# ---- block 1 ----
block_1/io_placement.png
Scale bar: 10 um. Pins as bars across the die edge, other pins in grey.
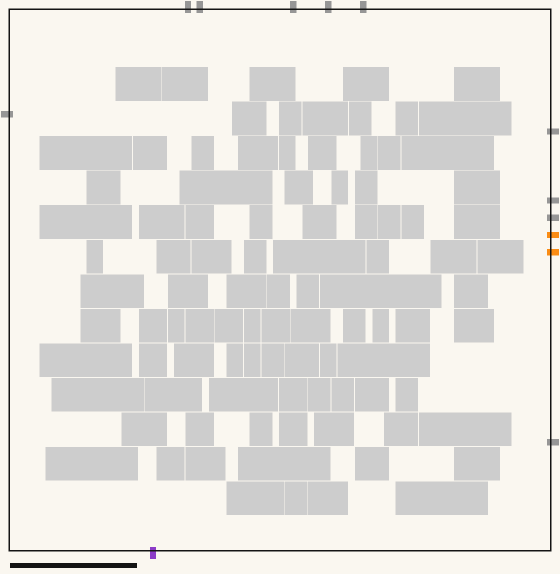

**config.mk**
```make
export PLATFORM = sky130hd
export DESIGN_NAME = exu_gpr_arb
export DESIGN_NICKNAME = d
export VERILOG_FILES = /design/src/rtl/exu_gpr_arb.sv
export SDC_FILE = /design/constraint.sdc
export NUM_CORES = 1
export LEC_CHECK = 0
export ABC_AREA = 0
export CORE_MARGIN = 2
export CORE_UTILIZATION = 50
export DETAILED_ROUTE_END_ITERATION = 6
export PLACE_DENSITY_LB_ADDON = 0.05
export SKIP_LAST_GASP = 1
export SLEW_MARGIN = 20
export SYNTH_ARGS = -nofsm -noshare
export SYNTH_HDL_FRONTEND = slang
export SYNTH_SLANG_ARGS = --single-unit
```
**constraint.sdc**
```tcl
create_clock -name clk -period 2.6 [get_ports clk]
set_clock_uncertainty 0.1 [all_clocks]
set_input_delay 0.39 -clock clk [delete_from_list [all_inputs] [get_ports clk]]
set_output_delay 0.39 -clock clk [all_outputs]
set_load 0.005 [all_outputs]
```
**src/rtl/exu_gpr_arb.sv**
```systemverilog
// Round-robin arbiter granting one channel at a time ownership of the GPR
// read/write ports, with release on done and an optional hold-time watchdog.
module exu_gpr_arb #(
  parameter  int CHN_NUM  = 2,
  parameter  int MAX_HOLD = 16,
  localparam int OW       = (CHN_NUM > 1) ? $clog2(CHN_NUM) : 1
) (
  input  logic          clk,
  input  logic          rst,
  input  logic          req      [CHN_NUM],
  input  logic          done     [CHN_NUM],
  output logic          chn_sels [CHN_NUM],
  output logic          busy,
  output logic [OW-1:0] owner,
  output logic          timeout,
  output logic          dbg_state,
  output logic [OW-1:0] dbg_ptr
);

  // Handshake: req[i] is level-sensitive and held until chn_sels[i] rises;
  // done[i] is sampled only while chn_sels[i] is high, and the owner keeps
  // chn_sels through its done cycle so the last access completes.
  typedef enum logic {
    S_IDLE = 1'b0,
    S_BUSY = 1'b1
  } state_t;

  localparam bit         WD_EN    = (MAX_HOLD > 0);
  localparam logic [7:0] HOLD_LIM = 8'((MAX_HOLD > 0) ? MAX_HOLD - 1 : 0);

  state_t               r_state;
  logic [CHN_NUM-1:0]   r_sel;
  logic [OW-1:0]        r_owner;
  logic [OW-1:0]        r_ptr;
  logic [7:0]           r_hold;
  logic                 r_timeout;

  state_t               w_state_nxt;
  logic [CHN_NUM-1:0]   w_sel_nxt;
  logic [OW-1:0]        w_owner_nxt;
  logic [OW-1:0]        w_ptr_nxt;
  logic [7:0]           w_hold_nxt;
  logic                 w_timeout_nxt;
  logic                 w_found;
  int                   w_win;
  logic                 w_done_own;
  logic                 w_wd_fire;

  function automatic int rr_idx(input int base, input int k);
    int s;
    s = base + k;
    if (s >= CHN_NUM) s = s - CHN_NUM;
    return s;
  endfunction

  // Round-robin search starting at r_ptr; first requester found wins.
  always_comb begin
    w_found = 1'b0;
    w_win   = 0;
    for (int k = 0; k < CHN_NUM; k++) begin
      for (int j = 0; j < CHN_NUM; j++) begin
        if (!w_found && (j == rr_idx(int'(r_ptr), k)) && req[j]) begin
          w_found = 1'b1;
          w_win   = j;
        end
      end
    end
  end

  always_comb begin
    w_done_own = 1'b0;
    for (int j = 0; j < CHN_NUM; j++) begin
      if (r_sel[j] && done[j]) w_done_own = 1'b1;
    end
    w_wd_fire = WD_EN && (r_state == S_BUSY) && (r_hold == HOLD_LIM) && !w_done_own;
  end

  always_comb begin
    w_state_nxt   = r_state;
    w_sel_nxt     = r_sel;
    w_owner_nxt   = r_owner;
    w_ptr_nxt     = r_ptr;
    w_hold_nxt    = r_hold;
    w_timeout_nxt = 1'b0;
    case (r_state)
      S_IDLE: begin
        if (w_found) begin
          w_state_nxt = S_BUSY;
          for (int j = 0; j < CHN_NUM; j++) w_sel_nxt[j] = (j == w_win);
          w_owner_nxt = OW'(w_win);
          w_ptr_nxt   = OW'((w_win + 1 == CHN_NUM) ? 0 : w_win + 1);
          w_hold_nxt  = 8'd0;
        end
      end
      S_BUSY: begin
        if (w_done_own || w_wd_fire) begin
          w_timeout_nxt = w_wd_fire;
          // r_ptr already points past the old owner, so it ranks last here.
          if (w_found) begin
            w_state_nxt = S_BUSY;
            for (int j = 0; j < CHN_NUM; j++) w_sel_nxt[j] = (j == w_win);
            w_owner_nxt = OW'(w_win);
            w_ptr_nxt   = OW'((w_win + 1 == CHN_NUM) ? 0 : w_win + 1);
            w_hold_nxt  = 8'd0;
          end else begin
            w_state_nxt = S_IDLE;
            w_sel_nxt   = '0;
            w_owner_nxt = '0;
          end
        end else begin
          w_hold_nxt = (r_hold == 8'hFF) ? r_hold : r_hold + 8'd1;
        end
      end
      default: begin
        w_state_nxt = S_IDLE;
        w_sel_nxt   = '0;
        w_owner_nxt = '0;
      end
    endcase
  end

  always_ff @(posedge clk) begin
    if (rst) begin
      r_state   <= S_IDLE;
      r_sel     <= '0;
      r_owner   <= '0;
      r_ptr     <= '0;
      r_hold    <= 8'd0;
      r_timeout <= 1'b0;
    end else begin
      r_state   <= w_state_nxt;
      r_sel     <= w_sel_nxt;
      r_owner   <= w_owner_nxt;
      r_ptr     <= w_ptr_nxt;
      r_hold    <= w_hold_nxt;
      r_timeout <= w_timeout_nxt;
    end
  end

  for (genvar g = 0; g < CHN_NUM; g++) begin : g_sel
    assign chn_sels[g] = r_sel[g];
  end

  assign busy      = (r_state == S_BUSY);
  assign owner     = r_owner;
  assign timeout   = r_timeout;
  assign dbg_state = r_state;
  assign dbg_ptr   = r_ptr;

endmodule

```
# ---- block 2 ----
$ cat config.mk
export PLATFORM = sky130hd
export DESIGN_NAME = wb_regfile_flat
export DESIGN_NICKNAME = d
export VERILOG_FILES = /design/src/rtl/wb_regfile_if.sv /design/src/rtl/wb_regfile.sv /design/src/flat_wrapper.sv
export SDC_FILE = /design/constraint.sdc
export NUM_CORES = 2
export LEC_CHECK = 0
export CAP_MARGIN = 0
export CORE_AREA = 2 2 363 365
export CTS_CLUSTER_DIAMETER = 200
export DETAILED_ROUTE_END_ITERATION = 10
export DIE_AREA = 0 0 365 367
export HOLD_SLACK_MARGIN = 0.1
export RECOVER_POWER = 50
export SLEW_MARGIN = 40
export SYNTH_ARGS = -nofsm -noshare
export SYNTH_HDL_FRONTEND = slang
export SYNTH_SLANG_ARGS = --single-unit
export TNS_END_PERCENT = 5
$ cat constraint.sdc
create_clock -name clk -period 5.2 [get_ports clk]
set_input_delay 0.78 -clock clk [delete_from_list [all_inputs] [get_ports clk]]
set_output_delay 0.78 -clock clk [all_outputs]
set_load 0.02 [all_outputs]
$ cat src/rtl/wb_regfile_if.sv
// Bundles the write-back, read-port and issue/scoreboard signals of the register file.
// The master drives the pipeline side and the slave is the register file itself.
interface wb_regfile_if #(
  parameter int WIDTH = 32,
  parameter int AW    = 5
);
  logic [WIDTH-1:0] wb_data;
  logic [AW-1:0]    wb_rd;
  logic             wb_en;
  logic [AW-1:0]    rs1;
  logic [AW-1:0]    rs2;
  logic [WIDTH-1:0] rd1;
  logic [WIDTH-1:0] rd2;
  logic             issue_en;
  logic [AW-1:0]    issue_rd;
  logic             stall;
  logic [AW:0]      pending;
  logic             err;

  modport master (
    output wb_data, wb_rd, wb_en, rs1, rs2, issue_en, issue_rd,
    input  rd1, rd2, stall, pending, err
  );

  modport slave (
    input  wb_data, wb_rd, wb_en, rs1, rs2, issue_en, issue_rd,
    output rd1, rd2, stall, pending, err
  );
endinterface

$ cat src/rtl/wb_regfile.sv
// 32-entry register file with write-back bypass and a pending-write scoreboard
// that stalls issue on read-after-write and write-after-write hazards.
module wb_regfile #(
  parameter int WIDTH = 32,
  parameter int AW    = 5
) (
  input logic         clk,
  input logic         reset,
  wb_regfile_if.slave bus
);
  localparam int N = 2 ** AW;

  logic [WIDTH-1:0] regs [N];
  logic [N-1:0]     busy;
  logic [AW:0]      pendingQ;
  logic             errQ;

  logic wbHit1, wbHit2, wbHitIssue;
  logic hz1, hz2, hzw;
  logic doSet, doClr;
  logic incr, decr;

  assign wbHit1     = bus.wb_en && (bus.wb_rd == bus.rs1);
  assign wbHit2     = bus.wb_en && (bus.wb_rd == bus.rs2);
  assign wbHitIssue = bus.wb_en && (bus.wb_rd == bus.issue_rd);

  assign bus.rd1 = (bus.rs1 == '0) ? '0 : (wbHit1 ? bus.wb_data : regs[bus.rs1]);
  assign bus.rd2 = (bus.rs2 == '0) ? '0 : (wbHit2 ? bus.wb_data : regs[bus.rs2]);

  // A write-back landing this cycle resolves the hazard on that register.
  assign hz1 = (bus.rs1 != '0) && busy[bus.rs1] && !wbHit1;
  assign hz2 = (bus.rs2 != '0) && busy[bus.rs2] && !wbHit2;
  assign hzw = bus.issue_en && (bus.issue_rd != '0) && busy[bus.issue_rd] && !wbHitIssue;

  assign bus.stall = bus.issue_en && (hz1 || hz2 || hzw);

  assign doSet = bus.issue_en && !bus.stall && (bus.issue_rd != '0);
  assign doClr = bus.wb_en && (bus.wb_rd != '0);

  // An accepted issue onto a busy register means that register is being cleared
  // in the same cycle, so the count is unchanged for it.
  assign incr = doSet && !busy[bus.issue_rd];
  assign decr = doClr && busy[bus.wb_rd] && !(doSet && (bus.issue_rd == bus.wb_rd));

  assign bus.pending = pendingQ;
  assign bus.err     = errQ;

  always_ff @(posedge clk) begin
    if (reset) begin
      for (int i = 0; i < N; i++) begin
        regs[i] <= '0;
      end
      busy     <= '0;
      pendingQ <= '0;
      errQ     <= 1'b0;
    end else begin
      if (doClr) begin
        regs[bus.wb_rd] <= bus.wb_data;
        busy[bus.wb_rd] <= 1'b0;
        if (!busy[bus.wb_rd]) begin
          errQ <= 1'b1;
        end
      end
      // Placed after the clear so a same-register set wins for the new producer.
      if (doSet) begin
        busy[bus.issue_rd] <= 1'b1;
      end
      pendingQ <= pendingQ + {{AW{1'b0}}, incr} - {{AW{1'b0}}, decr};
    end
  end
endmodule

$ cat src/flat_wrapper.sv
// flat-port wrapper written by rule: the top's interface ports become plain ports
module wb_regfile_flat 
#(
  parameter int WIDTH = 32,
  parameter int AW    = 5
)
  (clk, reset, bus_wb_data, bus_wb_rd, bus_wb_en, bus_rs1, bus_rs2, bus_issue_en, bus_issue_rd, bus_rd1, bus_rd2, bus_stall, bus_pending, bus_err);
  wb_regfile_if #(.WIDTH(WIDTH), .AW(AW)) bus_i ();
  input logic clk;
  input logic reset;
  input wire logic [$bits(bus_i.wb_data)-1:0] bus_wb_data;
  input wire logic [$bits(bus_i.wb_rd)-1:0] bus_wb_rd;
  input wire logic [$bits(bus_i.wb_en)-1:0] bus_wb_en;
  input wire logic [$bits(bus_i.rs1)-1:0] bus_rs1;
  input wire logic [$bits(bus_i.rs2)-1:0] bus_rs2;
  input wire logic [$bits(bus_i.issue_en)-1:0] bus_issue_en;
  input wire logic [$bits(bus_i.issue_rd)-1:0] bus_issue_rd;
  output wire logic [$bits(bus_i.rd1)-1:0] bus_rd1;
  output wire logic [$bits(bus_i.rd2)-1:0] bus_rd2;
  output wire logic [$bits(bus_i.stall)-1:0] bus_stall;
  output wire logic [$bits(bus_i.pending)-1:0] bus_pending;
  output wire logic [$bits(bus_i.err)-1:0] bus_err;
  assign bus_i.wb_data = bus_wb_data;
  assign bus_i.wb_rd = bus_wb_rd;
  assign bus_i.wb_en = bus_wb_en;
  assign bus_i.rs1 = bus_rs1;
  assign bus_i.rs2 = bus_rs2;
  assign bus_i.issue_en = bus_issue_en;
  assign bus_i.issue_rd = bus_issue_rd;
  assign bus_rd1 = bus_i.rd1;
  assign bus_rd2 = bus_i.rd2;
  assign bus_stall = bus_i.stall;
  assign bus_pending = bus_i.pending;
  assign bus_err = bus_i.err;
  wb_regfile #(.WIDTH(WIDTH), .AW(AW)) u_core (.clk(clk), .reset(reset), .bus(bus_i));
endmodule
# ---- block 3 ----
`src/rtl/riscv_fetch_unit.sv`:
```
// Instruction-fetch and sequencing stage for a single-cycle RISC-V core.
// It owns the architectural PC. Words come from a small direct-mapped cache on a hit, or from a
// variable-latency memory over a req/ack handshake on a miss. After each fetch it drives a
// one-cycle commit strobe to the core.
module riscv_fetch_unit #(
  parameter logic [31:0] RESET_PC    = 32'h0000_0000,
  parameter int unsigned CACHE_LINES = 16,
  parameter int unsigned INDEX_BITS  = $clog2(CACHE_LINES)
) (
  input  logic        clk,
  input  logic        reset,
  output logic [31:0] pc,
  input  logic [31:0] pc_new,
  output logic [31:0] instr,
  output logic        commit,
  output logic        mem_req,
  output logic [31:0] mem_addr,
  input  logic        mem_ack,
  input  logic [31:0] mem_rdata,
  input  logic        flush,
  output logic        halted,
  output logic        misaligned
);

  localparam int unsigned TagBits = 32 - INDEX_BITS - 2;
  localparam logic [31:0] InstrNop    = 32'h0000_0013;
  localparam logic [31:0] InstrEbreak = 32'h0010_0073;

  typedef enum logic [1:0] {StFetch, StWait, StExec, StHalt} state_e;

  state_e                 r_state;
  logic [31:0]            r_pc;
  logic [31:0]            r_instr;
  logic                   r_mem_req;
  logic [31:0]            r_mem_addr;
  logic                   r_halted;
  logic                   r_misaligned;
  // Set when a flush lands while a miss is outstanding; the returning word must not be cached.
  logic                   r_drop;

  logic [CACHE_LINES-1:0] r_valid;
  logic [TagBits-1:0]     r_tag  [CACHE_LINES];
  logic [31:0]            r_data [CACHE_LINES];

  logic [INDEX_BITS-1:0]  w_index;
  logic [TagBits-1:0]     w_tag;
  logic                   w_hit;
  logic                   w_fill;
  logic                   w_is_ebreak;
  logic                   w_pc_new_misaligned;

  assign w_index             = r_pc[INDEX_BITS+1:2];
  assign w_tag               = r_pc[31:INDEX_BITS+2];
  assign w_hit               = r_valid[w_index] && (r_tag[w_index] == w_tag);
  assign w_fill              = (r_state == StWait) && mem_ack && !r_drop;
  assign w_is_ebreak         = (r_instr == InstrEbreak);
  assign w_pc_new_misaligned = (pc_new[1:0] != 2'b00);

  // Valid bits: reset and flush clear everything; flush beats a same-cycle fill.
  always_ff @(posedge clk or posedge reset) begin
    if (reset) begin
      r_valid <= '0;
    end else if (flush) begin
      r_valid <= '0;
    end else if (w_fill) begin
      r_valid[w_index] <= 1'b1;
    end
  end

  // Tag/data storage needs no reset; a line is only trusted once its valid bit is set.
  always_ff @(posedge clk) begin
    if (w_fill) begin
      r_tag[w_index]  <= w_tag;
      r_data[w_index] <= mem_rdata;
    end
  end

  // Sequencing FSM: fetch (hit or miss), wait for memory, execute, or halt for good.
  always_ff @(posedge clk or posedge reset) begin
    if (reset) begin
      r_state      <= StFetch;
      r_pc         <= RESET_PC;
      r_instr      <= InstrNop;
      r_mem_req    <= 1'b0;
      r_mem_addr   <= 32'h0000_0000;
      r_halted     <= 1'b0;
      r_misaligned <= 1'b0;
      r_drop       <= 1'b0;
    end else begin
      case (r_state)
        StFetch: begin
          if (w_hit) begin
            r_instr <= r_data[w_index];
            r_state <= StExec;
          end else begin
            r_mem_req  <= 1'b1;
            r_mem_addr <= r_pc;
            r_state    <= StWait;
          end
        end
        StWait: begin
          if (mem_ack) begin
            r_instr   <= mem_rdata;
            r_mem_req <= 1'b0;
            r_drop    <= 1'b0;
            r_state   <= StExec;
          end else if (flush) begin
            r_drop <= 1'b1;
          end
        end
        StExec: begin
          if (w_is_ebreak) begin
            r_halted <= 1'b1;
            r_state  <= StHalt;
          end else if (w_pc_new_misaligned) begin
            r_halted     <= 1'b1;
            r_misaligned <= 1'b1;
            r_state      <= StHalt;
          end else begin
            r_pc    <= pc_new;
            r_state <= StFetch;
          end
        end
        StHalt: begin
          r_mem_req <= 1'b0;
        end
        default: begin
          r_state <= StHalt;
        end
      endcase
    end
  end

  // Commit is combinational so the core sees it during the execute cycle itself.
  always_comb begin
    commit = 1'b0;
    if (r_state == StExec) begin
      commit = !w_is_ebreak && !w_pc_new_misaligned;
    end
  end

  assign pc         = r_pc;
  assign instr      = r_instr;
  assign mem_req    = r_mem_req;
  assign mem_addr   = r_mem_addr;
  assign halted     = r_halted;
  assign misaligned = r_misaligned;

endmodule
```
`config.mk`:
```
export PLATFORM = sky130hd
export DESIGN_NAME = riscv_fetch_unit
export DESIGN_NICKNAME = d
export VERILOG_FILES = /design/src/rtl/riscv_fetch_unit.sv
export SDC_FILE = /design/constraint.sdc
export NUM_CORES = 1
export LEC_CHECK = 0
export ABC_AREA = 1
export CORE_MARGIN = 3
export CORE_UTILIZATION = 65
export DETAILED_ROUTE_END_ITERATION = 10
export GPL_ROUTABILITY_DRIVEN = 0
export PLACE_DENSITY = 0.87
export SYNTH_ARGS = -nofsm -noshare
export SYNTH_HDL_FRONTEND = slang
export SYNTH_SLANG_ARGS = --single-unit
```
`constraint.sdc`:
```
create_clock -name clk -period 10.1 [get_ports clk]
set_clock_uncertainty 0.05 [all_clocks]
set_input_delay 2.02 -clock clk [delete_from_list [all_inputs] [get_ports clk]]
set_output_delay 2.02 -clock clk [all_outputs]
set_load 0.1 [all_outputs]
```
block_2/congestion.png
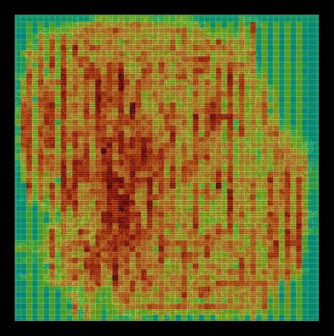
met3 Track Usage GR: 5.46%
global routing usage on met1: 40.4%
busiest layer in global routing: met2
gr usage total: 30.2%
Core Util, Final: 50.7%

==> reports/results.txt, block 2 <==
DR top layer = met5
RSZ-0062 raised after global routing = no
Post-synth top area share = 53.0%
Ys cells = 3,710
Max-cap violations = 7
Sequential share of power = 47.1%
Final Max Slew Viols = 175
DIE HEIGHT = 367 um
Top-count cell post-synth = edfxtp_1
FF-to-FF End = u_core.bus.pending[4]
Reg2reg start = u_core.busy[28]
Min-delay src = u_core.busy[1]
Worst vdd ir = 0.000261 V
Run status = finished, violations left
Failing checks = max-capacitance violations, max-slew violations
Nets = 3,865
Clk pwr share = 38.5%
Most instantiated logic cell after routing = edfxtp_1
XOR/XNOR Area Share = 0.302%
Seq group = 10,100 uW
WS Path Type = in2reg
First-pass GRT wire length = 279 mm
block 2: layout make-up:
type                            instances  area, sq um  area share, %
Multi-Input combinational cell       2235        24900           37.6
Inverter                               42          160          0.242
Sequential cell                      1063        31500           47.7
Tap cell                             1755         2200           3.32
Timing Repair Buffer                  344         3600           5.45
Antenna cell                            9         22.5         0.0341
Clock buffer                          145         3090           4.67
Clock inverter                         68          623          0.943
block 2: stage by stage:
step	util, %	setup slack [ps]	cells	hold slack [ps]
global placement	47.9	341	5430	488
global route	50.6	192	5652	546
CTS	50.9	381	5651	506
finish	50.7	132	5661	521
floorplan	-	1290	3741	452
detailed placement	48.0	386	5438	484
block 2: worst min-delay path by stage:
stage,end,slack [ps],depth (start not counted)
2_1_floorplan,u_core.busy[14],450,2
3_3_place_gp,u_core.busy[10],490,2
3_5_place_dp,u_core.busy[11],480,2
4_1_cts,u_core.busy[1],510,2
5_1_grt,u_core.busy[11],550,2
6_report,u_core.busy[1],520,2
block 2: layer usage:
layer,global-route usage [%],vias up
li1,-,14502
met1,40.4,18888
met2,48.5,2058
met3,5.46,460
met4,13.2,4
met5,0,-
block_3/layer_met3.png
Scale bar: 100 um.
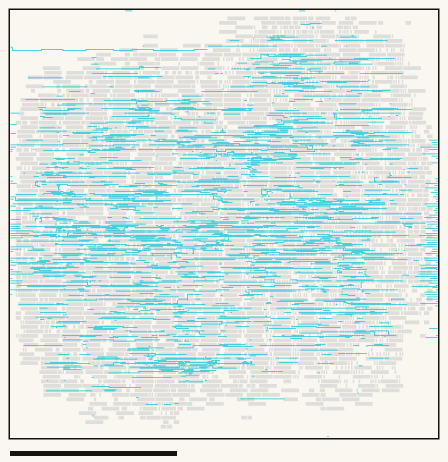
share of all routed wire	14%
longest straight run	93.8 um
main direction	horizontal
nets with wire on the layer	564

==> reports/results.txt, block 3 <==
Max FFs per register = 512
RSZ-0062 raised after global routing = no
Fin crit period = 6940 ps
FF-to-FF End = instr[15]
Initial Utilization = 65.9%
Site row count = 91
Fin crit share = 68.7%
Critical-path cell list = nor4_1, nand2_1, nor4_1, nand4_1, nand2_1, nor2_4, buf_4, clkdlybuf4s50_1
Area after DPL = 43,200 sq um
Worst hold path type = reg2reg
Routed Antenna Nets = 0
Placed Cells = 4,106
Busiest layer in global routing = met2
Area grow syn2layout = 13.8%
Total vias in the final route = 28,342
Routed WL = 112 mm
Most instantiated logic cell after routing = nand2_1
Syn Area/Cell = 12.6 sq um
Reg2reg start = pc[3]
Final tally of hold violations = 0
Gr usage total = 33.4%
Leakage = 0.0170 uW
DIE HEIGHT = 257 um
Core Util, Final = 75.0%
Mapped Area = 40,800 sq um
Critical path startpoint category = flip-flop
Die ar. = 65,800 sq um
Final setup margin = 3160 ps
Die X = 257 um
Post-CTS Resized = 0
Floorplan Nets = 3,304
Most frequent cells in the layout = nand2_1, edfxtp_1, a22oi_1
Share of layout cells above drive strength 1 = 6.63%
Cell variety after synth = 34
CP max FO = 62
Post-DP HPWL = 54.9 mm
Run status = finished, final reports clean
Metal3 WL = 15.7 mm
## block 3: Yosys cell counts, drive strengths merged, types with 4 or more instances
cell	number	area, sq um
o22ai	6	37.5
a211oi	24	180
nand3	82	410
dfrtp	115	2880
nand2	1158	4350
nor3	15	75.1
buf	74	454
a22oi	256	1920
nor4	6	37.5
nand4	5	31.3
ha	4	50.1
inv	57	216
nor2	150	571
o21ai	92	460
edfxtp	928	27900
clkbuf	97	365
a21oi	149	746
## block 3: final cells by class
type | instances | area (sq um)
fill | 3428 | 15500
multi-input combinational | 1956 | 9110
sequential | 1046 | 30800
clock inverter | 33 | 289
clock buffer | 154 | 2940
timing repair buffer | 208 | 1980
antenna | 2 | 5.00
inverter | 59 | 241
tap | 837 | 1050
## block 3: where the power goes
part / leakage (uW) / switching (uW) / internal [uW]
clock: 0.00156 / 1590 / 2080
combinational: 0.00566 / 4400 / 1370
sequential: 0.00981 / 478 / 5290
total: 0.0170 / 6460 / 8740
## block 3: kinds of logic after synthesis
| logic type | Yosys count | share of synthesized area, % |
|---|---|---|
| compound gates | 532 | 8.31 |
| simple gates | 1420 | 13.5 |
| buf+inv | 230 | 2.56 |
| flops | 1046 | 75.5 |
| fa+ha+maj | 4 | 0.123 |
block_1/congestion.png
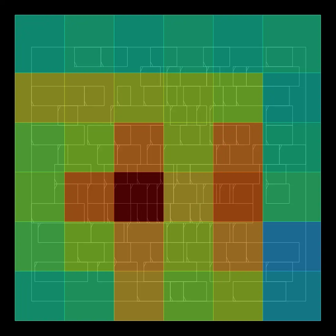
WL/cell: 14.1 um
busiest layer in global routing: met1
M2 GR Usage: 25.8%
Core Util, Final: 65.6%

## Picture notes: block_1/io_placement.png
port	colour	pins	direction	edge
`done`	orange	2	input	right
`rst`	purple	1	input	bottom
all pins by edge	6 right, 5 top, 1 left, 1 bottom
DIE HEIGHT: 42.6 um
IO Port Bufs: 12
Die X: 42.6 um

==> reports/results.txt, block 1 <==
Run status = finished, final reports clean
Clk pwr = 126 uW
Placed Cells = 107
Final tally of hold violations = 0
Worst hold path type = reg2reg
Share of layout cells above drive strength 1 = 10.4%
FF-to-FF End = r_hold[2]
Yosys reg bits = 13
Endpoints failing setup = 0
Mapped Cells = 84
Min-delay src = dbg_ptr
# fillers = 115
Worst Hold Slack = 406 ps
Met3 Track Usage GR = 9.05%
Seq/Total Area, Yosys = 35.0%
Core Area = 1350 sq um
Seq group = 212 uW
Tool warnings = 26
Total vias in the final route = 710
First-pass GRT wire length = 2.62 mm
Floorplan Nets = 91
Largest area contributor in the netlist = dfxtp_1
Max-cap violations = 0
block 1: cell type report:
| type | instances | area share (%) |
|---|---|---|
| Tap cell | 15 | 2.12 |
| Inverter | 2 | 0.847 |
| Sequential cell | 13 | 29.4 |
| Clock buffer | 4 | 2.97 |
| Multi-Input combinational cell | 64 | 50.3 |
| Timing Repair Buffer | 13 | 14.4 |
block 1: cells by family (layout without fill, tap and decap cells):
kind of cell / after synthesis / count (layout) / share of synthesized area [%]
buf+inv: 7 / 19 / 5.05
flops: 13 / 13 / 35.0
simple gates: 32 / 32 / 25.9
fa+ha+maj: 1 / 1 / 1.68
compound gates: 31 / 31 / 32.3
block 1: placed cells by master (no fill, tap or decap), types with 2 or more instances in the layout:
cell / synthesis / final
nor3_1: 4 / 4
o21ai_0: 3 / 3
nor4_1: 2 / 2
nor2_1: 4 / 4
nand2b_1: 2 / 2
a31oi_1: 2 / 2
a311oi_1: 2 / 2
nand3_1: 4 / 4
nand4_1: 2 / 2
inv_1: 2 / 2
dfxtp_1: 13 / 13
a21oi_1: 10 / 10
nand2_1: 3 / 3
and4_1: 3 / 3
a211oi_1: 2 / 2
clkbuf_4: 0 / 3
clkdlybuf4s50_1: 0 / 12

# ---- block 4 ----
==> src/rtl/dmem_arb_pkg.sv <==
// dmem_arb_pkg: shared types and constants for the data-memory port arbiter.
// Holds the arbiter state encoding, memory map constants and port bundle.
package dmem_arb_pkg;

  localparam int DMEM_WORDS  = 32;
  localparam int WORD_SHIFT  = 2;
  localparam int IO_ADDR_BIT = $clog2(DMEM_WORDS) + WORD_SHIFT;

  typedef enum logic [1:0] {
    ARB_IDLE   = 2'd0,
    ARB_BURST  = 2'd1,
    ARB_REJECT = 2'd2
  } arb_state_e;

  typedef struct packed {
    logic [31:0] addr;
    logic [31:0] data;
    logic        we;
  } mem_port_t;

  function automatic logic is_io(input logic [31:0] a);
    return a[IO_ADDR_BIT];
  endfunction

endpackage

==> src/rtl/dmem_burst_check.sv <==
// dmem_burst_check: combinational legality check of a DMA burst request.
// Rejects misaligned bases and bursts that start in or reach I/O space.
module dmem_burst_check
  import dmem_arb_pkg::*;
#(
  parameter int LEN_W = 3
) (
  input  logic [31:0]      base,
  input  logic [LEN_W-1:0] len,
  output logic             reject
);

  logic [31:0] end_addr;
  logic        misaligned;

  always_comb begin
    end_addr   = base + {{(30-LEN_W){1'b0}}, len, 2'b00};
    misaligned = base[1:0] != 2'b00;
    reject     = is_io(end_addr) | is_io(base) | misaligned;
  end

endmodule

==> src/rtl/dmem_bus_arbiter.sv <==
// dmem_bus_arbiter: CPU / burst-DMA arbiter for the shared data-memory port.
// Define DMEM_ARB_FAIR_EN to enable the DMA anti-starvation rule.
module dmem_bus_arbiter
  import dmem_arb_pkg::*;
#(
  parameter int STARVE_LIMIT = 4,
  parameter int LEN_W        = 3
) (
  input  logic             mem_clk,
  input  logic             clrn,
  input  logic             cpu_req,
  input  logic             cpu_we,
  input  logic [31:0]      cpu_addr,
  input  logic [31:0]      cpu_wdata,
  output logic [31:0]      cpu_rdata,
  output logic             cpu_stall,
  input  logic             dma_req,
  input  logic             dma_we,
  input  logic [31:0]      dma_addr,
  input  logic [LEN_W-1:0] dma_len,
  input  logic [31:0]      dma_wdata,
  output logic             dma_gnt,
  output logic             dma_beat,
  output logic [31:0]      dma_rdata,
  output logic             dma_done,
  output logic             dma_err,
  output logic [31:0]      m_addr,
  output logic [31:0]      m_datain,
  output logic             m_we,
  input  logic [31:0]      m_dataout
);

  arb_state_e       state_q, state_d;
  logic [LEN_W-1:0] cnt_q, cnt_d;
  logic [LEN_W-1:0] len_q, len_d;
  logic [31:0]      base_q, base_d;
  logic             we_q, we_d;

  logic             reject;
  logic             force_burst;
  logic             go_reject;
  logic             start_burst;
  logic             last_beat;
  logic [31:0]      beat_addr;
  mem_port_t        port;

  dmem_burst_check #(
    .LEN_W (LEN_W)
  ) u_check (
    .base   (dma_addr),
    .len    (dma_len),
    .reject (reject)
  );

  assign last_beat = cnt_q == len_q;
  assign beat_addr = base_q + {{(30-LEN_W){1'b0}}, cnt_q, 2'b00};

  assign go_reject = (state_q == ARB_IDLE)
                   & dma_req & reject;

  assign start_burst = (state_q == ARB_IDLE)
                     & dma_req & ~reject
                     & (~cpu_req | force_burst);

`ifdef DMEM_ARB_FAIR_EN
  localparam int STARVE_W = $clog2(STARVE_LIMIT + 1);
  localparam logic [STARVE_W-1:0] STARVE_MAX =
    STARVE_W'(STARVE_LIMIT);

  logic [STARVE_W-1:0] starve_q, starve_d;

  assign force_burst = starve_q == STARVE_MAX;

  // Counts IDLE cycles where the DMA loses to the CPU.
  always_comb begin
    starve_d = starve_q;
    if (state_q == ARB_IDLE) begin
      if (!dma_req || start_burst || go_reject)
        starve_d = '0;
      else if (cpu_req && !force_burst)
        starve_d = starve_q + 1'b1;
    end
  end

  always_ff @(posedge mem_clk or posedge clrn) begin
    if (clrn) starve_q <= '0;
    else      starve_q <= starve_d;
  end
`else
  logic unused_limit;
  assign unused_limit = STARVE_LIMIT != 0;
  assign force_burst  = 1'b0;
`endif

  always_ff @(posedge mem_clk or posedge clrn) begin
    if (clrn) begin
      state_q <= ARB_IDLE;
      cnt_q   <= '0;
      len_q   <= '0;
      base_q  <= '0;
      we_q    <= 1'b0;
    end else begin
      state_q <= state_d;
      cnt_q   <= cnt_d;
      len_q   <= len_d;
      base_q  <= base_d;
      we_q    <= we_d;
    end
  end

  always_comb begin
    state_d = state_q;
    cnt_d   = cnt_q;
    len_d   = len_q;
    base_d  = base_q;
    we_d    = we_q;
    unique case (state_q)
      ARB_IDLE: begin
        if (go_reject) begin
          state_d = ARB_REJECT;
        end else if (start_burst) begin
          state_d = ARB_BURST;
          base_d  = dma_addr;
          len_d   = dma_len;
          we_d    = dma_we;
          cnt_d   = '0;
        end
      end
      ARB_BURST: begin
        if (last_beat) state_d = ARB_IDLE;
        else           cnt_d   = cnt_q + 1'b1;
      end
      ARB_REJECT: state_d = ARB_IDLE;
      default:    state_d = ARB_IDLE;
    endcase
  end

  // Burst owns the port outright; CPU writes cannot leak through.
  always_comb begin
    port.addr = cpu_addr;
    port.data = cpu_wdata;
    port.we   = cpu_req & cpu_we;
    cpu_stall = 1'b0;
    dma_gnt   = 1'b0;
    dma_beat  = 1'b0;
    dma_done  = 1'b0;
    dma_err   = 1'b0;
    dma_rdata = '0;
    unique case (state_q)
      ARB_IDLE: ;
      ARB_BURST: begin
        port.addr = beat_addr;
        port.data = dma_wdata;
        port.we   = we_q;
        cpu_stall = cpu_req;
        dma_beat  = 1'b1;
        dma_gnt   = cnt_q == '0;
        dma_done  = last_beat;
        dma_rdata = m_dataout;
      end
      ARB_REJECT: dma_err = 1'b1;
      default: ;
    endcase
  end

  assign m_addr    = port.addr;
  assign m_datain  = port.data;
  assign m_we      = port.we;
  assign cpu_rdata = m_dataout;

endmodule

==> config.mk <==
export PLATFORM = sky130hd
export DESIGN_NAME = dmem_bus_arbiter
export DESIGN_NICKNAME = d
export VERILOG_FILES = /design/src/rtl/dmem_arb_pkg.sv /design/src/rtl/dmem_burst_check.sv /design/src/rtl/dmem_bus_arbiter.sv
export SDC_FILE = /design/constraint.sdc
export NUM_CORES = 1
export LEC_CHECK = 0
export CORE_AREA = 5 5 113 115
export DETAILED_ROUTE_END_ITERATION = 8
export DIE_AREA = 0 0 118 120
export MAX_ROUTING_LAYER = met4
export PLACE_DENSITY = 0.78
export SYNTH_ARGS = -nofsm -noshare
export SYNTH_HDL_FRONTEND = slang
export SYNTH_SLANG_ARGS = --single-unit
==> constraint.sdc <==
create_clock -name mem_clk -period 6.38 [get_ports mem_clk]
set_input_delay 0.957 -clock mem_clk [delete_from_list [all_inputs] [get_ports mem_clk]]
set_output_delay 0.957 -clock mem_clk [all_outputs]
set_load 0.02 [all_outputs]
# ---- block 5 ----
`src/rtl/keypad_conditioner.sv`:
```
// Keypad front end: synchronizes the raw enter button and digit switches, debounces
// the button, and turns each accepted press into a one-cycle enter or reject strobe.
module keypad_conditioner #(
    parameter int DEBOUNCE_CYCLES = 4
) (
    input  logic       clk,
    input  logic       reset,
    input  logic       enter_btn,
    input  logic [3:0] in_digit,
    output logic       enter_pulse,
    output logic [3:0] digit_out,
    output logic       reject_pulse,
    output logic       btn_level
);

    localparam int            CW   = $clog2(DEBOUNCE_CYCLES + 1);
    localparam logic [CW-1:0] LAST = CW'(DEBOUNCE_CYCLES - 1);

    logic          btn_s1, btn_s2;
    logic [3:0]    dig_s1, dig_s2;
    logic [CW-1:0] count;
    logic          pending_rise;
    logic          digit_moving;

    assign pending_rise = btn_s2 & ~btn_level;
    // The s2 digit takes a new value at this edge; a press must see a settled digit.
    assign digit_moving = (dig_s1 != dig_s2);

    always_ff @(posedge clk) begin
        if (reset) begin
            btn_s1       <= 1'b0;
            btn_s2       <= 1'b0;
            dig_s1       <= 4'd0;
            dig_s2       <= 4'd0;
            count        <= '0;
            btn_level    <= 1'b0;
            enter_pulse  <= 1'b0;
            reject_pulse <= 1'b0;
            digit_out    <= 4'd0;
        end else begin
            btn_s1       <= enter_btn;
            btn_s2       <= btn_s1;
            dig_s1       <= in_digit;
            dig_s2       <= dig_s1;
            enter_pulse  <= 1'b0;
            reject_pulse <= 1'b0;

            if ((btn_s2 == btn_level) || (pending_rise && digit_moving)) begin
                count <= '0;
            end else if (count == LAST) begin
                count     <= '0;
                btn_level <= btn_s2;
                // Only the press edge strobes; the release is silent.
                if (btn_s2) begin
                    if (dig_s2 <= 4'd9) begin
                        enter_pulse <= 1'b1;
                        digit_out   <= dig_s2;
                    end else begin
                        reject_pulse <= 1'b1;
                    end
                end
            end else begin
                count <= count + 1'b1;
            end
        end
    end

endmodule
```
`config.mk`:
```
export PLATFORM = sky130hd
export DESIGN_NAME = keypad_conditioner
export DESIGN_NICKNAME = d
export VERILOG_FILES = /design/src/rtl/keypad_conditioner.sv
export SDC_FILE = /design/constraint.sdc
export NUM_CORES = 1
export LEC_CHECK = 0
export ABC_AREA = 0
export CAP_MARGIN = 20
export CORE_MARGIN = 4
export CORE_UTILIZATION = 32
export DETAILED_ROUTE_END_ITERATION = 8
export GPL_ROUTABILITY_DRIVEN = 0
export PLACE_DENSITY = 0.52
export SYNTH_ARGS = -nofsm -noshare
export SYNTH_HDL_FRONTEND = slang
export SYNTH_SLANG_ARGS = --single-unit
```
`constraint.sdc`:
```
create_clock -name clk -period 1.35 [get_ports clk]
set_input_delay 0.405 -clock clk [delete_from_list [all_inputs] [get_ports clk]]
set_output_delay 0.405 -clock clk [all_outputs]
set_load 0.02 [all_outputs]
```
# ---- block 6 ----
===== config.mk =====
export PLATFORM = sky130hd
export DESIGN_NAME = spike_rate_encoder
export DESIGN_NICKNAME = d
export VERILOG_FILES = /design/src/rtl/spike_rate_encoder.sv
export SDC_FILE = /design/constraint.sdc
export NUM_CORES = 1
export LEC_CHECK = 0
export CAP_MARGIN = 20
export CORE_UTILIZATION = 55
export CTS_BUF_LIST = sky130_fd_sc_hd__clkbuf_8
export DETAILED_ROUTE_END_ITERATION = 10
export GPL_ROUTABILITY_DRIVEN = 1
export PLACE_DENSITY = 0.85
export SETUP_SLACK_MARGIN = 0.02
export SYNTH_ARGS = -nofsm -noshare
export SYNTH_HDL_FRONTEND = slang
export SYNTH_SLANG_ARGS = --single-unit

===== constraint.sdc =====
create_clock -name clk -period 3.97 [get_ports clk]
set_input_delay 0.794 -clock clk [delete_from_list [all_inputs] [get_ports clk]]
set_output_delay 0.794 -clock clk [all_outputs]
set_load 0.005 [all_outputs]

===== src/rtl/spike_rate_encoder.sv =====
// Float firing rate -> Q16.16 phase accumulator -> per-clock spike count and windowed spike total.
// Optional Bernoulli-dithered emission via macro SPIKE_RATE_ENCODER_POISSON_EN.
module spike_rate_encoder #(
    parameter int unsigned DT_SHIFT  = 10,
    parameter int unsigned WINDOW    = 8,
    parameter logic [15:0] LFSR_SEED = 16'hACE1
) (
    input  logic        clk,
    input  logic        reset,
    input  logic [31:0] f_rate,
    input  logic        i_en,
    input  logic        i_clear,
    output logic        o_spike,
    output logic [7:0]  o_spike_now,
    output logic [31:0] o_spike_cnt,
    output logic        o_cnt_valid
);

    localparam logic [31:0] RATE_MAX = 32'h7FFF_FFFF;
    localparam logic [15:0] WIN_LAST = 16'(WINDOW - 1);

    logic        sign_bit;
    logic [7:0]  exp_field;
    logic [22:0] frac_field;
    logic [31:0] mant_ext;
    logic [31:0] rate_conv;
    logic [31:0] rate_q16_reg;
    logic [31:0] inc;
    logic [16:0] spike_count;
    logic [32:0] win_wide;
    logic [31:0] win_sum_reg;
    logic [31:0] win_sum_next;
    logic [15:0] win_cnt_reg;
    logic        win_last;
    logic [7:0]  spike_now_sat;
    logic        advance;

    assign sign_bit   = f_rate[31];
    assign exp_field  = f_rate[30:23];
    assign frac_field = f_rate[22:0];
    assign advance    = i_en && !i_clear;

    // Value = {1,mant} * 2^(exp-127-23) * 2^16, i.e. shift by (exp - 134).
    always_comb begin
        mant_ext  = {8'd0, 1'b1, frac_field};
        rate_conv = '0;
        if (sign_bit || exp_field == 8'd0) begin
            rate_conv = '0;
        end else if (exp_field == 8'hFF) begin
            rate_conv = (frac_field == 23'd0) ? RATE_MAX : 32'd0;
        end else if (exp_field >= 8'd142) begin
            rate_conv = RATE_MAX;
        end else if (exp_field < 8'd111) begin
            rate_conv = '0;
        end else if (exp_field >= 8'd134) begin
            rate_conv = mant_ext << (exp_field - 8'd134);
        end else begin
            rate_conv = mant_ext >> (8'd134 - exp_field);
        end
    end

    assign inc = rate_q16_reg >> DT_SHIFT;

`ifdef SPIKE_RATE_ENCODER_POISSON_EN
    logic [15:0] lfsr_reg;
    logic [15:0] lfsr_next;
    logic        lfsr_fb;

    // Taps 16,14,13,11; integer part is deterministic, fraction becomes a Bernoulli trial.
    always_comb begin
        lfsr_fb     = lfsr_reg[15] ^ lfsr_reg[13] ^ lfsr_reg[12] ^ lfsr_reg[10];
        lfsr_next   = {lfsr_reg[14:0], lfsr_fb};
        spike_count = {1'b0, inc[31:16]} + {16'd0, (lfsr_reg < inc[15:0])};
    end

    always_ff @(posedge clk or posedge reset) begin
        if (reset) begin
            lfsr_reg <= LFSR_SEED;
        end else if (advance) begin
            lfsr_reg <= lfsr_next;
        end
    end
`else
    logic [15:0] acc_frac_reg;
    logic [15:0] acc_frac_next;
    logic [32:0] phase_sum;

    always_comb begin
        phase_sum     = {17'd0, acc_frac_reg} + {1'b0, inc};
        spike_count   = phase_sum[32:16];
        acc_frac_next = phase_sum[15:0];
    end

    always_ff @(posedge clk or posedge reset) begin
        if (reset) begin
            acc_frac_reg <= '0;
        end else if (i_clear) begin
            acc_frac_reg <= '0;
        end else if (i_en) begin
            acc_frac_reg <= acc_frac_next;
        end
    end
`endif

    // Window total uses the unsaturated count and clamps at all-ones.
    always_comb begin
        win_wide      = {1'b0, win_sum_reg} + {16'd0, spike_count};
        win_sum_next  = win_wide[32] ? 32'hFFFF_FFFF : win_wide[31:0];
        win_last      = (win_cnt_reg == WIN_LAST);
        spike_now_sat = (spike_count > 17'd255) ? 8'hFF : spike_count[7:0];
    end

    always_ff @(posedge clk or posedge reset) begin
        if (reset) begin
            rate_q16_reg <= '0;
            win_sum_reg  <= '0;
            win_cnt_reg  <= '0;
            o_spike      <= 1'b0;
            o_spike_now  <= '0;
            o_spike_cnt  <= '0;
            o_cnt_valid  <= 1'b0;
        end else begin
            rate_q16_reg <= rate_conv;
            o_spike      <= 1'b0;
            o_spike_now  <= '0;
            o_cnt_valid  <= 1'b0;
            if (i_clear) begin
                win_sum_reg <= '0;
                win_cnt_reg <= '0;
            end else if (i_en) begin
                o_spike     <= (spike_count != 17'd0);
                o_spike_now <= spike_now_sat;
                if (win_last) begin
                    o_spike_cnt <= win_sum_next;
                    o_cnt_valid <= 1'b1;
                    win_sum_reg <= '0;
                    win_cnt_reg <= '0;
                end else begin
                    win_sum_reg <= win_sum_next;
                    win_cnt_reg <= win_cnt_reg + 16'd1;
                end
            end
        end
    end

endmodule


# ---- block 7 ----
File: config.mk
export PLATFORM = sky130hd
export DESIGN_NAME = clock_set_controller
export DESIGN_NICKNAME = d
export VERILOG_FILES = /design/src/rtl/clock_set_controller.sv
export SDC_FILE = /design/constraint.sdc
export NUM_CORES = 1
export LEC_CHECK = 0
export CAP_MARGIN = 30
export CORE_AREA = 5 5 77 79
export DETAILED_ROUTE_END_ITERATION = 12
export DIE_AREA = 0 0 82 84
export PLACE_DENSITY = 0.91
export SLEW_MARGIN = 20
export SYNTH_ARGS = -nofsm -noshare
export SYNTH_HDL_FRONTEND = slang
export SYNTH_SLANG_ARGS = --single-unit
File: constraint.sdc
create_clock -name clk -period 6.58 [get_ports clk]
set_clock_uncertainty 0.2 [all_clocks]
set_input_delay 0.658 -clock clk [delete_from_list [all_inputs] [get_ports clk]]
set_output_delay 0.658 -clock clk [all_outputs]
set_load 0.005 [all_outputs]
File: src/rtl/clock_set_controller.sv
// 24-hour HH:MM:SS clock with a button-driven set mode.
// RUN counts seconds. SET edits one BCD digit at a time and blinks the digit being edited.
module clock_set_controller #(
    parameter int BLINK_DIV = 25000000
) (
    input  logic       clk,
    input  logic       rst,
    input  logic       sec_tick,
    input  logic       btn_set,
    input  logic       btn_next,
    input  logic       btn_inc,
    output logic [1:0] mode,
    output logic [1:0] location,
    output logic [3:0] hoursUpper,
    output logic [3:0] hoursLower,
    output logic [3:0] minutesUpper,
    output logic [3:0] minutesLower,
    output logic [5:0] seconds,
    output logic       blank
);

    localparam int CNT_W = (BLINK_DIV > 1) ? $clog2(BLINK_DIV) : 1;
    localparam logic [CNT_W-1:0] CNT_LAST = CNT_W'(BLINK_DIV - 1);
    localparam logic [1:0] MODE_RUN = 2'b01;
    localparam logic [1:0] MODE_SET = 2'b00;

    typedef enum logic {
        RUN = 1'b0,
        SET = 1'b1
    } state_t;

    state_t           state_reg, state_next;
    logic [1:0]       mode_reg, mode_next;
    logic [1:0]       location_reg, location_next;
    logic [3:0]       hu_reg, hu_next;
    logic [3:0]       hl_reg, hl_next;
    logic [3:0]       mu_reg, mu_next;
    logic [3:0]       ml_reg, ml_next;
    logic [5:0]       sec_reg, sec_next;
    logic             blank_reg, blank_next;
    logic [CNT_W-1:0] blink_cnt_reg, blink_cnt_next;

    // Largest legal hours-units value depends on the hours-tens digit (20..23).
    logic [3:0] hl_limit;
    assign hl_limit = (hu_reg == 4'd2) ? 4'd3 : 4'd9;

    always_ff @(posedge clk or posedge rst) begin
        if (rst) begin
            state_reg     <= RUN;
            mode_reg      <= MODE_RUN;
            location_reg  <= 2'd0;
            hu_reg        <= 4'd0;
            hl_reg        <= 4'd0;
            mu_reg        <= 4'd0;
            ml_reg        <= 4'd0;
            sec_reg       <= 6'd0;
            blank_reg     <= 1'b0;
            blink_cnt_reg <= '0;
        end else begin
            state_reg     <= state_next;
            mode_reg      <= mode_next;
            location_reg  <= location_next;
            hu_reg        <= hu_next;
            hl_reg        <= hl_next;
            mu_reg        <= mu_next;
            ml_reg        <= ml_next;
            sec_reg       <= sec_next;
            blank_reg     <= blank_next;
            blink_cnt_reg <= blink_cnt_next;
        end
    end

    always_comb begin
        state_next     = state_reg;
        mode_next      = mode_reg;
        location_next  = location_reg;
        hu_next        = hu_reg;
        hl_next        = hl_reg;
        mu_next        = mu_reg;
        ml_next        = ml_reg;
        sec_next       = sec_reg;
        blank_next     = blank_reg;
        blink_cnt_next = blink_cnt_reg;

        case (state_reg)
            RUN: begin
                location_next  = 2'd0;
                blank_next     = 1'b0;
                blink_cnt_next = '0;
                mode_next      = MODE_RUN;
                if (btn_set) begin
                    // A tick arriving together with btn_set is deliberately lost.
                    state_next = SET;
                    mode_next  = MODE_SET;
                    sec_next   = 6'd0;
                end else if (sec_tick) begin
                    if (sec_reg == 6'd59) begin
                        sec_next = 6'd0;
                        if (ml_reg == 4'd9) begin
                            ml_next = 4'd0;
                            if (mu_reg == 4'd5) begin
                                mu_next = 4'd0;
                                if (hu_reg == 4'd2 && hl_reg == 4'd3) begin
                                    hu_next = 4'd0;
                                    hl_next = 4'd0;
                                end else if (hl_reg == 4'd9) begin
                                    hl_next = 4'd0;
                                    hu_next = hu_reg + 4'd1;
                                end else begin
                                    hl_next = hl_reg + 4'd1;
                                end
                            end else begin
                                mu_next = mu_reg + 4'd1;
                            end
                        end else begin
                            ml_next = ml_reg + 4'd1;
                        end
                    end else begin
                        sec_next = sec_reg + 6'd1;
                    end
                end
            end

            SET: begin
                mode_next = MODE_SET;
                if (btn_set) begin
                    state_next     = RUN;
                    mode_next      = MODE_RUN;
                    location_next  = 2'd0;
                    blank_next     = 1'b0;
                    blink_cnt_next = '0;
                end else if (btn_next) begin
                    location_next  = location_reg + 2'd1;
                    blank_next     = 1'b0;
                    blink_cnt_next = '0;
                end else if (btn_inc) begin
                    blank_next     = 1'b0;
                    blink_cnt_next = '0;
                    // Each digit wraps on its own; edits never carry into neighbours.
                    case (location_reg)
                        2'd0: begin
                            if (hu_reg >= 4'd2) begin
                                hu_next = 4'd0;
                            end else begin
                                hu_next = hu_reg + 4'd1;
                                if (hu_reg == 4'd1 && hl_reg > 4'd3)
                                    hl_next = 4'd3;
                            end
                        end
                        2'd1: hl_next = (hl_reg >= hl_limit) ? 4'd0 : hl_reg + 4'd1;
                        2'd2: mu_next = (mu_reg >= 4'd5) ? 4'd0 : mu_reg + 4'd1;
                        default: ml_next = (ml_reg >= 4'd9) ? 4'd0 : ml_reg + 4'd1;
                    endcase
                end else begin
                    if (blink_cnt_reg == CNT_LAST) begin
                        blink_cnt_next = '0;
                        blank_next     = ~blank_reg;
                    end else begin
                        blink_cnt_next = blink_cnt_reg + 1'b1;
                    end
                end
            end

            default: begin
                state_next = RUN;
                mode_next  = MODE_RUN;
            end
        endcase
    end

    assign mode         = mode_reg;
    assign location     = location_reg;
    assign hoursUpper   = hu_reg;
    assign hoursLower   = hl_reg;
    assign minutesUpper = mu_reg;
    assign minutesLower = ml_reg;
    assign seconds      = sec_reg;
    assign blank        = blank_reg;

endmodule

# ---- block 8 ----
===== config.mk =====
export PLATFORM = sky130hd
export DESIGN_NAME = mba_rr_arbiter
export DESIGN_NICKNAME = d
export VERILOG_FILES = /design/src/rtl/mba_rr_arbiter.sv
export SDC_FILE = /design/constraint.sdc
export NUM_CORES = 1
export LEC_CHECK = 0
export CAP_MARGIN = 20
export CORE_AREA = 5 5 124 126
export DETAILED_ROUTE_END_ITERATION = 8
export DIE_AREA = 0 0 129 131
export GPL_ROUTABILITY_DRIVEN = 0
export PLACE_DENSITY_LB_ADDON = 0.3
export SYNTH_ARGS = -nofsm -noshare
export SYNTH_HDL_FRONTEND = slang
export SYNTH_SLANG_ARGS = --single-unit

===== constraint.sdc =====
create_clock -name clock -period 1.6 [get_ports clock]
set_input_delay 0.24 -clock clock [delete_from_list [all_inputs] [get_ports clock]]
set_output_delay 0.24 -clock clock [all_outputs]
set_load 0.02 [all_outputs]

===== src/rtl/mba_rr_arbiter.sv =====
// ---------------------------------------------------------------------------
// mba_rr_arbiter
//   Shares one Modified Booth multiplier core between NUM_REQ requesters.
//   A round-robin arbiter accepts one operand pair at a time. It truncates the
//   operands to the core width and strobes them into the core. It then waits
//   for the core's product and returns it sign-extended to AXI_SIZE, tagged
//   with the index of the requester that owns it.
//
//   Optional feature macro: MBA_ARB_TIMEOUT_EN
//     When defined, a WAIT-state watchdog answers with rsp_error=1 and
//     rsp_data=0 after TIMEOUT_CYCLES cycles without a core result.
//     When undefined, WAIT holds indefinitely and rsp_error is tied to 0.
//
// Ports
//   clock        in   clock
//   reset        in   synchronous reset, active-low
//   req_valid    in   [NUM_REQ]           operand pair pending per requester
//   req_ready    out  [NUM_REQ]           one-hot grant, only in IDLE
//   req_a/req_b  in   [NUM_REQ*AXI_SIZE]  flat operands, requester i at [i*AXI_SIZE +: AXI_SIZE]
//   MBA_A/MBA_B  out  [MBA_SIZE_IN]       operands to the core, 0 unless MBA_val
//   MBA_val      out                      one-cycle start strobe to the core
//   MBA_out      in   [MBA_SIZE_OUT]      signed product from the core
//   MBA_out_val  in                       product valid strobe from the core
//   rsp_data     out  [AXI_SIZE]          sign-extended product (held between responses)
//   rsp_id       out  [ID_W]              owner of rsp_data
//   rsp_valid    out                      one-cycle response strobe
//   rsp_error    out                      watchdog timeout flag, qualified by rsp_valid
// ---------------------------------------------------------------------------
module mba_rr_arbiter #(
    parameter int NUM_REQ        = 4,
    parameter int AXI_SIZE       = 32,
    parameter int MBA_SIZE_IN    = 5,
    parameter int MBA_SIZE_OUT   = 10,
    parameter int TIMEOUT_CYCLES = 64,
    localparam int ID_W          = (NUM_REQ <= 2) ? 1 : $clog2(NUM_REQ)
) (
    input  logic                          clock,
    input  logic                          reset,
    input  logic [NUM_REQ-1:0]            req_valid,
    output logic [NUM_REQ-1:0]            req_ready,
    input  logic [NUM_REQ*AXI_SIZE-1:0]   req_a,
    input  logic [NUM_REQ*AXI_SIZE-1:0]   req_b,
    output logic [MBA_SIZE_IN-1:0]        MBA_A,
    output logic [MBA_SIZE_IN-1:0]        MBA_B,
    output logic                          MBA_val,
    input  logic signed [MBA_SIZE_OUT-1:0] MBA_out,
    input  logic                          MBA_out_val,
    output logic [AXI_SIZE-1:0]           rsp_data,
    output logic [ID_W-1:0]               rsp_id,
    output logic                          rsp_valid,
    output logic                          rsp_error
);

    if (NUM_REQ < 2 || TIMEOUT_CYCLES < 1 || MBA_SIZE_OUT > AXI_SIZE || MBA_SIZE_IN > AXI_SIZE)
    begin : g_param_check
        $error("mba_rr_arbiter: invalid parameter combination");
    end

    typedef enum logic [1:0] {S_IDLE, S_ISSUE, S_WAIT, S_RESP} state_t;

    state_t                   state;
    logic [ID_W-1:0]          last_grant;
    logic [ID_W-1:0]          cur_id;
    logic [ID_W-1:0]          grant_idx;
    logic [ID_W-1:0]          cand;
    logic                     grant_found;
    logic                     accept;
    logic [MBA_SIZE_IN-1:0]   op_a;
    logic [MBA_SIZE_IN-1:0]   op_b;
    logic                     unused_bits;

`ifdef MBA_ARB_TIMEOUT_EN
    localparam int CNT_W = (TIMEOUT_CYCLES > 1) ? $clog2(TIMEOUT_CYCLES) : 1;
    logic [CNT_W-1:0]         wait_cnt;
    logic                     err_flag;
    assign rsp_error = err_flag;
`else
    assign rsp_error = 1'b0;
`endif

    // Only the low MBA_SIZE_IN bits of each operand reach the core.
    assign unused_bits = ^{req_a, req_b};

    function automatic logic [AXI_SIZE-1:0] sext_product(input logic signed [MBA_SIZE_OUT-1:0] p);
        return {{(AXI_SIZE-MBA_SIZE_OUT){p[MBA_SIZE_OUT-1]}}, p};
    endfunction

    // Round-robin search starting just after the last granted requester.
    always_comb begin
        grant_idx   = '0;
        grant_found = 1'b0;
        cand        = '0;
        for (int k = 0; k < NUM_REQ; k++) begin
            cand = ID_W'((int'(last_grant) + 1 + k) % NUM_REQ);
            if (!grant_found && req_valid[cand]) begin
                grant_idx   = cand;
                grant_found = 1'b1;
            end
        end
    end

    // Grant is suppressed while reset is held so nothing is accepted at the reset edge.
    always_comb begin
        req_ready = '0;
        if (state == S_IDLE && reset && grant_found)
            req_ready[grant_idx] = 1'b1;
    end

    assign accept    = |(req_valid & req_ready);
    assign MBA_val   = (state == S_ISSUE);
    assign MBA_A     = MBA_val ? op_a : '0;
    assign MBA_B     = MBA_val ? op_b : '0;
    assign rsp_valid = (state == S_RESP);

    always_ff @(posedge clock) begin
        if (!reset) begin
            state      <= S_IDLE;
            last_grant <= ID_W'(NUM_REQ - 1);
            rsp_data   <= '0;
            rsp_id     <= '0;
`ifdef MBA_ARB_TIMEOUT_EN
            wait_cnt   <= '0;
            err_flag   <= 1'b0;
`endif
        end else begin
            case (state)
                S_IDLE: begin
                    if (accept) begin
                        op_a       <= req_a[grant_idx*AXI_SIZE +: MBA_SIZE_IN];
                        op_b       <= req_b[grant_idx*AXI_SIZE +: MBA_SIZE_IN];
                        cur_id     <= grant_idx;
                        last_grant <= grant_idx;
                        state      <= S_ISSUE;
                    end
                end
                S_ISSUE: begin
                    // A zero-latency core answers in the same cycle as the strobe.
                    if (MBA_out_val) begin
                        rsp_data <= sext_product(MBA_out);
                        rsp_id   <= cur_id;
`ifdef MBA_ARB_TIMEOUT_EN
                        err_flag <= 1'b0;
`endif
                        state    <= S_RESP;
                    end else begin
`ifdef MBA_ARB_TIMEOUT_EN
                        wait_cnt <= '0;
`endif
                        state    <= S_WAIT;
                    end
                end
                S_WAIT: begin
                    // A real result beats a watchdog expiry in the same cycle.
                    if (MBA_out_val) begin
                        rsp_data <= sext_product(MBA_out);
                        rsp_id   <= cur_id;
`ifdef MBA_ARB_TIMEOUT_EN
                        err_flag <= 1'b0;
`endif
                        state    <= S_RESP;
                    end
`ifdef MBA_ARB_TIMEOUT_EN
                    else if (wait_cnt == CNT_W'(TIMEOUT_CYCLES - 1)) begin
                        rsp_data <= '0;
                        rsp_id   <= cur_id;
                        err_flag <= 1'b1;
                        state    <= S_RESP;
                    end else begin
                        wait_cnt <= wait_cnt + 1'b1;
                    end
`endif
                end
                S_RESP: begin
                    state <= S_IDLE;
                end
                default: state <= S_IDLE;
            endcase
        end
    end

endmodule



## Gallery

Metal 3.
Plate I
Scale bar: 20 um.
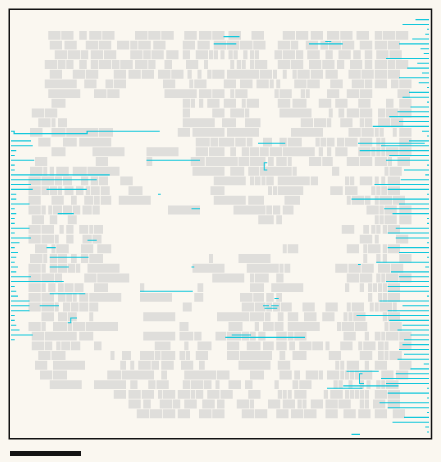
Plate II
Scale bar: 50 um.
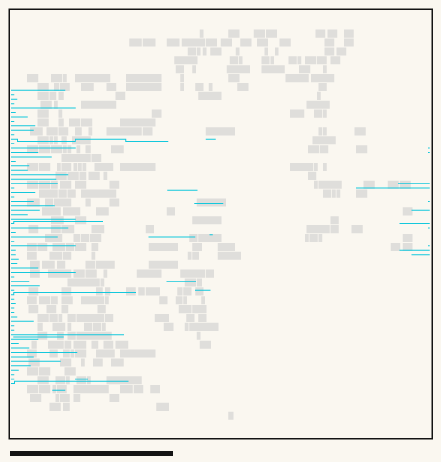
Plate III
Scale bar: 50 um.
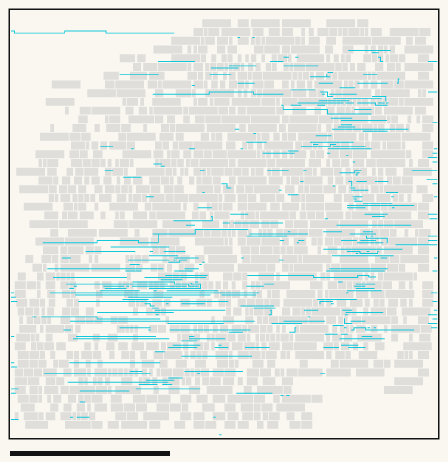
Plate IV
Scale bar: 20 um.
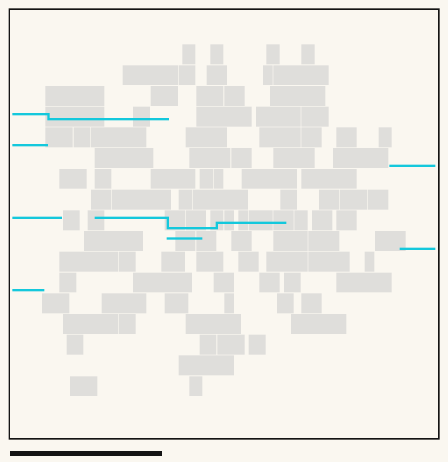
Plate V
Scale bar: 20 um.
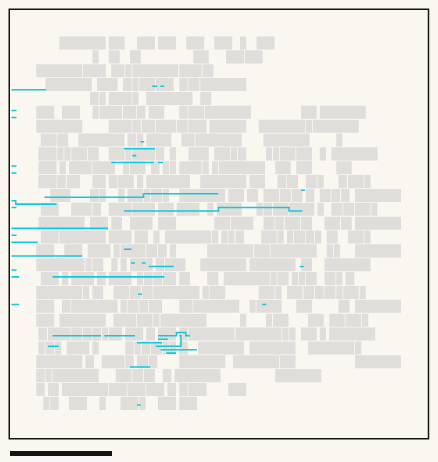
Of these, smallest die: Plate IV
- block 5 = Plate IV
- block 6 = Plate III
- block 4 = Plate I
- block 8 = Plate II
- block 7 = Plate V

Key to Plate V:
nets with wire on the layer	31
share of all routed wire	3.7%
main direction	horizontal

block_6/layer_met4.png
Scale bar: 50 um.
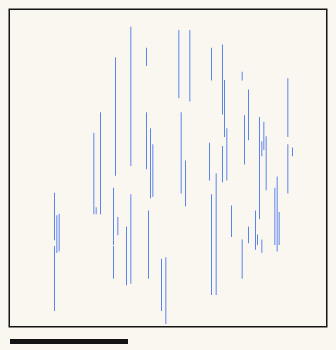
main direction	vertical
wire length on this layer	1,160 um
share of all routed wire	4.1%
Routed WL: 28.5 mm
total vias in the final route: 9,490

==> reports/results.txt, block 6 <==
Final setup margin = -114 ps
Path depth of the worst reg2reg path = 19
Post-route design area = 11,700 sq um
Critical-path cell list = ha_2, inv_2, fa_2, nor2b_4, o2111ai_2, a211o_1, a21oi_2, buf_4, o21a_1, xor2_2, ha_4, nor2b_4, o21a_4, o21ai_4, buf_4, a2111o_1, nor2_2, a21oi_1, nand3_1
Seq/Total Area, Yosys = 33.5%
IO Port Bufs = 76
Buf/Inv on CP = 3
Mapped Cells = 1,109
Tool warnings = 32
Min-delay src = o_spike_cnt[24]
Comb pwr share = 26.9%
Fmax achieved = 0.245 GHz
Failing checks = negative setup slack
CP Depth = 19
WP data arrival = 4480 ps
WL met1 = 11.2 mm
Largest net degree at the start of global routing = 87
Site row count = 47
DR top layer = met4
Endpoints failing setup = 31
Run status = finished, violations left
Relative max-transition margin = 41.8%
Leakage = 0.00500 uW
Placed Cells = 1,410
==> block 6: layout by cell type, fill, tap and decap left out, drive strengths merged, types with 5 or more instances in the layout <==
cell and count:
inv 29, o2111ai 6, a21o 15, nand3b 6, a31oi 31, o32ai 6
nand3 30, o211a 5, xnor2 34, nor3 43, or2 9, or4 5
nand2b 17, nand2 99, a22o 12, nor2b 7, dfrtp 127, clkbuf 20
and3 15, mux4 8, nor2 115, nor4 13, o21ai 77, a21oi 75
xor2 19, mux2 16, ha 29, o211ai 10, o31ai 12, o21a 9
clkdlybuf4s50 75, o22ai 11, and2 7, nand4 15, buf 92, or3 8
a211oi 16, mux2i 47
==> block 6: metrics by stage <==
step	power, uW	util [%]	setup slack, ps
floorplan	1950	-	-36.5
global placement	2240	65.0	-94.7
detailed placement	2260	65.0	-218
CTS	3420	68.4	-64.6
global route	3620	70.2	-278
finish	3470	70.2	-114
==> block 6: timing repair <==
action,in CTS,in global routing
buffers inserted,8,5
endpoints found under the setup margin,58,64
gates resized,19,62
cloned,1,2
pin swaps,8,26
hold buffers,0,0
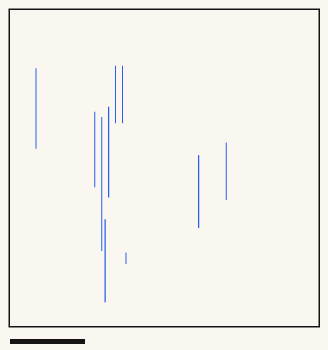
block_7/layer_met4.png
Scale bar: 20 um.
nets with wire on the layer	9
share of all routed wire	3.1%
longest straight run	35.4 um
Routed WL: 6.15 mm
total vias in the final route: 2,449

==> reports/results.txt, block 7 <==
First-pass GRT wire length = 10.6 mm
Fin crit share = 45.4%
Clock network area share = 2.74%
Plain + repair buffers = 32
WS Path Type = reg2reg
DRC violations left = 0
Power per cell area = 244 nW/um^2
Mapped Area = 3030 sq um
CTS tree = done
Top cells, area = dfrtp_1, ha_1, nor2_1, xor2_1, o21ai_0
DIE HEIGHT = 84 um
Area grow syn2layout = 15.9%
Vias/cell = 5.75
Max-cap violations = 0
Top-level port count = 33
Largest cell class = multi-input combinational cells
Path depth of the worst reg2reg path = 10
Final Max Slew Viols = 0
First DRT Iteration DRCs = 78
M2 GR Usage = 31.7%
Run status = finished, final reports clean
EDFF count, synth = 0
Gr usage total = 19.1%
CP Launch Point = hoursUpper[0]
Endpoints failing setup = 0
Comb pwr share = 29.5%
Die X = 82 um
CTS max path bufs = 2
Clock buffers = 5
DR top layer = met4
FF-to-FF End = hoursLower[3]
Critical Path RT = 6640 ps
Cell variety after synth = 50
-- block 7: stage by stage --
step / power [uW] / area, sq um / cells
finish: 856 / 3510 / 426
global route: 906 / 3510 / 426
CTS: 860 / 3510 / 426
detailed placement: 665 / 3410 / 418
global placement: 653 / 3390 / 417
floorplan: 560 / 3030 / 321
-- block 7: how the worst min path moves through the flow --
| stage | from | endpoint | slack (ps) |
|---|---|---|---|
| final | blink_cnt_reg[0] | blink_cnt_reg[0] | 340 |
| after global routing | blink_cnt_reg[0] | blink_cnt_reg[0] | 380 |
| after detailed placement | blink_cnt_reg[0] | blink_cnt_reg[0] | 330 |
| after floorplan | blink_cnt_reg[0] | blink_cnt_reg[0] | 290 |
| after global placement | blink_cnt_reg[0] | blink_cnt_reg[0] | 320 |
| after CTS | blink_cnt_reg[0] | blink_cnt_reg[0] | 340 |
-- block 7: power by group through the flow --
| stage | Sequential, uW | Combinational [uW] | Clock [uW] |
|---|---|---|---|
| 4_1_cts | 407 | 255 | 197 |
| 2_1_floorplan | 394 | 166 | 0 |
| 6_report | 408 | 252 | 195 |
| 3_5_place_dp | 413 | 251 | 0 |
| 3_3_place_gp | 413 | 240 | 0 |
| 5_1_grt | 417 | 281 | 208 |
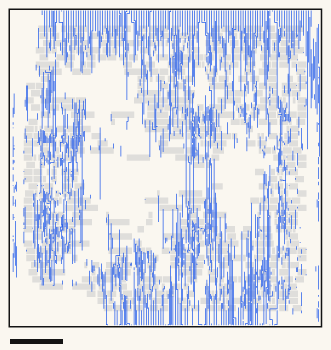
block_4/layer_met2.png
Scale bar: 20 um.
nets with wire on the layer	761
share of all routed wire	52%
wire length on this layer	7,460 um

block_4/congestion.png
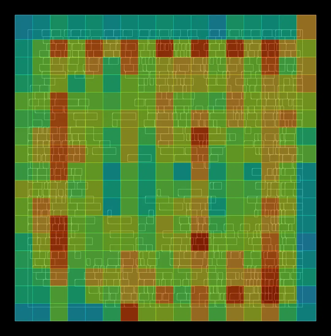
Core Util, Final: 56.2%
busiest layer in global routing: met2

==> reports/results.txt, block 4 <==
Switching share of total power = 33.3%
Clock network area share = 2.11%
Fin crit share = 73.8%
Routed Antenna Nets = 0
WL/cell = 16.6 um
Logic cell area = 2130 sq um
CTS max path bufs = 2
DRC violations left = 0
Main synth FF type = dfrtp_1
Worst-Skew Late Latency = 280 ps
Most frequent cells in the layout = clkdlybuf4s50_1, nand2_1, dfrtp_1
Relative max-transition margin = 30.2%
Seq/Total Area, Yosys = 28.9%
Largest net degree at the start of global routing = 61
Setup crit end = m_addr[20]
Share of layout cells above drive strength 1 = 6.93%
Setup crit end kind = primary output
Clk root buf = clkbuf_16
GPL Wtd Cong = 0.883
Hold-critical path depth = 1
Power per cell area = 162 nW/um^2
CP Launch Point = state_q[1]
Leakage = 0.00269 uW
Tap cells = 147
FF-to-FF End = cnt_q[2]
Run status = finished, final reports clean
block 4: synthesized netlist by cell type, types with 4 or more instances:
| cell | n | area share, % |
|---|---|---|
| a21oi_1 | 5 | 0.71 |
| a31oi_1 | 19 | 3.3 |
| and2_1 | 35 | 6.2 |
| buf_2 | 4 | 0.56 |
| buf_4 | 32 | 6.8 |
| clkbuf_1 | 19 | 2.0 |
| dfrtp_1 | 41 | 29 |
| ha_1 | 7 | 2.5 |
| inv_1 | 13 | 1.4 |
| mux2_2 | 33 | 10 |
| nand2_1 | 126 | 13 |
| nand3_1 | 9 | 1.3 |
| nand4_1 | 7 | 1.2 |
| nor2_1 | 23 | 2.4 |
| nor2b_1 | 5 | 0.88 |
| o21ai_0 | 21 | 3.0 |
| o31ai_1 | 13 | 2.8 |
| or3_1 | 6 | 1.1 |
| or4_1 | 13 | 2.8 |
| xnor2_1 | 5 | 1.2 |
| xor2_1 | 7 | 1.7 |
block 4: per-layer routing:
layer  GRT usage, %  routed length (um)
met2           33.8                7460
met5              -                   0
met4           2.51                  88
met3           4.38                1020
met1           23.6                5810
block 4: sequential cells by signal, summed over array words and instances, names as in the netlist:
register / flops
len_q: 3
base_q: 32
state_q: 2
we_q: 1
cnt_q: 3
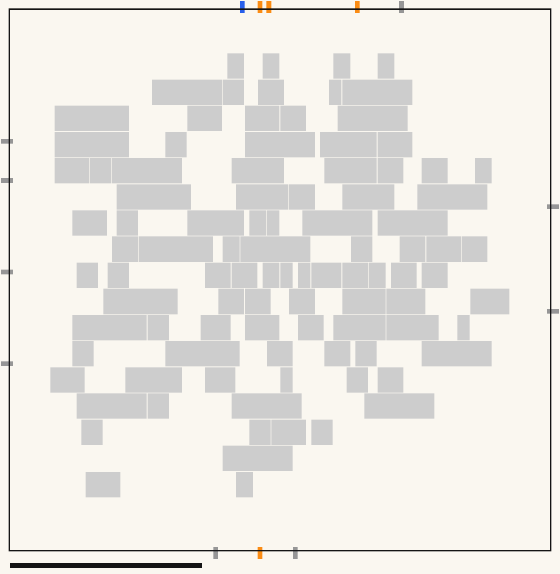
block_5/io_placement.png
Scale bar: 20 um. Pins as bars across the die edge, other pins in grey.
port	colour	pins	direction	edge
`digit_out`	orange	4	output	3 top, 1 bottom
`reset`	blue	1	input	top
all pins by edge	5 top, 4 left, 3 bottom, 2 right

==> reports/results.txt, block 5 <==
Post-route design area = 1080 sq um
# fillers = 225
WL met1 = 668 um
Endpoints failing setup = 3
Setup_tns = -83.0 ps
Worst hold path type = reg2reg
Area grow syn2layout = 45.7%
Setup crit end = digit_out[0]
Clk pwr share = 28.2%
Logic cell area = 365 sq um
Router iterations before antenna repair = 2
Nets = 108
Fmax achieved = 0.708 GHz
Failing checks = negative setup slack
Clock-pin slew on the worst setup and hold paths = 100 ps
XOR/XNOR Area Share = 4.72%
Clock buffer count from CTS = 3
Run status = finished, violations left
Core Util, Final = 48.9%
Slowest CP cell = dfxtp_2
Sequential share of power = 61.5%
Clock network area share = 2.08%
Final setup margin = -62.4 ps
RSZ-0062 raised after global routing = yes
Gr usage total = 10.7%
Comb pwr share = 10.3%
Syn Area/Cell = 11.1 sq um
Plain + repair buffers = 29
CP Depth = 6
Buf/Inv on CP = 2
Ant. Diodes = 0
Max-cap violations = 0
Reg2reg start = dig_s1[0]
Most frequent cells in the layout = buf_4, dfxtp_1, nor2b_1
Yosys stat area = 742 sq um
MI comb cells = 41
Mapped Cells = 67
Relative max-transition margin = 77.9%
Routed Antenna Nets = 0
CTS max path bufs = 2
Most frequent CP cell = buf_4
Simple share = 21.2%
Post-synthesis compound-gate area fraction = 12.3%
-- block 5: cells in the mapped netlist (all sizes together) --
cell type | number | share of area, %
dfxtp | 20 | 54
nor2b | 10 | 8.4
inv | 4 | 2.0
xor2 | 4 | 4.7
a21oi | 3 | 2.0
nor3 | 3 | 3.4
a2111oi | 2 | 4.0
a41oi | 2 | 2.4
clkbuf | 2 | 1.0
ha | 2 | 3.4
nand2b | 2 | 1.7
nor2 | 2 | 1.0
nor4 | 2 | 1.7
nor4b | 2 | 3.2
a221oi | 1 | 1.2
a22oi | 1 | 1.0
and3 | 1 | 1.0
mux2i | 1 | 1.3
nand4 | 1 | 0.84
o21a | 1 | 1.0
o21ai | 1 | 0.67
-- block 5: layer usage --
metal | up-vias | global-route usage [%]
met5 | - | 0
met4 | 0 | 4.07
met3 | 2 | 4.87
met2 | 9 | 17.5
met1 | 279 | 12.1
li1 | 297 | -
-- block 5: repair_timing --
action                     4_1_cts  5_1_grt
hold buffers                     0        0
setup buffers                    2        1
resized                         25       14
cloned                           0        0
setup endpoints to repair       12       15
pin swaps                        5        6
block_8/layer_met1.png
Scale bar: 50 um.
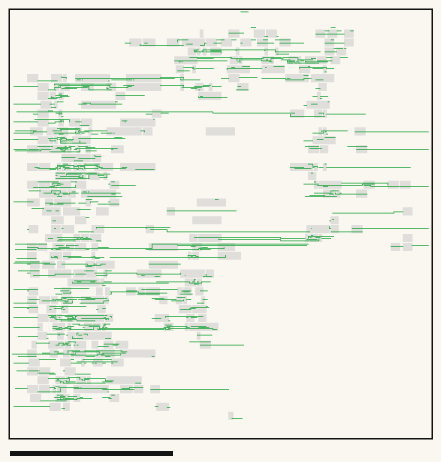
share of all routed wire	41%
longest straight run	60.0 um
wire length on this layer	2,870 um
nets with wire on the layer	322

==> reports/results.txt, block 8 <==
Post-CTS Setup Repair Bufs = 4
Area grow syn2layout = 95.5%
DIE HEIGHT = 131 um
Largest cell class = buffers
CTS max path bufs = 2
Endpoints failing setup = 11
Seq group = 1190 uW
Critical path startpoint category = flip-flop
Clk root buf = clkbuf_16
Clk pwr = 713 uW
CP max FO = 7
Seq area share = 20.2%
RSZ-0062 raised after global routing = yes
Yosys warnings = 0
Main synth FF type = dfxtp_1
WS Path Type = reg2out
Comb pwr share = 65.8%
Num sequential = 28
Ys cells = 206
Non-Clock Buffer Area Fraction = 40.7%
Die X = 129 um
Gr usage total = 8.06%
# fillers = 1,557
Die ar. = 16,900 sq um
Mapped Cells = 206
Nets = 594
Vias/cell = 3.66
Worst Hold Slack = 454 ps
Clk sinks = 28
Worst hold path type = in2reg
Final setup margin = -242 ps
Syn Area/Cell = 8.44 sq um
Comb/total area = 28.1%
Failing checks = negative setup slack
Async SR Flop Fraction = 0%
Core Util, Final = 23.9%
XOR/XNOR Area Share = 0%
Max-cap violations = 0
Run status = finished, violations left
Final tally of hold violations = 0
Clk pwr share = 12.8%
Inverters = 8
Critical Path RT = 1360 ps
==> block 8: per-layer routing <==
layer | wire [um] | vias to the layer above | GRT usage, %
met5 | 0 | - | 0
met4 | 42 | 0 | 1.79
met3 | 718 | 6 | 3.82
met2 | 3300 | 93 | 13.2
met1 | 2870 | 840 | 9.63
li1 | - | 889 | -
==> block 8: worst paths after layout <==
check	slack, ps	start	depth (start not counted)	to
min	450	req_valid[1]	5	last_grant[0]
max	-240	last_grant[1]	6	req_ready[2]
max reg2reg	-170	last_grant[1]	8	op_b[3]
min reg2reg	460	rsp_data[8]	2	rsp_data[8]
==> block 8: synth_stat cells, drive strengths merged, types with 2 or more instances <==
library cell	number	area, sq um
nor2	3	13.8
nand2b	2	12.5
a32oi	11	96.3
inv	7	26.3
nor3	2	10.0
ha	5	62.6
edfxtp	12	360
nand2	61	229
dfxtp	16	320
nand3	2	10.0
clkbuf	5	18.8
a21boi	13	97.6
and2	11	68.8
a21oi	11	55.1
and3	2	12.5
buf	30	246
==> block 8: state kept, by name, indices dropped and copies added (netlist names) <==
name	cells
cur_id	2
rsp_id	2
rsp_data	10
op_b	5
op_a	5
last_grant	2
state	2

# ---- block 9 ----
--- config.mk ---
export PLATFORM = sky130hd
export DESIGN_NAME = pipe_hazard_sb
export DESIGN_NICKNAME = d
export VERILOG_FILES = /design/src/rtl/pipe_hazard_sb.sv
export SDC_FILE = /design/constraint.sdc
export NUM_CORES = 1
export LEC_CHECK = 0
export CAP_MARGIN = 25
export CORE_AREA = 4 4 108 110
export DETAILED_ROUTE_END_ITERATION = 16
export DIE_AREA = 0 0 112 114
export HOLD_SLACK_MARGIN = 0.05
export PLACE_DENSITY_LB_ADDON = 0.08
export SYNTH_ARGS = -nofsm -noshare
export SYNTH_HDL_FRONTEND = slang
export SYNTH_SLANG_ARGS = --single-unit
--- constraint.sdc ---
create_clock -name clock -period 4.9 [get_ports clock]
set_input_delay 1.225 -clock clock [delete_from_list [all_inputs] [get_ports clock]]
set_output_delay 1.225 -clock clock [all_outputs]
set_load 0.005 [all_outputs]
--- src/rtl/pipe_hazard_sb.sv ---
// ID-stage hazard/forwarding unit with a one-entry scoreboard for a fixed-latency multi-cycle unit.
// Define PIPE_WB_FWD_EN to add the WB bypass ports (wwreg, wrn, wdi) and forward select 100.
`timescale 1ns/1ps

module pipe_hazard_sb #(
  parameter int unsigned XLEN   = 32,
  parameter int unsigned RAW    = 5,
  parameter int unsigned MC_LAT = 4,
  parameter int unsigned CNT_W  = 16
) (
  input  logic             clock,
  input  logic             resetn,
  input  logic             d_valid,
  input  logic [RAW-1:0]   rs,
  input  logic [RAW-1:0]   rt,
  input  logic             use_rs,
  input  logic             use_rt,
  input  logic             d_wreg,
  input  logic [RAW-1:0]   d_rn,
  input  logic             d_mc,
  input  logic             ewreg,
  input  logic             em2reg,
  input  logic [RAW-1:0]   ern,
  input  logic             mwreg,
  input  logic             mm2reg,
  input  logic [RAW-1:0]   mrn,
  input  logic [XLEN-1:0]  qa,
  input  logic [XLEN-1:0]  qb,
  input  logic [XLEN-1:0]  ealu,
  input  logic [XLEN-1:0]  malu,
  input  logic [XLEN-1:0]  mmo,
`ifdef PIPE_WB_FWD_EN
  input  logic             wwreg,
  input  logic [RAW-1:0]   wrn,
  input  logic [XLEN-1:0]  wdi,
`endif
  output logic [2:0]       fwda,
  output logic [2:0]       fwdb,
  output logic [XLEN-1:0]  da,
  output logic [XLEN-1:0]  db,
  output logic             wpcir,
  output logic             dbubble,
  output logic             mc_busy,
  output logic [CNT_W-1:0] stall_cnt
);

  localparam int unsigned MCW = (MC_LAT < 1) ? 1 : $clog2(MC_LAT + 1);
  localparam logic [MCW-1:0] McLatV = MCW'(MC_LAT);

  logic [MCW-1:0]   r_mc_cnt;
  logic [RAW-1:0]   r_mc_rn;
  logic [CNT_W-1:0] r_stall_cnt;

  logic [MCW-1:0]   w_mc_cnt_nxt;
  logic [RAW-1:0]   w_mc_rn_nxt;
  logic [CNT_W-1:0] w_stall_cnt_nxt;

  logic             w_wwreg;
  logic [RAW-1:0]   w_wrn;
  logic [XLEN-1:0]  w_wdi;

  logic w_mc_busy, w_load_use, w_mc_raw, w_mc_waw, w_struct, w_stall;

`ifdef PIPE_WB_FWD_EN
  assign w_wwreg = wwreg;
  assign w_wrn   = wrn;
  assign w_wdi   = wdi;
`else
  // WB path tied off so select 100 can never be produced.
  assign w_wwreg = 1'b0;
  assign w_wrn   = '0;
  assign w_wdi   = '0;
`endif

  function automatic logic [2:0] fwd_sel(input logic [RAW-1:0] src,
                                         input logic e_wr, input logic e_ld,
                                         input logic [RAW-1:0] e_rn,
                                         input logic m_wr, input logic m_ld,
                                         input logic [RAW-1:0] m_rn,
                                         input logic w_wr, input logic [RAW-1:0] w_rn);
    logic [2:0] sel;
    sel = 3'b000;
    if (src == '0)                         sel = 3'b000;
    else if (e_wr && !e_ld && e_rn == src) sel = 3'b001;
    else if (m_wr && m_rn == src)          sel = m_ld ? 3'b011 : 3'b010;
    else if (w_wr && w_rn == src)          sel = 3'b100;
    return sel;
  endfunction

  function automatic logic [XLEN-1:0] fwd_mux(input logic [2:0] sel, input logic [XLEN-1:0] q,
                                              input logic [XLEN-1:0] e, input logic [XLEN-1:0] m,
                                              input logic [XLEN-1:0] mo,
                                              input logic [XLEN-1:0] w);
    logic [XLEN-1:0] res;
    case (sel)
      3'b001:  res = e;
      3'b010:  res = m;
      3'b011:  res = mo;
      3'b100:  res = w;
      default: res = q;
    endcase
    return res;
  endfunction

  always_comb begin
    fwda = fwd_sel(rs, ewreg, em2reg, ern, mwreg, mm2reg, mrn, w_wwreg, w_wrn);
    fwdb = fwd_sel(rt, ewreg, em2reg, ern, mwreg, mm2reg, mrn, w_wwreg, w_wrn);
    da   = fwd_mux(fwda, qa, ealu, malu, mmo, w_wdi);
    db   = fwd_mux(fwdb, qb, ealu, malu, mmo, w_wdi);
  end

  always_comb begin
    w_mc_busy  = (r_mc_cnt != '0);
    w_load_use = ewreg && em2reg && (ern != '0) &&
                 ((use_rs && ern == rs) || (use_rt && ern == rt));
    // No MC bypass exists: dependants wait until the result has reached the regfile.
    w_mc_raw   = w_mc_busy && (r_mc_rn != '0) &&
                 ((use_rs && r_mc_rn == rs) || (use_rt && r_mc_rn == rt));
    w_mc_waw   = w_mc_busy && d_wreg && (d_rn == r_mc_rn) && (r_mc_rn != '0);
    w_struct   = w_mc_busy && d_mc;
    w_stall    = d_valid && (w_load_use || w_mc_raw || w_mc_waw || w_struct);
    wpcir      = ~w_stall;
    dbubble    = w_stall;
    mc_busy    = w_mc_busy;
    stall_cnt  = r_stall_cnt;
  end

  always_comb begin
    w_mc_cnt_nxt    = r_mc_cnt;
    w_mc_rn_nxt     = r_mc_rn;
    w_stall_cnt_nxt = r_stall_cnt;
    if (d_valid && !w_stall && d_mc) begin
      w_mc_cnt_nxt = McLatV;
      w_mc_rn_nxt  = d_rn;
    end else if (w_mc_busy) begin
      w_mc_cnt_nxt = r_mc_cnt - MCW'(1);
    end
    if (w_stall && (r_stall_cnt != '1)) begin
      w_stall_cnt_nxt = r_stall_cnt + CNT_W'(1);
    end
  end

  always_ff @(posedge clock or negedge resetn) begin
    if (!resetn) begin
      r_mc_cnt    <= '0;
      r_mc_rn     <= '0;
      r_stall_cnt <= '0;
    end else begin
      r_mc_cnt    <= w_mc_cnt_nxt;
      r_mc_rn     <= w_mc_rn_nxt;
      r_stall_cnt <= w_stall_cnt_nxt;
    end
  end

endmodule

# ---- block 10 ----
--- src/rtl/matrix_index_sequencer.sv ---
// Three chained up/down index counters walking every (slice, row, col) of a ROWS x COLS x DEPTH matrix.
// Optional macro CONTINUOUS_SCAN_EN: adds a stop input and wraps to the start position instead of finishing.
module matrix_index_sequencer #(
  parameter int ROWS  = 5,
  parameter int COLS  = 5,
  parameter int DEPTH = 64,
  parameter int RW    = 3,
  parameter int CW    = 3,
  parameter int DW    = 6
) (
  input  logic          clk,
  input  logic          rst,
  input  logic          start,
  input  logic          select,
  input  logic          en,
`ifdef CONTINUOUS_SCAN_EN
  input  logic          stop,
`endif
  input  logic          ld,
  input  logic [RW-1:0] ld_row,
  input  logic [CW-1:0] ld_col,
  input  logic [DW-1:0] ld_depth,
  output logic [RW-1:0] row,
  output logic [CW-1:0] col,
  output logic [DW-1:0] depth,
  output logic          busy,
  output logic          valid,
  output logic          last,
  output logic          co,
  output logic          done
);

  typedef enum logic [1:0] {IDLE, RUN, DONE} state_t;

  localparam logic [RW-1:0] ROW_MAX = RW'(ROWS - 1);
  localparam logic [CW-1:0] COL_MAX = CW'(COLS - 1);
  localparam logic [DW-1:0] DEP_MAX = DW'(DEPTH - 1);

  function automatic logic [RW-1:0] sat_row(input logic [RW-1:0] v);
    return (v > ROW_MAX) ? ROW_MAX : v;
  endfunction

  function automatic logic [CW-1:0] sat_col(input logic [CW-1:0] v);
    return (v > COL_MAX) ? COL_MAX : v;
  endfunction

  function automatic logic [DW-1:0] sat_dep(input logic [DW-1:0] v);
    return (v > DEP_MAX) ? DEP_MAX : v;
  endfunction

  state_t        state_q, state_d;
  logic          dir_q, dir_d;
  logic [RW-1:0] row_q, row_d, row_step;
  logic [CW-1:0] col_q, col_d, col_step;
  logic [DW-1:0] dep_q, dep_d, dep_step;
  logic          col_end, row_end, last_pos;
`ifdef CONTINUOUS_SCAN_EN
  logic          wrap_hit, wrap_done_q;
`endif

  // Boundary detection and the single-step successor for the latched direction
  always_comb begin
    col_end  = dir_q ? (col_q == COL_MAX) : (col_q == '0);
    row_end  = dir_q ? (row_q == ROW_MAX) : (row_q == '0);
    last_pos = dir_q ? (col_q == COL_MAX && row_q == ROW_MAX && dep_q == DEP_MAX)
                     : (col_q == '0 && row_q == '0 && dep_q == '0);
    col_step = col_end ? (dir_q ? '0 : COL_MAX) : (dir_q ? col_q + CW'(1) : col_q - CW'(1));
    row_step = row_q;
    dep_step = dep_q;
    if (col_end) begin
      row_step = row_end ? (dir_q ? '0 : ROW_MAX) : (dir_q ? row_q + RW'(1) : row_q - RW'(1));
      if (row_end)
        dep_step = dir_q ? dep_q + DW'(1) : dep_q - DW'(1);
    end
  end

  always_comb begin
    state_d = state_q;
    dir_d   = dir_q;
    row_d   = row_q;
    col_d   = col_q;
    dep_d   = dep_q;
`ifdef CONTINUOUS_SCAN_EN
    wrap_hit = 1'b0;
`endif
    case (state_q)
      IDLE: begin
        if (start) begin
          state_d = RUN;
          dir_d   = select;
          row_d   = select ? '0 : ROW_MAX;
          col_d   = select ? '0 : COL_MAX;
          dep_d   = select ? '0 : DEP_MAX;
        end
      end
      RUN: begin
        if (ld) begin
          row_d = sat_row(ld_row);
          col_d = sat_col(ld_col);
          dep_d = sat_dep(ld_depth);
        end else if (en) begin
          if (last_pos) begin
`ifdef CONTINUOUS_SCAN_EN
            wrap_hit = 1'b1;
            row_d    = dir_q ? '0 : ROW_MAX;
            col_d    = dir_q ? '0 : COL_MAX;
            dep_d    = dir_q ? '0 : DEP_MAX;
`else
            state_d = DONE;
`endif
          end else begin
            row_d = row_step;
            col_d = col_step;
            dep_d = dep_step;
          end
        end
`ifdef CONTINUOUS_SCAN_EN
        else if (stop) begin
          state_d = DONE;
        end
`endif
      end
      DONE:    state_d = IDLE;
      default: state_d = IDLE;
    endcase
  end

  always_ff @(posedge clk) begin
    if (rst) state_q <= IDLE;
    else     state_q <= state_d;
  end

  always_ff @(posedge clk) begin
    if (rst) begin
      dir_q <= 1'b1;
      row_q <= '0;
      col_q <= '0;
      dep_q <= '0;
    end else begin
      dir_q <= dir_d;
      row_q <= row_d;
      col_q <= col_d;
      dep_q <= dep_d;
    end
  end

`ifdef CONTINUOUS_SCAN_EN
  always_ff @(posedge clk) begin
    if (rst) wrap_done_q <= 1'b0;
    else     wrap_done_q <= wrap_hit;
  end
  assign done = (state_q == DONE) | wrap_done_q;
`else
  assign done = (state_q == DONE);
`endif

  assign row   = row_q;
  assign col   = col_q;
  assign depth = dep_q;
  assign busy  = (state_q != IDLE);
  assign valid = (state_q == RUN);
  assign last  = valid & last_pos;
  assign co    = last & en;

endmodule

--- config.mk ---
export PLATFORM = sky130hd
export DESIGN_NAME = matrix_index_sequencer
export DESIGN_NICKNAME = d
export VERILOG_FILES = /design/src/rtl/matrix_index_sequencer.sv
export SDC_FILE = /design/constraint.sdc
export NUM_CORES = 1
export LEC_CHECK = 0
export ABC_AREA = 1
export CAP_MARGIN = 15
export CORE_MARGIN = 2
export CORE_UTILIZATION = 30
export CTS_CLUSTER_SIZE = 20
export DETAILED_ROUTE_END_ITERATION = 7
export PLACE_DENSITY = 0.52
export SYNTH_ARGS = -nofsm -noshare
export SYNTH_HDL_FRONTEND = slang
export SYNTH_SLANG_ARGS = --single-unit
--- constraint.sdc ---
create_clock -name clk -period 4.5 [get_ports clk]
set_input_delay 0.9 -clock clk [delete_from_list [all_inputs] [get_ports clk]]
set_output_delay 0.9 -clock clk [all_outputs]
set_load 0.01 [all_outputs]
# ---- block 11 ----
<file path="config.mk">
export PLATFORM = sky130hd
export DESIGN_NAME = my_cpu
export DESIGN_NICKNAME = d
export VERILOG_FILES = /design/src/rtl/my_cpu.sv
export SDC_FILE = /design/constraint.sdc
export NUM_CORES = 1
export LEC_CHECK = 0
export CAP_MARGIN = 20
export CORE_MARGIN = 3
export CORE_UTILIZATION = 67
export DETAILED_ROUTE_END_ITERATION = 8
export PLACE_DENSITY = 0.88
export REMOVE_ABC_BUFFERS = 1
export SLEW_MARGIN = 0
export SYNTH_ARGS = -nofsm -noshare
export SYNTH_HDL_FRONTEND = slang
export SYNTH_SLANG_ARGS = --single-unit
</file>
<file path="constraint.sdc">
create_clock -name clk -period 9.4 [get_ports clk]
set_input_delay 1.88 -clock clk [delete_from_list [all_inputs] [get_ports clk]]
set_output_delay 1.88 -clock clk [all_outputs]
set_load 0.01 [all_outputs]
</file>
<file path="src/rtl/my_cpu.sv">
// Multi-cycle 16-bit load/store core: fetch (INF) then one or two execute cycles.
// One shared address/data bus; iom_out steers an access to I/O space instead of memory.
module my_cpu (
  input  logic        clk,
  input  logic        rst_n,
  input  logic [15:0] d_in,
  input  logic [15:0] io_in,
  output logic [15:0] a_out,
  output logic [15:0] d_out,
  output logic        wen_out,
  output logic        iom_out
);
  typedef enum logic [1:0] {INF = 2'd0, EX0 = 2'd1, EX1 = 2'd2, HLT = 2'd3} st_t;
  typedef enum logic [1:0] {PS_HOLD, PS_INC, PS_BR, PS_JMP} ps_t;

  localparam logic [6:0] OP_MOVA = 7'b0000000, OP_INC = 7'b0000001, OP_ADD = 7'b0000010;
  localparam logic [6:0] OP_SUB  = 7'b0000101, OP_DEC = 7'b0000110, OP_AND = 7'b0001000;
  localparam logic [6:0] OP_OR   = 7'b0001001, OP_XOR = 7'b0001010, OP_NOT = 7'b0001011;
  localparam logic [6:0] OP_MOVB = 7'b0001100, OP_SHR = 7'b0001101, OP_SHL = 7'b0001110;
  localparam logic [6:0] OP_LDI  = 7'b1001100, OP_ADI = 7'b1000010, OP_LD  = 7'b0010000;
  localparam logic [6:0] OP_ST   = 7'b0100000, OP_IN  = 7'b0010001, OP_OUT = 7'b0100001;
  localparam logic [6:0] OP_LRI  = 7'b0010100, OP_BRZ = 7'b1100000, OP_BRN = 7'b1100001;
  localparam logic [6:0] OP_JMP  = 7'b1110000, OP_HLT = 7'b1111111;

  st_t         st_r, st_d;
  ps_t         ps;
  logic [15:0] pc_r, ir_r;
  logic [15:0] rb_r [8];
  logic [15:0] hb_r [8];
  logic [1:0]  nz;
  logic        nz_unused;
  logic [15:0] abus, bbus, dbus, fu_res, br_off;
  logic        fu_alu, il, rf_we, nz_we, h0_we;
  logic [7:0]  rf_sel;
  logic [15:0] a_int, d_int;
  logic        wen_int, iom_int;

  logic [6:0] op;
  logic [2:0] dr, sa, sb;
  assign op = ir_r[15:9];
  assign dr = ir_r[8:6];
  assign sa = ir_r[5:3];
  assign sb = ir_r[2:0];

  assign abus   = rb_r[sa];
  assign bbus   = rb_r[sb];
  assign br_off = {{10{ir_r[8]}}, ir_r[8:6], ir_r[2:0]};

  // Flags are architectural state only; no instruction consumes them.
  assign nz_unused = ^nz;

  always_comb begin
    fu_res = '0;
    fu_alu = 1'b1;
    case (op)
      OP_MOVA: fu_res = abus;
      OP_INC:  fu_res = abus + 16'd1;
      OP_ADD:  fu_res = abus + bbus;
      OP_SUB:  fu_res = abus - bbus;
      OP_DEC:  fu_res = abus - 16'd1;
      OP_AND:  fu_res = abus & bbus;
      OP_OR:   fu_res = abus | bbus;
      OP_XOR:  fu_res = abus ^ bbus;
      OP_NOT:  fu_res = ~abus;
      OP_MOVB: fu_res = bbus;
      OP_SHR:  fu_res = {1'b0, bbus[15:1]};
      OP_SHL:  fu_res = {bbus[14:0], 1'b0};
      OP_LDI:  fu_res = {13'd0, sb};
      OP_ADI:  fu_res = abus + {13'd0, sb};
      default: fu_alu = 1'b0;
    endcase
  end

  always_comb begin
    st_d    = st_r;
    ps      = PS_HOLD;
    il      = 1'b0;
    rf_we   = 1'b0;
    nz_we   = 1'b0;
    h0_we   = 1'b0;
    dbus    = fu_res;
    a_int   = pc_r;
    d_int   = '0;
    wen_int = 1'b1;
    iom_int = 1'b0;
    case (st_r)
      INF: begin
        il   = 1'b1;
        st_d = EX0;
      end
      EX0: begin
        st_d = INF;
        ps   = PS_INC;
        case (op)
          OP_LD:  begin a_int = abus; dbus = d_in; rf_we = 1'b1; nz_we = 1'b1; end
          OP_ST:  begin a_int = abus; d_int = bbus; wen_int = 1'b0; end
          OP_IN:  begin a_int = abus; iom_int = 1'b1; dbus = io_in; rf_we = 1'b1; nz_we = 1'b1; end
          OP_OUT: begin a_int = abus; d_int = bbus; wen_int = 1'b0; iom_int = 1'b1; end
          OP_LRI: begin a_int = abus; h0_we = 1'b1; ps = PS_HOLD; st_d = EX1; end
          OP_BRZ: if (abus == 16'd0) ps = PS_BR;
          OP_BRN: if (abus[15]) ps = PS_BR;
          OP_JMP: ps = PS_JMP;
          OP_HLT: begin ps = PS_HOLD; st_d = HLT; end
          default: if (fu_alu) begin rf_we = 1'b1; nz_we = 1'b1; end
        endcase
      end
      EX1: begin
        a_int = hb_r[0];
        dbus  = d_in;
        rf_we = 1'b1;
        ps    = PS_INC;
        st_d  = INF;
      end
      default: ;
    endcase
  end

  // Reset forces the bus idle at once so an in-flight store never reaches memory.
  assign a_out   = rst_n ? 16'd0 : a_int;
  assign d_out   = rst_n ? 16'd0 : d_int;
  assign wen_out = rst_n ? 1'b1  : wen_int;
  assign iom_out = rst_n ? 1'b0  : iom_int;

  genvar gi;
  generate
    for (gi = 0; gi < 8; gi++) begin : g_rf_sel
      assign rf_sel[gi] = rf_we && (dr == 3'(gi));
    end
  endgenerate

  always_ff @(posedge clk) begin
    if (rst_n) begin
      st_r <= INF;
      pc_r <= '0;
      ir_r <= '0;
      nz   <= '0;
    end else begin
      st_r <= st_d;
      if (il) ir_r <= d_in;
      case (ps)
        PS_INC:  pc_r <= pc_r + 16'd1;
        PS_BR:   pc_r <= pc_r + br_off;
        PS_JMP:  pc_r <= abus;
        default: ;
      endcase
      if (nz_we) nz <= {dbus[15], dbus == 16'd0};
    end
  end

  always_ff @(posedge clk) begin
    if (rst_n) begin
      for (int i = 0; i < 8; i++) begin
        rb_r[i] <= '0;
        hb_r[i] <= '0;
      end
    end else begin
      for (int i = 0; i < 8; i++) begin
        if (rf_sel[i]) rb_r[i] <= dbus;
      end
      if (h0_we) hb_r[0] <= d_in;
    end
  end
endmodule

</file>
# ---- block 12 ----
## src/rtl/jk_cmd_sequencer.sv

```systemverilog
// Command sequencer driving a JK flip-flop's j/k from a queued {op, rep} FIFO and checking q against a shadow model.
// Optional macro JK_SEQ_ERR_CNT_EN builds the saturating mismatch counter behind err_cnt.
module jk_cmd_sequencer #(
    parameter int DEPTH = 4,
    parameter int REP_W = 4
) (
    input  logic             clk,
    input  logic             rst,
    input  logic             cmd_valid,
    output logic             cmd_ready,
    input  logic [1:0]       cmd_op,
    input  logic [REP_W-1:0] cmd_rep,
    output logic             j,
    output logic             k,
    input  logic             q_fb,
    output logic             busy,
    output logic             done,
    output logic             err,
    output logic [7:0]       err_cnt
);

    localparam int PTR_W = $clog2(DEPTH);
    localparam logic [PTR_W:0] FULL_CNT = (PTR_W + 1)'(DEPTH);

    typedef enum logic [1:0] {
        S_IDLE,
        S_DRIVE,
        S_CHECK
    } state_t;

    function automatic logic jk_next(input logic [1:0] op, input logic q);
        case (op)
            2'b00:   return q;
            2'b01:   return 1'b0;
            2'b10:   return 1'b1;
            default: return ~q;
        endcase
    endfunction

    function automatic logic [7:0] sat_inc(input logic [7:0] v);
        return (v == 8'hFF) ? v : v + 8'd1;
    endfunction

    logic [REP_W+1:0] r_mem [DEPTH];
    logic [PTR_W-1:0] r_wr_ptr;
    logic [PTR_W-1:0] r_rd_ptr;
    logic [PTR_W:0]   r_count;

    state_t           r_state;
    logic [1:0]       r_op;
    logic [REP_W-1:0] r_cnt;
    logic             r_shadow;
    logic             r_j;
    logic             r_k;
    logic             r_done;
    logic             r_err;

    state_t           w_state_nxt;
    logic [1:0]       w_op_nxt;
    logic [REP_W-1:0] w_cnt_nxt;
    logic             w_shadow_nxt;
    logic             w_j_nxt;
    logic             w_k_nxt;
    logic             w_done_nxt;
    logic             w_err_nxt;

    logic             w_full;
    logic             w_empty;
    logic             w_push;
    logic             w_pop;
    logic [REP_W+1:0] w_head;
    logic [1:0]       w_head_op;
    logic [REP_W-1:0] w_head_rep;

    assign w_full     = (r_count == FULL_CNT);
    assign w_empty    = (r_count == '0);
    assign w_push     = cmd_valid & ~w_full;
    assign w_pop      = (r_state == S_IDLE) & ~w_empty;
    assign w_head     = r_mem[r_rd_ptr];
    assign w_head_op  = w_head[REP_W+1:REP_W];
    assign w_head_rep = w_head[REP_W-1:0];

    // FIFO storage carries no reset; validity is tracked by the pointers and count.
    always_ff @(posedge clk) begin
        if (w_push) begin
            r_mem[r_wr_ptr] <= {cmd_op, cmd_rep};
        end
    end

    always_ff @(posedge clk or posedge rst) begin
        if (rst) begin
            r_wr_ptr <= '0;
            r_rd_ptr <= '0;
            r_count  <= '0;
        end else begin
            if (w_push) begin
                r_wr_ptr <= r_wr_ptr + 1'b1;
            end
            if (w_pop) begin
                r_rd_ptr <= r_rd_ptr + 1'b1;
            end
            case ({w_push, w_pop})
                2'b10:   r_count <= r_count + 1'b1;
                2'b01:   r_count <= r_count - 1'b1;
                default: r_count <= r_count;
            endcase
        end
    end

    always_ff @(posedge clk or posedge rst) begin
        if (rst) begin
            r_state  <= S_IDLE;
            r_op     <= 2'b00;
            r_cnt    <= '0;
            r_shadow <= 1'b0;
            r_j      <= 1'b0;
            r_k      <= 1'b0;
            r_done   <= 1'b0;
            r_err    <= 1'b0;
        end else begin
            r_state  <= w_state_nxt;
            r_op     <= w_op_nxt;
            r_cnt    <= w_cnt_nxt;
            r_shadow <= w_shadow_nxt;
            r_j      <= w_j_nxt;
            r_k      <= w_k_nxt;
            r_done   <= w_done_nxt;
            r_err    <= w_err_nxt;
        end
    end

    // j = op[1], k = op[0] maps HOLD/RESET/SET/TOGGLE straight onto the JK inputs.
    always_comb begin
        w_state_nxt  = r_state;
        w_op_nxt     = r_op;
        w_cnt_nxt    = r_cnt;
        w_shadow_nxt = r_shadow;
        w_j_nxt      = r_j;
        w_k_nxt      = r_k;
        w_done_nxt   = 1'b0;
        w_err_nxt    = 1'b0;
        case (r_state)
            S_IDLE: begin
                w_j_nxt = 1'b0;
                w_k_nxt = 1'b0;
                if (!w_empty) begin
                    w_state_nxt = S_DRIVE;
                    w_op_nxt    = w_head_op;
                    w_cnt_nxt   = w_head_rep;
                    w_j_nxt     = w_head_op[1];
                    w_k_nxt     = w_head_op[0];
                end
            end
            S_DRIVE: begin
                w_shadow_nxt = jk_next(r_op, r_shadow);
                w_cnt_nxt    = r_cnt - 1'b1;
                if (r_cnt == '0) begin
                    w_j_nxt     = 1'b0;
                    w_k_nxt     = 1'b0;
                    w_state_nxt = S_CHECK;
                end
            end
            S_CHECK: begin
                w_state_nxt = S_IDLE;
                w_done_nxt  = 1'b1;
                w_err_nxt   = (q_fb != r_shadow);
            end
            default: begin
                w_state_nxt = S_IDLE;
                w_j_nxt     = 1'b0;
                w_k_nxt     = 1'b0;
            end
        endcase
    end

`ifdef JK_SEQ_ERR_CNT_EN
    logic [7:0] r_err_cnt;

    always_ff @(posedge clk or posedge rst) begin
        if (rst) begin
            r_err_cnt <= 8'd0;
        end else if (w_err_nxt) begin
            r_err_cnt <= sat_inc(r_err_cnt);
        end
    end

    assign err_cnt = r_err_cnt;
`else
    assign err_cnt = 8'd0;
`endif

    assign cmd_ready = ~w_full;
    assign busy      = (r_state != S_IDLE) | ~w_empty;
    assign j         = r_j;
    assign k         = r_k;
    assign done      = r_done;
    assign err       = r_err;

endmodule

```

## config.mk

```make
export PLATFORM = sky130hd
export DESIGN_NAME = jk_cmd_sequencer
export DESIGN_NICKNAME = d
export VERILOG_FILES = /design/src/rtl/jk_cmd_sequencer.sv
export SDC_FILE = /design/constraint.sdc
export NUM_CORES = 1
export LEC_CHECK = 0
export CAP_MARGIN = 30
export CORE_ASPECT_RATIO = 1.25
export CORE_MARGIN = 1.5
export CORE_UTILIZATION = 55
export DETAILED_ROUTE_END_ITERATION = 8
export PLACE_DENSITY_LB_ADDON = 0.12
export REMOVE_ABC_BUFFERS = 1
export SETUP_SLACK_MARGIN = 0.1
export SYNTH_ARGS = -nofsm -noshare
export SYNTH_HDL_FRONTEND = slang
export SYNTH_SLANG_ARGS = --single-unit
```

## constraint.sdc

```tcl
create_clock -name clk -period 2.7 [get_ports clk]
set_clock_uncertainty 0.2 [all_clocks]
set_input_delay 0.54 -clock clk [delete_from_list [all_inputs] [get_ports clk]]
set_output_delay 0.54 -clock clk [all_outputs]
set_load 0.03 [all_outputs]
```

block_11/layer_met4.png
Scale bar: 50 um.
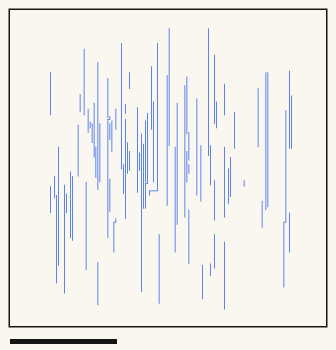
nets with wire on the layer	66
main direction	vertical
longest straight run	73.4 um
Routed WL: 43.1 mm
total vias in the final route: 12,056

==> reports/results.txt, block 11 <==
Global routing usage on met1 = 51.0%
Worst vdd ir = 0.000129 V
Cts hold-fix bufs = 0
Most instantiated logic cell after routing = nor2_1
Clk sinks = 184
Adder share = 6.59%
Setup crit end = d_out[11]
Vias/cell = 7.34
Metal3 WL = 6.37 mm
Critical Path RT = 7520 ps
Fin crit period = 6260 ps
Die ar. = 21,600 sq um
# H-tree levels = 4
DR top layer = met4
Post-CTS Setup Repair Bufs = 0
CTS max path bufs = 2
Core Util, Final = 77.7%
DIE HEIGHT = 147 um
Placed Cells = 1,608
Mapped Area = 13,300 sq um
Slew @ Worst Pin = 1160 ps
Min-delay src = ir_r[4]
WS Path Type = in2out
Tap cells = 260
Ant. Diodes = 0
Seq area share = 34.5%
Initial Utilization = 69.7%
Run status = finished, final reports clean
CP max FO = 35
Clk pwr share = 33.7%
Max FFs per register = 128
-- block 11: critical path: stages --
cell	delay, ps
buf_2	300
nand2b_1	280
nor3_1	160
nand3_1	780
nor2_1	360
clkdlybuf4s50_1	600
-- block 11: power by group through the flow --
stage / clock (uW) / sequential, uW / combinational, uW
after floorplan: 0 / 968 / 303
after global placement: 0 / 966 / 468
after detailed placement: 0 / 970 / 480
after CTS: 736 / 952 / 487
after global routing: 770 / 957 / 538
final: 744 / 955 / 508
-- block 11: cell usage after synthesis, types with 22 or more instances --
cell,count,area (sq um)
nor2_1,171,642
edfxtp_1,144,4320
a21oi_1,101,505
inv_1,84,315
ha_1,67,838
mux4_2,63,1420
nand2_1,63,236
clkbuf_1,59,221
o21ai_0,45,225
mux2i_1,43,430
dfxtp_1,40,801
nor3_1,34,170
nand3_1,27,135
nand2b_1,26,163
a211oi_1,25,188
and2_1,25,156
a221oi_1,22,193
xnor2_1,22,193
-- block 11: how the worst min path moves through the flow --
stage	end	slack (ps)	depth (start not counted)
after floorplan	flip-flop	460	2
after CTS	ir_r[4]	510	2
after global routing	flip-flop	550	2
final	flip-flop	510	2
after global placement	ir_r[4]	490	2
after detailed placement	ir_r[4]	500	2
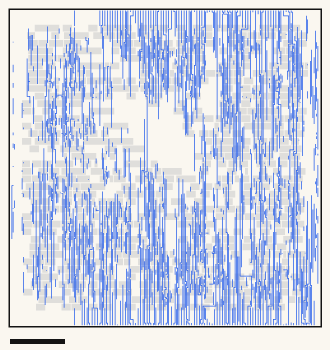
block_9/layer_met2.png
Scale bar: 20 um.
nets with wire on the layer	818
share of all routed wire	52%
main direction	vertical

==> reports/results.txt, block 9 <==
Run status = finished, final reports clean
Crit-path max cell delay = 510 ps
Storage cell area = 601 sq um
Mapped Cells = 417
Critical path startpoint category = input port
Cts hold-fix bufs = 0
Top-level port count = 285
Largest area contributor in the netlist = mux2i_1
Yosys warnings = 0
Syn Area/Cell = 8.13 sq um
Vias/cell = 5.17
Reg2reg start = r_mc_rn[0]
WP data arrival = 3600 ps
Plain + repair buffers = 350
CP max FO = 7
Setup crit end = db[0]
DIE HEIGHT = 114 um
Fmax achieved = 0.207 GHz
First DRT Iteration DRCs = 237
Setup_tns = 0 ps
WL/cell = 20.1 um
Post-route design area = 7130 sq um
Power per cell area = 171 nW/um^2
Hold-critical path depth = 1
Leakage = 0.00325 uW
Fin crit share = 98.4%
Final Max Slew Viols = 0
Yosys reg bits = 24
Global route overflow = 0
Dpl ws = -246 ps
Die X = 112 um
Largest cell class = buffers
Top-count cell post-synth = mux2i_1
Pwr Total = 1220 uW
Final tally of hold violations = 0
Site row count = 38
Setup crit end kind = primary output
Clk sinks = 24
## block 9: registers in the layout, summed over array words and instances, names as in the netlist
register,count
stall_cnt,16
r_mc_rn,5
r_mc_cnt,3
## block 9: placed cells by master, fill, tap and decap left out, types with 3 or more instances in the layout
cell             count
clkbuf_8             3
and3_1               3
dlygate4sd2_1       47
buf_12               6
mux2_2               5
ha_1                 3
xnor2_1             29
a22o_1               8
buf_4               52
nand2b_1             4
nor2_1              38
a211oi_1            34
dlymetal6s2s_1      17
a2111oi_0            5
nor3_1              32
nand3_1             12
a211oi_2             3
o21ai_0              7
clkdlybuf4s50_1    216
a21oi_1              5
xor2_1              18
nand4_1              5
nor3_2               3
mux2i_1             79
inv_1                8
dfrtp_1             24
buf_6                5
nand2_1             24
## block 9: layer usage
| metal | vias to the layer above | track usage (%) | part of all wire, % |
|---|---|---|---|
| met5 | - | 0 | 0 |
| met2 | 183 | 48.8 | 52 |
| met3 | 30 | 4.67 | 5.8 |
| met4 | 0 | 8.17 | 2.6 |
| met1 | 2157 | 31.5 | 39 |
| li1 | 2194 | - | - |
## block 9: where the power goes
group	switching, uW	internal (uW)	total (uW)
clock	70.7	110	180
combinational	264	436	700
sequential	85.8	253	339
total	420	799	1220
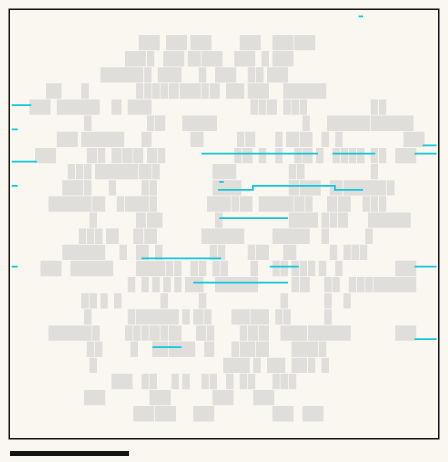
block_10/layer_met3.png
Scale bar: 20 um.
nets with wire on the layer	16
longest straight run	19.3 um

==> reports/results.txt, block 10 <==
Routed WL = 3.71 mm
Critical path startpoint category = input port
Comb pwr share = 45.9%
Final setup margin = 1560 ps
Num sequential = 15
Initial Utilization = 31.5%
Area after DPL = 1790 sq um
Post-route design area = 1830 sq um
CTS tree = done
Die X = 72.1 um
CP max FO = 2
Leakage = 0.000926 uW
Wire length on met2 = 1.65 mm
Post-route insts no fill = 318
Run status = finished, final reports clean
Cell variety after synth = 32
Clock buffers = 3
Post-CTS Resized = 0
P_sw = 215 uW
Worst Skew = 2.75 ps
Yosys reg bits = 15
Fin crit share = 65.4%
Die ar. = 5200 sq um
Clk sinks = 15
Clock-pin slew on the worst setup and hold paths = 70 ps
Ys cells = 230
Busiest layer in global routing = met2
Final Max Slew Viols = 0
Tool warnings = 26
Clock buffer count from CTS = 3
Largest area contributor in the netlist = dfxtp_1
Metal3 WL = 122 um
Async SR Flop Fraction = 0%
WS Path Type = in2out
Critical-path cell list = clkdlybuf4s50_1, and3_1, clkdlybuf4s50_1
Yosys stat area = 1390 sq um
Worst-Skew Late Latency = 260 ps
## block 10: worst max-delay path: cells and delay by family
| family | cells | cell delay, ps |
|---|---|---|
| buf+inv | 2 | 1000 |
| simple gates | 1 | 140 |
## block 10: power groups by stage
stage	clock (uW)	combinational [uW]	sequential [uW]
detailed placement	0	248	179
global route	125	280	179
floorplan	0	159	180
finish	115	246	175
global placement	0	249	180
CTS	120	249	176
## block 10: layout by cell type, fill, tap and decap left out, drive strengths merged, types with 2 or more instances in the layout
master,instances
a21oi,9
clkbuf,3
clkdlybuf4s50,34
clkinv,2
dfxtp,15
fa,3
ha,4
inv,37
nand2,82
nand3,13
nand4,5
nor2,38
o211ai,2
o21ai,7
or2,3
xor2,2
## block 10: cells by family (layout without fill, tap and decap cells)
logic type / Yosys count / in the layout / share of synthesized area [%]
simple gates: 145 / 145 / 47.7
fa+ha+maj: 7 / 7 / 7.91
buf+inv: 40 / 76 / 11.3
compound gates: 20 / 20 / 9.61
flops: 15 / 15 / 21.6
xor+xnor: 3 / 3 / 1.89
## block 10: final timing paths
kind                              from        to  slack, ps
worst min-delay path            col[0]    col[0]        530
worst max register to register   dir_q  depth[4]       2430
worst max-delay path                en        co       1560
worst min register to register  col[0]    col[0]        530
block_12/congestion.png
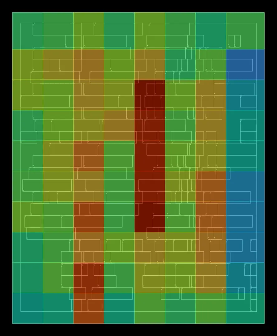
busiest layer in global routing: met2
WL/cell: 14.7 um
Core Util, Final: 65.2%
M2 GR Usage: 28.4%

block_12/layer_met1.png
Scale bar: 20 um.
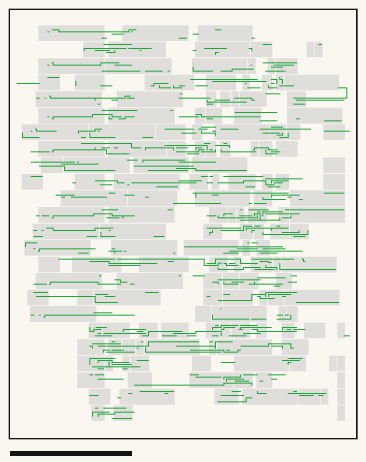
nets with wire on the layer	148
share of all routed wire	42%

==> reports/results.txt, block 12 <==
Nets = 181
R2R Setup Slk = 300 ps
Clk sinks = 44
Post-CTS Setup Repair Bufs = 0
Fin crit share = 93.8%
Yosys warnings = 0
# H-tree levels = 2
Global route overflow = 0
Largest area contributor in the netlist = edfxtp_1
Cell variety after synth = 36
Max FFs per register = 24
Clock buffer count from CTS = 5
Metal3 WL = 124 um
Seq/Total Area, Yosys = 61.0%
Fmax achieved = 0.395 GHz
Run status = finished, final reports clean
Router iterations before antenna repair = 4
Vias in the first global route = 1,090
# fillers = 259
Area grow syn2layout = 13.5%
Wire length on met2 = 1.57 mm
block 12: report_power, final:
group          internal (uW)  leakage [uW]  switching (uW)
Combinational            444      0.000420             407
Clock                    183     0.0000404             228
Sequential               922      0.000462             175
block 12: how the worst max path moves through the flow:
| stage | start | to | cells after the start |
|---|---|---|---|
| 2_1_floorplan | r_count[0] | r_count[1] | 6 |
| 3_3_place_gp | cmd_valid | r_count[2] | 8 |
| 3_5_place_dp | cmd_valid | r_count[2] | 8 |
| 4_1_cts | r_count[0] | busy | 3 |
| 5_1_grt | r_count[0] | busy | 3 |
| 6_report | r_count[0] | busy | 3 |
block 12: cells by family after synthesis:
logic type               synth area share [%]
flip-flops                               61.0
multiplexers                             8.76
other                                   0.187
AND-OR/OR-AND                            5.57
buffers and inverters                    6.19
XOR/XNOR                                 3.06
adder cells (fa/ha/maj)                  6.00
AND/OR/NAND/NOR                          9.19
block 12: layout make-up:
class | count | area (sq um) | area share [%]
tap | 39 | 48.8 | 2.15
clock inverter | 3 | 23.8 | 1.05
clock buffer | 5 | 68.8 | 3.03
inverter | 11 | 41.3 | 1.82
sequential | 44 | 1220 | 53.8
multi-input combinational | 81 | 688 | 30.3
timing repair buffer | 19 | 179 | 7.88

# ---- block 13 ----
block_13/layer_met1.png
Scale bar: 20 um.
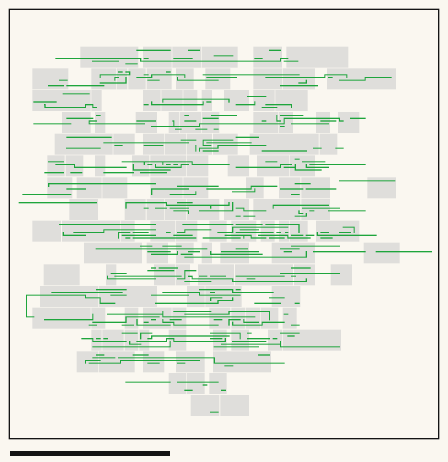
block_13/layer_met2.png
Scale bar: 20 um.
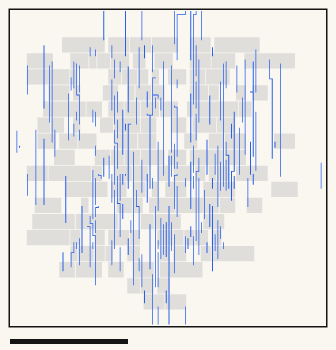
`src/rtl/mem_xfer_ctrl_if.sv`:
```
// Control/strobe bundle between the top-level sequencer and mem_xfer_ctrl.
// The master drives start/cont/pause; the slave drives the memory strobes and status.
interface mem_xfer_ctrl_if #(
  parameter int ADDR_A_W = 4,
  parameter int ADDR_B_W = 3
);
  logic                start;
  logic                cont;
  logic                pause;
  logic                wea;
  logic                rea;
  logic [ADDR_A_W-1:0] addr_a;
  logic                web;
  logic [ADDR_B_W-1:0] addr_b;
  logic                busy;
  logic                done;
  logic [2:0]          phase;

  modport master (
    output start, cont, pause,
    input  wea, rea, addr_a, web, addr_b, busy, done, phase
  );

  modport slave (
    input  start, cont, pause,
    output wea, rea, addr_a, web, addr_b, busy, done, phase
  );
endinterface

```
`src/rtl/mem_xfer_ctrl.sv`:
```
// Fill/gap/transfer sequencer for the A->B packing datapath: fills A, waits,
// then reads A back and writes one B word per PACK A words.
module mem_xfer_ctrl #(
  parameter int ADDR_A_W = 4,
  parameter int ADDR_B_W = 3,
  parameter int FILL_LEN = 8,
  parameter int PACK     = 2,
  parameter int GAP_LEN  = 2
) (
  input  logic           clock,
  input  logic           Reset,
  mem_xfer_ctrl_if.slave bus
);
  localparam int CW = ADDR_A_W + 1;
  localparam int GW = (GAP_LEN > 1) ? $clog2(GAP_LEN) : 1;
  localparam logic [CW-1:0] CLAST = CW'(FILL_LEN - 1);
  localparam logic [GW-1:0] GLAST = GW'((GAP_LEN > 0) ? GAP_LEN - 1 : 0);

  typedef enum logic [2:0] {
    IDLE  = 3'd0,
    FILL  = 3'd1,
    GAP   = 3'd2,
    XFER  = 3'd3,
    FLUSH = 3'd4,
    DONE  = 3'd5
  } state_t;

  state_t              state;
  logic [CW-1:0]       cnt;
  logic [GW-1:0]       gcnt;
  logic                wb_pend;
  logic [ADDR_B_W-1:0] addr_b_q;
  logic                adv;

  assign adv = (state inside {FILL, GAP, XFER, FLUSH}) && !bus.pause;

  always_ff @(posedge clock) begin
    if (Reset) begin
      state    <= IDLE;
      cnt      <= '0;
      gcnt     <= '0;
      wb_pend  <= 1'b0;
      addr_b_q <= '0;
    end else begin
      if (wb_pend && !bus.pause) addr_b_q <= addr_b_q + 1'b1;
      case (state)
        IDLE: if (bus.start) begin
          state <= FILL;
          cnt   <= '0;
        end
        FILL: if (adv) begin
          if (cnt == CLAST) begin
            cnt   <= '0;
            gcnt  <= '0;
            state <= (GAP_LEN == 0) ? XFER : GAP;
          end else begin
            cnt <= cnt + 1'b1;
          end
        end
        GAP: if (adv) begin
          if (gcnt == GLAST) begin
            state <= XFER;
            cnt   <= '0;
          end else begin
            gcnt <= gcnt + 1'b1;
          end
        end
        XFER: if (adv) begin
          // B write lands the cycle after the last A word of each group is read
          wb_pend <= ((int'(cnt) % PACK) == (PACK - 1));
          if (cnt == CLAST) begin
            cnt   <= '0;
            state <= FLUSH;
          end else begin
            cnt <= cnt + 1'b1;
          end
        end
        FLUSH: if (adv) begin
          wb_pend <= 1'b0;
          state   <= DONE;
        end
        DONE: begin
          addr_b_q <= '0;
          cnt      <= '0;
          state    <= (bus.start || bus.cont) ? FILL : IDLE;
        end
        default: state <= IDLE;
      endcase
    end
  end

  // Outputs are forced low while Reset is asserted, even mid-run.
  always_comb begin
    bus.wea    = !Reset && (state == FILL) && !bus.pause;
    bus.rea    = !Reset && (state == XFER) && !bus.pause;
    bus.web    = !Reset && wb_pend && !bus.pause;
    bus.addr_a = (!Reset && (state == FILL || state == XFER)) ? cnt[ADDR_A_W-1:0] : '0;
    bus.addr_b = Reset ? '0 : addr_b_q;
    bus.busy   = !Reset && (state inside {FILL, GAP, XFER, FLUSH});
    bus.done   = !Reset && (state == DONE);
    bus.phase  = Reset ? 3'd0 : state;
  end
endmodule

```
`src/flat_wrapper.sv`:
```
// flat-port wrapper written by rule: the top's interface ports become plain ports
module mem_xfer_ctrl_flat 
#(
  parameter int ADDR_A_W = 4,
  parameter int ADDR_B_W = 3,
  parameter int FILL_LEN = 8,
  parameter int PACK     = 2,
  parameter int GAP_LEN  = 2
)
  (clock, Reset, bus_start, bus_cont, bus_pause, bus_wea, bus_rea, bus_addr_a, bus_web, bus_addr_b, bus_busy, bus_done, bus_phase);
  mem_xfer_ctrl_if #(.ADDR_A_W(ADDR_A_W), .ADDR_B_W(ADDR_B_W)) bus_i ();
  input  logic clock;
  input  logic Reset;
  input wire logic [$bits(bus_i.start)-1:0] bus_start;
  input wire logic [$bits(bus_i.cont)-1:0] bus_cont;
  input wire logic [$bits(bus_i.pause)-1:0] bus_pause;
  output wire logic [$bits(bus_i.wea)-1:0] bus_wea;
  output wire logic [$bits(bus_i.rea)-1:0] bus_rea;
  output wire logic [$bits(bus_i.addr_a)-1:0] bus_addr_a;
  output wire logic [$bits(bus_i.web)-1:0] bus_web;
  output wire logic [$bits(bus_i.addr_b)-1:0] bus_addr_b;
  output wire logic [$bits(bus_i.busy)-1:0] bus_busy;
  output wire logic [$bits(bus_i.done)-1:0] bus_done;
  output wire logic [$bits(bus_i.phase)-1:0] bus_phase;
  assign bus_i.start = bus_start;
  assign bus_i.cont = bus_cont;
  assign bus_i.pause = bus_pause;
  assign bus_wea = bus_i.wea;
  assign bus_rea = bus_i.rea;
  assign bus_addr_a = bus_i.addr_a;
  assign bus_web = bus_i.web;
  assign bus_addr_b = bus_i.addr_b;
  assign bus_busy = bus_i.busy;
  assign bus_done = bus_i.done;
  assign bus_phase = bus_i.phase;
  mem_xfer_ctrl #(.ADDR_A_W(ADDR_A_W), .ADDR_B_W(ADDR_B_W), .FILL_LEN(FILL_LEN), .PACK(PACK), .GAP_LEN(GAP_LEN)) u_core (.clock(clock), .Reset(Reset), .bus(bus_i));
endmodule
```
`config.mk`:
```
export PLATFORM = sky130hd
export DESIGN_NAME = mem_xfer_ctrl_flat
export DESIGN_NICKNAME = d
export VERILOG_FILES = /design/src/rtl/mem_xfer_ctrl_if.sv /design/src/rtl/mem_xfer_ctrl.sv /design/src/flat_wrapper.sv
export SDC_FILE = /design/constraint.sdc
export NUM_CORES = 1
export LEC_CHECK = 0
export ABC_CLOCK_PERIOD_IN_PS = 2350
export CAP_MARGIN = 5
export CORE_MARGIN = 2
export CORE_UTILIZATION = 35
export DETAILED_ROUTE_END_ITERATION = 8
export PLACE_DENSITY = 0.65
export SYNTH_ARGS = -nofsm -noshare
export SYNTH_HDL_FRONTEND = slang
export SYNTH_SLANG_ARGS = --single-unit
```
`constraint.sdc`:
```
create_clock -name clock -period 2.35 [get_ports clock]
set_clock_uncertainty 0.15 [all_clocks]
set_input_delay 0.47 -clock clock [delete_from_list [all_inputs] [get_ports clock]]
set_output_delay 0.47 -clock clock [all_outputs]
set_load 0.01 [all_outputs]
```
==> reports/results.txt <==
Seq area share = 21.7%
Clock buffers = 3
Largest cell class = multi-input combinational cells
R2R Setup Slk = 420 ps
CP max FO = 8
Pwr Total = 879 uW
Critical-path cell list = dlygate4sd2_1, buf_4, nor2b_1, clkdlybuf4s50_1
Most frequent cells in the layout = buf_4, dfxtp_1, clkdlybuf4s50_1
WL/cell = 13.4 um
Area grow syn2layout = 42.9%
Cts hold-fix bufs = 0
CP delay by family, top = buffers and inverters
CP Launch Point = Reset
Most instantiated logic cell after routing = buf_4
Fmax achieved = 0.439 GHz
Final tally of hold violations = 0
Num sequential = 13
Worst vdd ir = 0.000435 V
Buf/Inv on CP = 3
Run status = finished, final reports clean
Initial antenna violation count = 0
Core Area = 2250 sq um
Area after DPL = 1150 sq um
Site row count = 17
WS Path Type = in2out
Syn Area/Cell = 8.75 sq um
Seq/Total Area, Yosys = 30.4%
About block_13/layer_met1.png:
wire length on this layer	1,040 um
share of all routed wire	50%
longest straight run	17.5 um
nets with wire on the layer	124
main direction	horizontal

About block_13/layer_met2.png:
wire length on this layer	972 um
longest straight run	22.4 um
nets with wire on the layer	123
main direction	vertical
Routed WL: 2.10 mm
total vias in the final route: 802
M2 GR Usage: 27.4%

cells in the mapped netlist, types with 3 or more instances:
| cell | n | area, sq um |
|---|---|---|
| a21oi_1 | 7 | 35.0 |
| and2_1 | 6 | 37.5 |
| clkbuf_1 | 3 | 11.3 |
| dfxtp_1 | 13 | 260 |
| mux2i_1 | 4 | 40.0 |
| nand2_1 | 3 | 11.3 |
| nor2_1 | 8 | 30.0 |
| nor2b_1 | 10 | 62.6 |
| nor4_1 | 3 | 18.8 |
| o21ai_0 | 4 | 20.0 |
| xnor2_1 | 3 | 26.3 |
power by group:
| group | switching (uW) | internal (uW) |
|---|---|---|
| clock | 82.0 | 63.3 |
| combinational | 211 | 232 |
| sequential | 40.5 | 249 |
layer usage:
layer  wire (um)  global-route usage (%)
met5           0                       0
met4          23                    6.41
met1        1040                    23.8
met2         971                    27.4
met3          62                    3.39
registers in the layout, indices dropped and copies added (netlist names):
register	count
u_core.addr_b_q	3
u_core.cnt	5
u_core.gcnt	1
u_core.state	3
u_core.wb_pend	1
path summary, 6_finish.rpt:
kind                endpoint
max            bus_addr_b[0]
min            u_core.cnt[1]
max reg2reg  u_core.state[0]
min reg2reg    u_core.cnt[1]


==> layout pictures side by side <==
Congestion heat map.
(a)
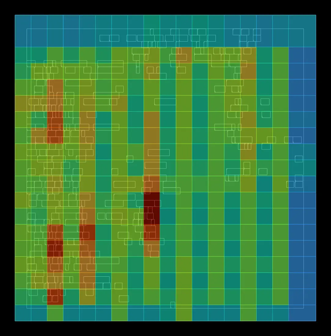
(b)
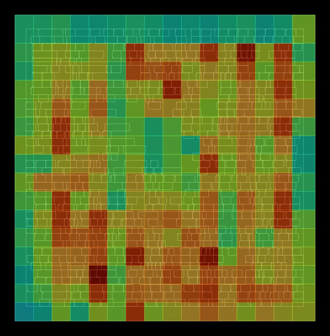
(c)
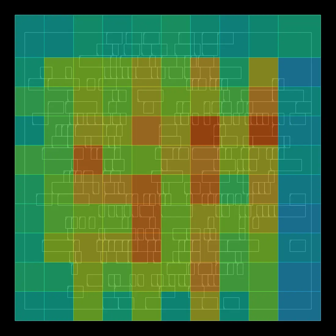
(d)
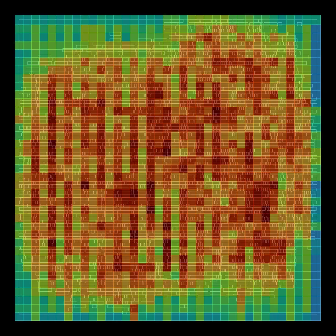
(e)
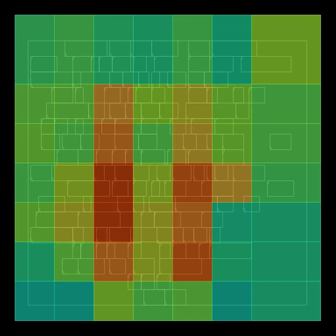
(f)
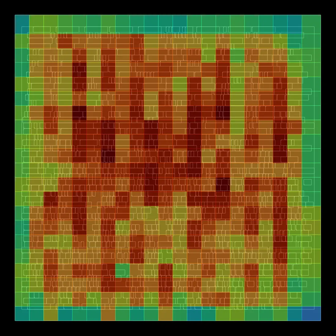
- block 9 = (b)
- block 3 = (d)
- block 13 = (e)
- block 8 = (a)
- block 10 = (c)
- block 11 = (f)


==> screenshots <==
Metal 1.
picture 1
Scale bar: 20 um.
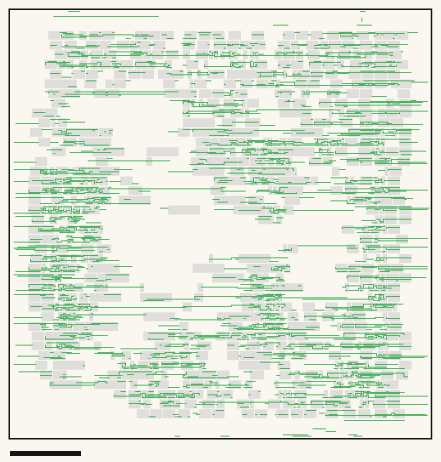
picture 2
Scale bar: 50 um.
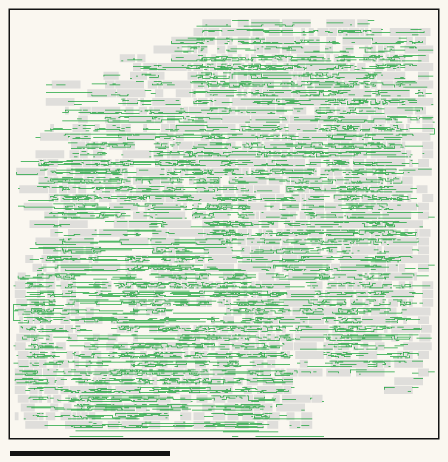
picture 3
Scale bar: 20 um.
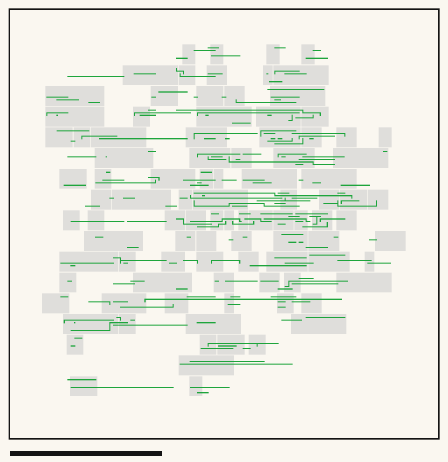
picture 4
Scale bar: 50 um.
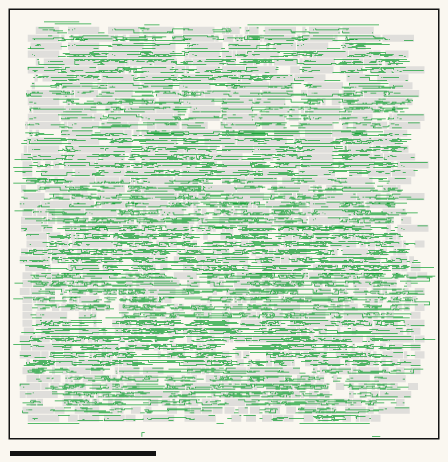
picture 5
Scale bar: 20 um.
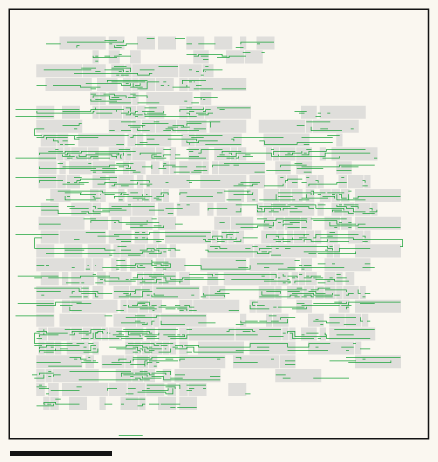
picture 6
Scale bar: 20 um.
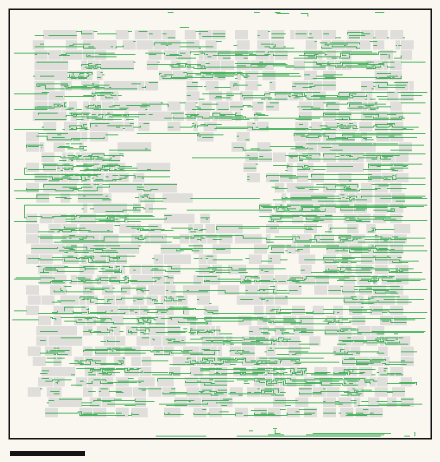
- largest die: picture 4
- smallest die: picture 3
picture 1: block 4
picture 2: block 6
picture 4: block 11
picture 6: block 9
picture 3: block 5
picture 5: block 7

Key to picture 1:
main direction	horizontal
longest straight run	40.9 um

Power is estimated from default activity; no workload was simulated.
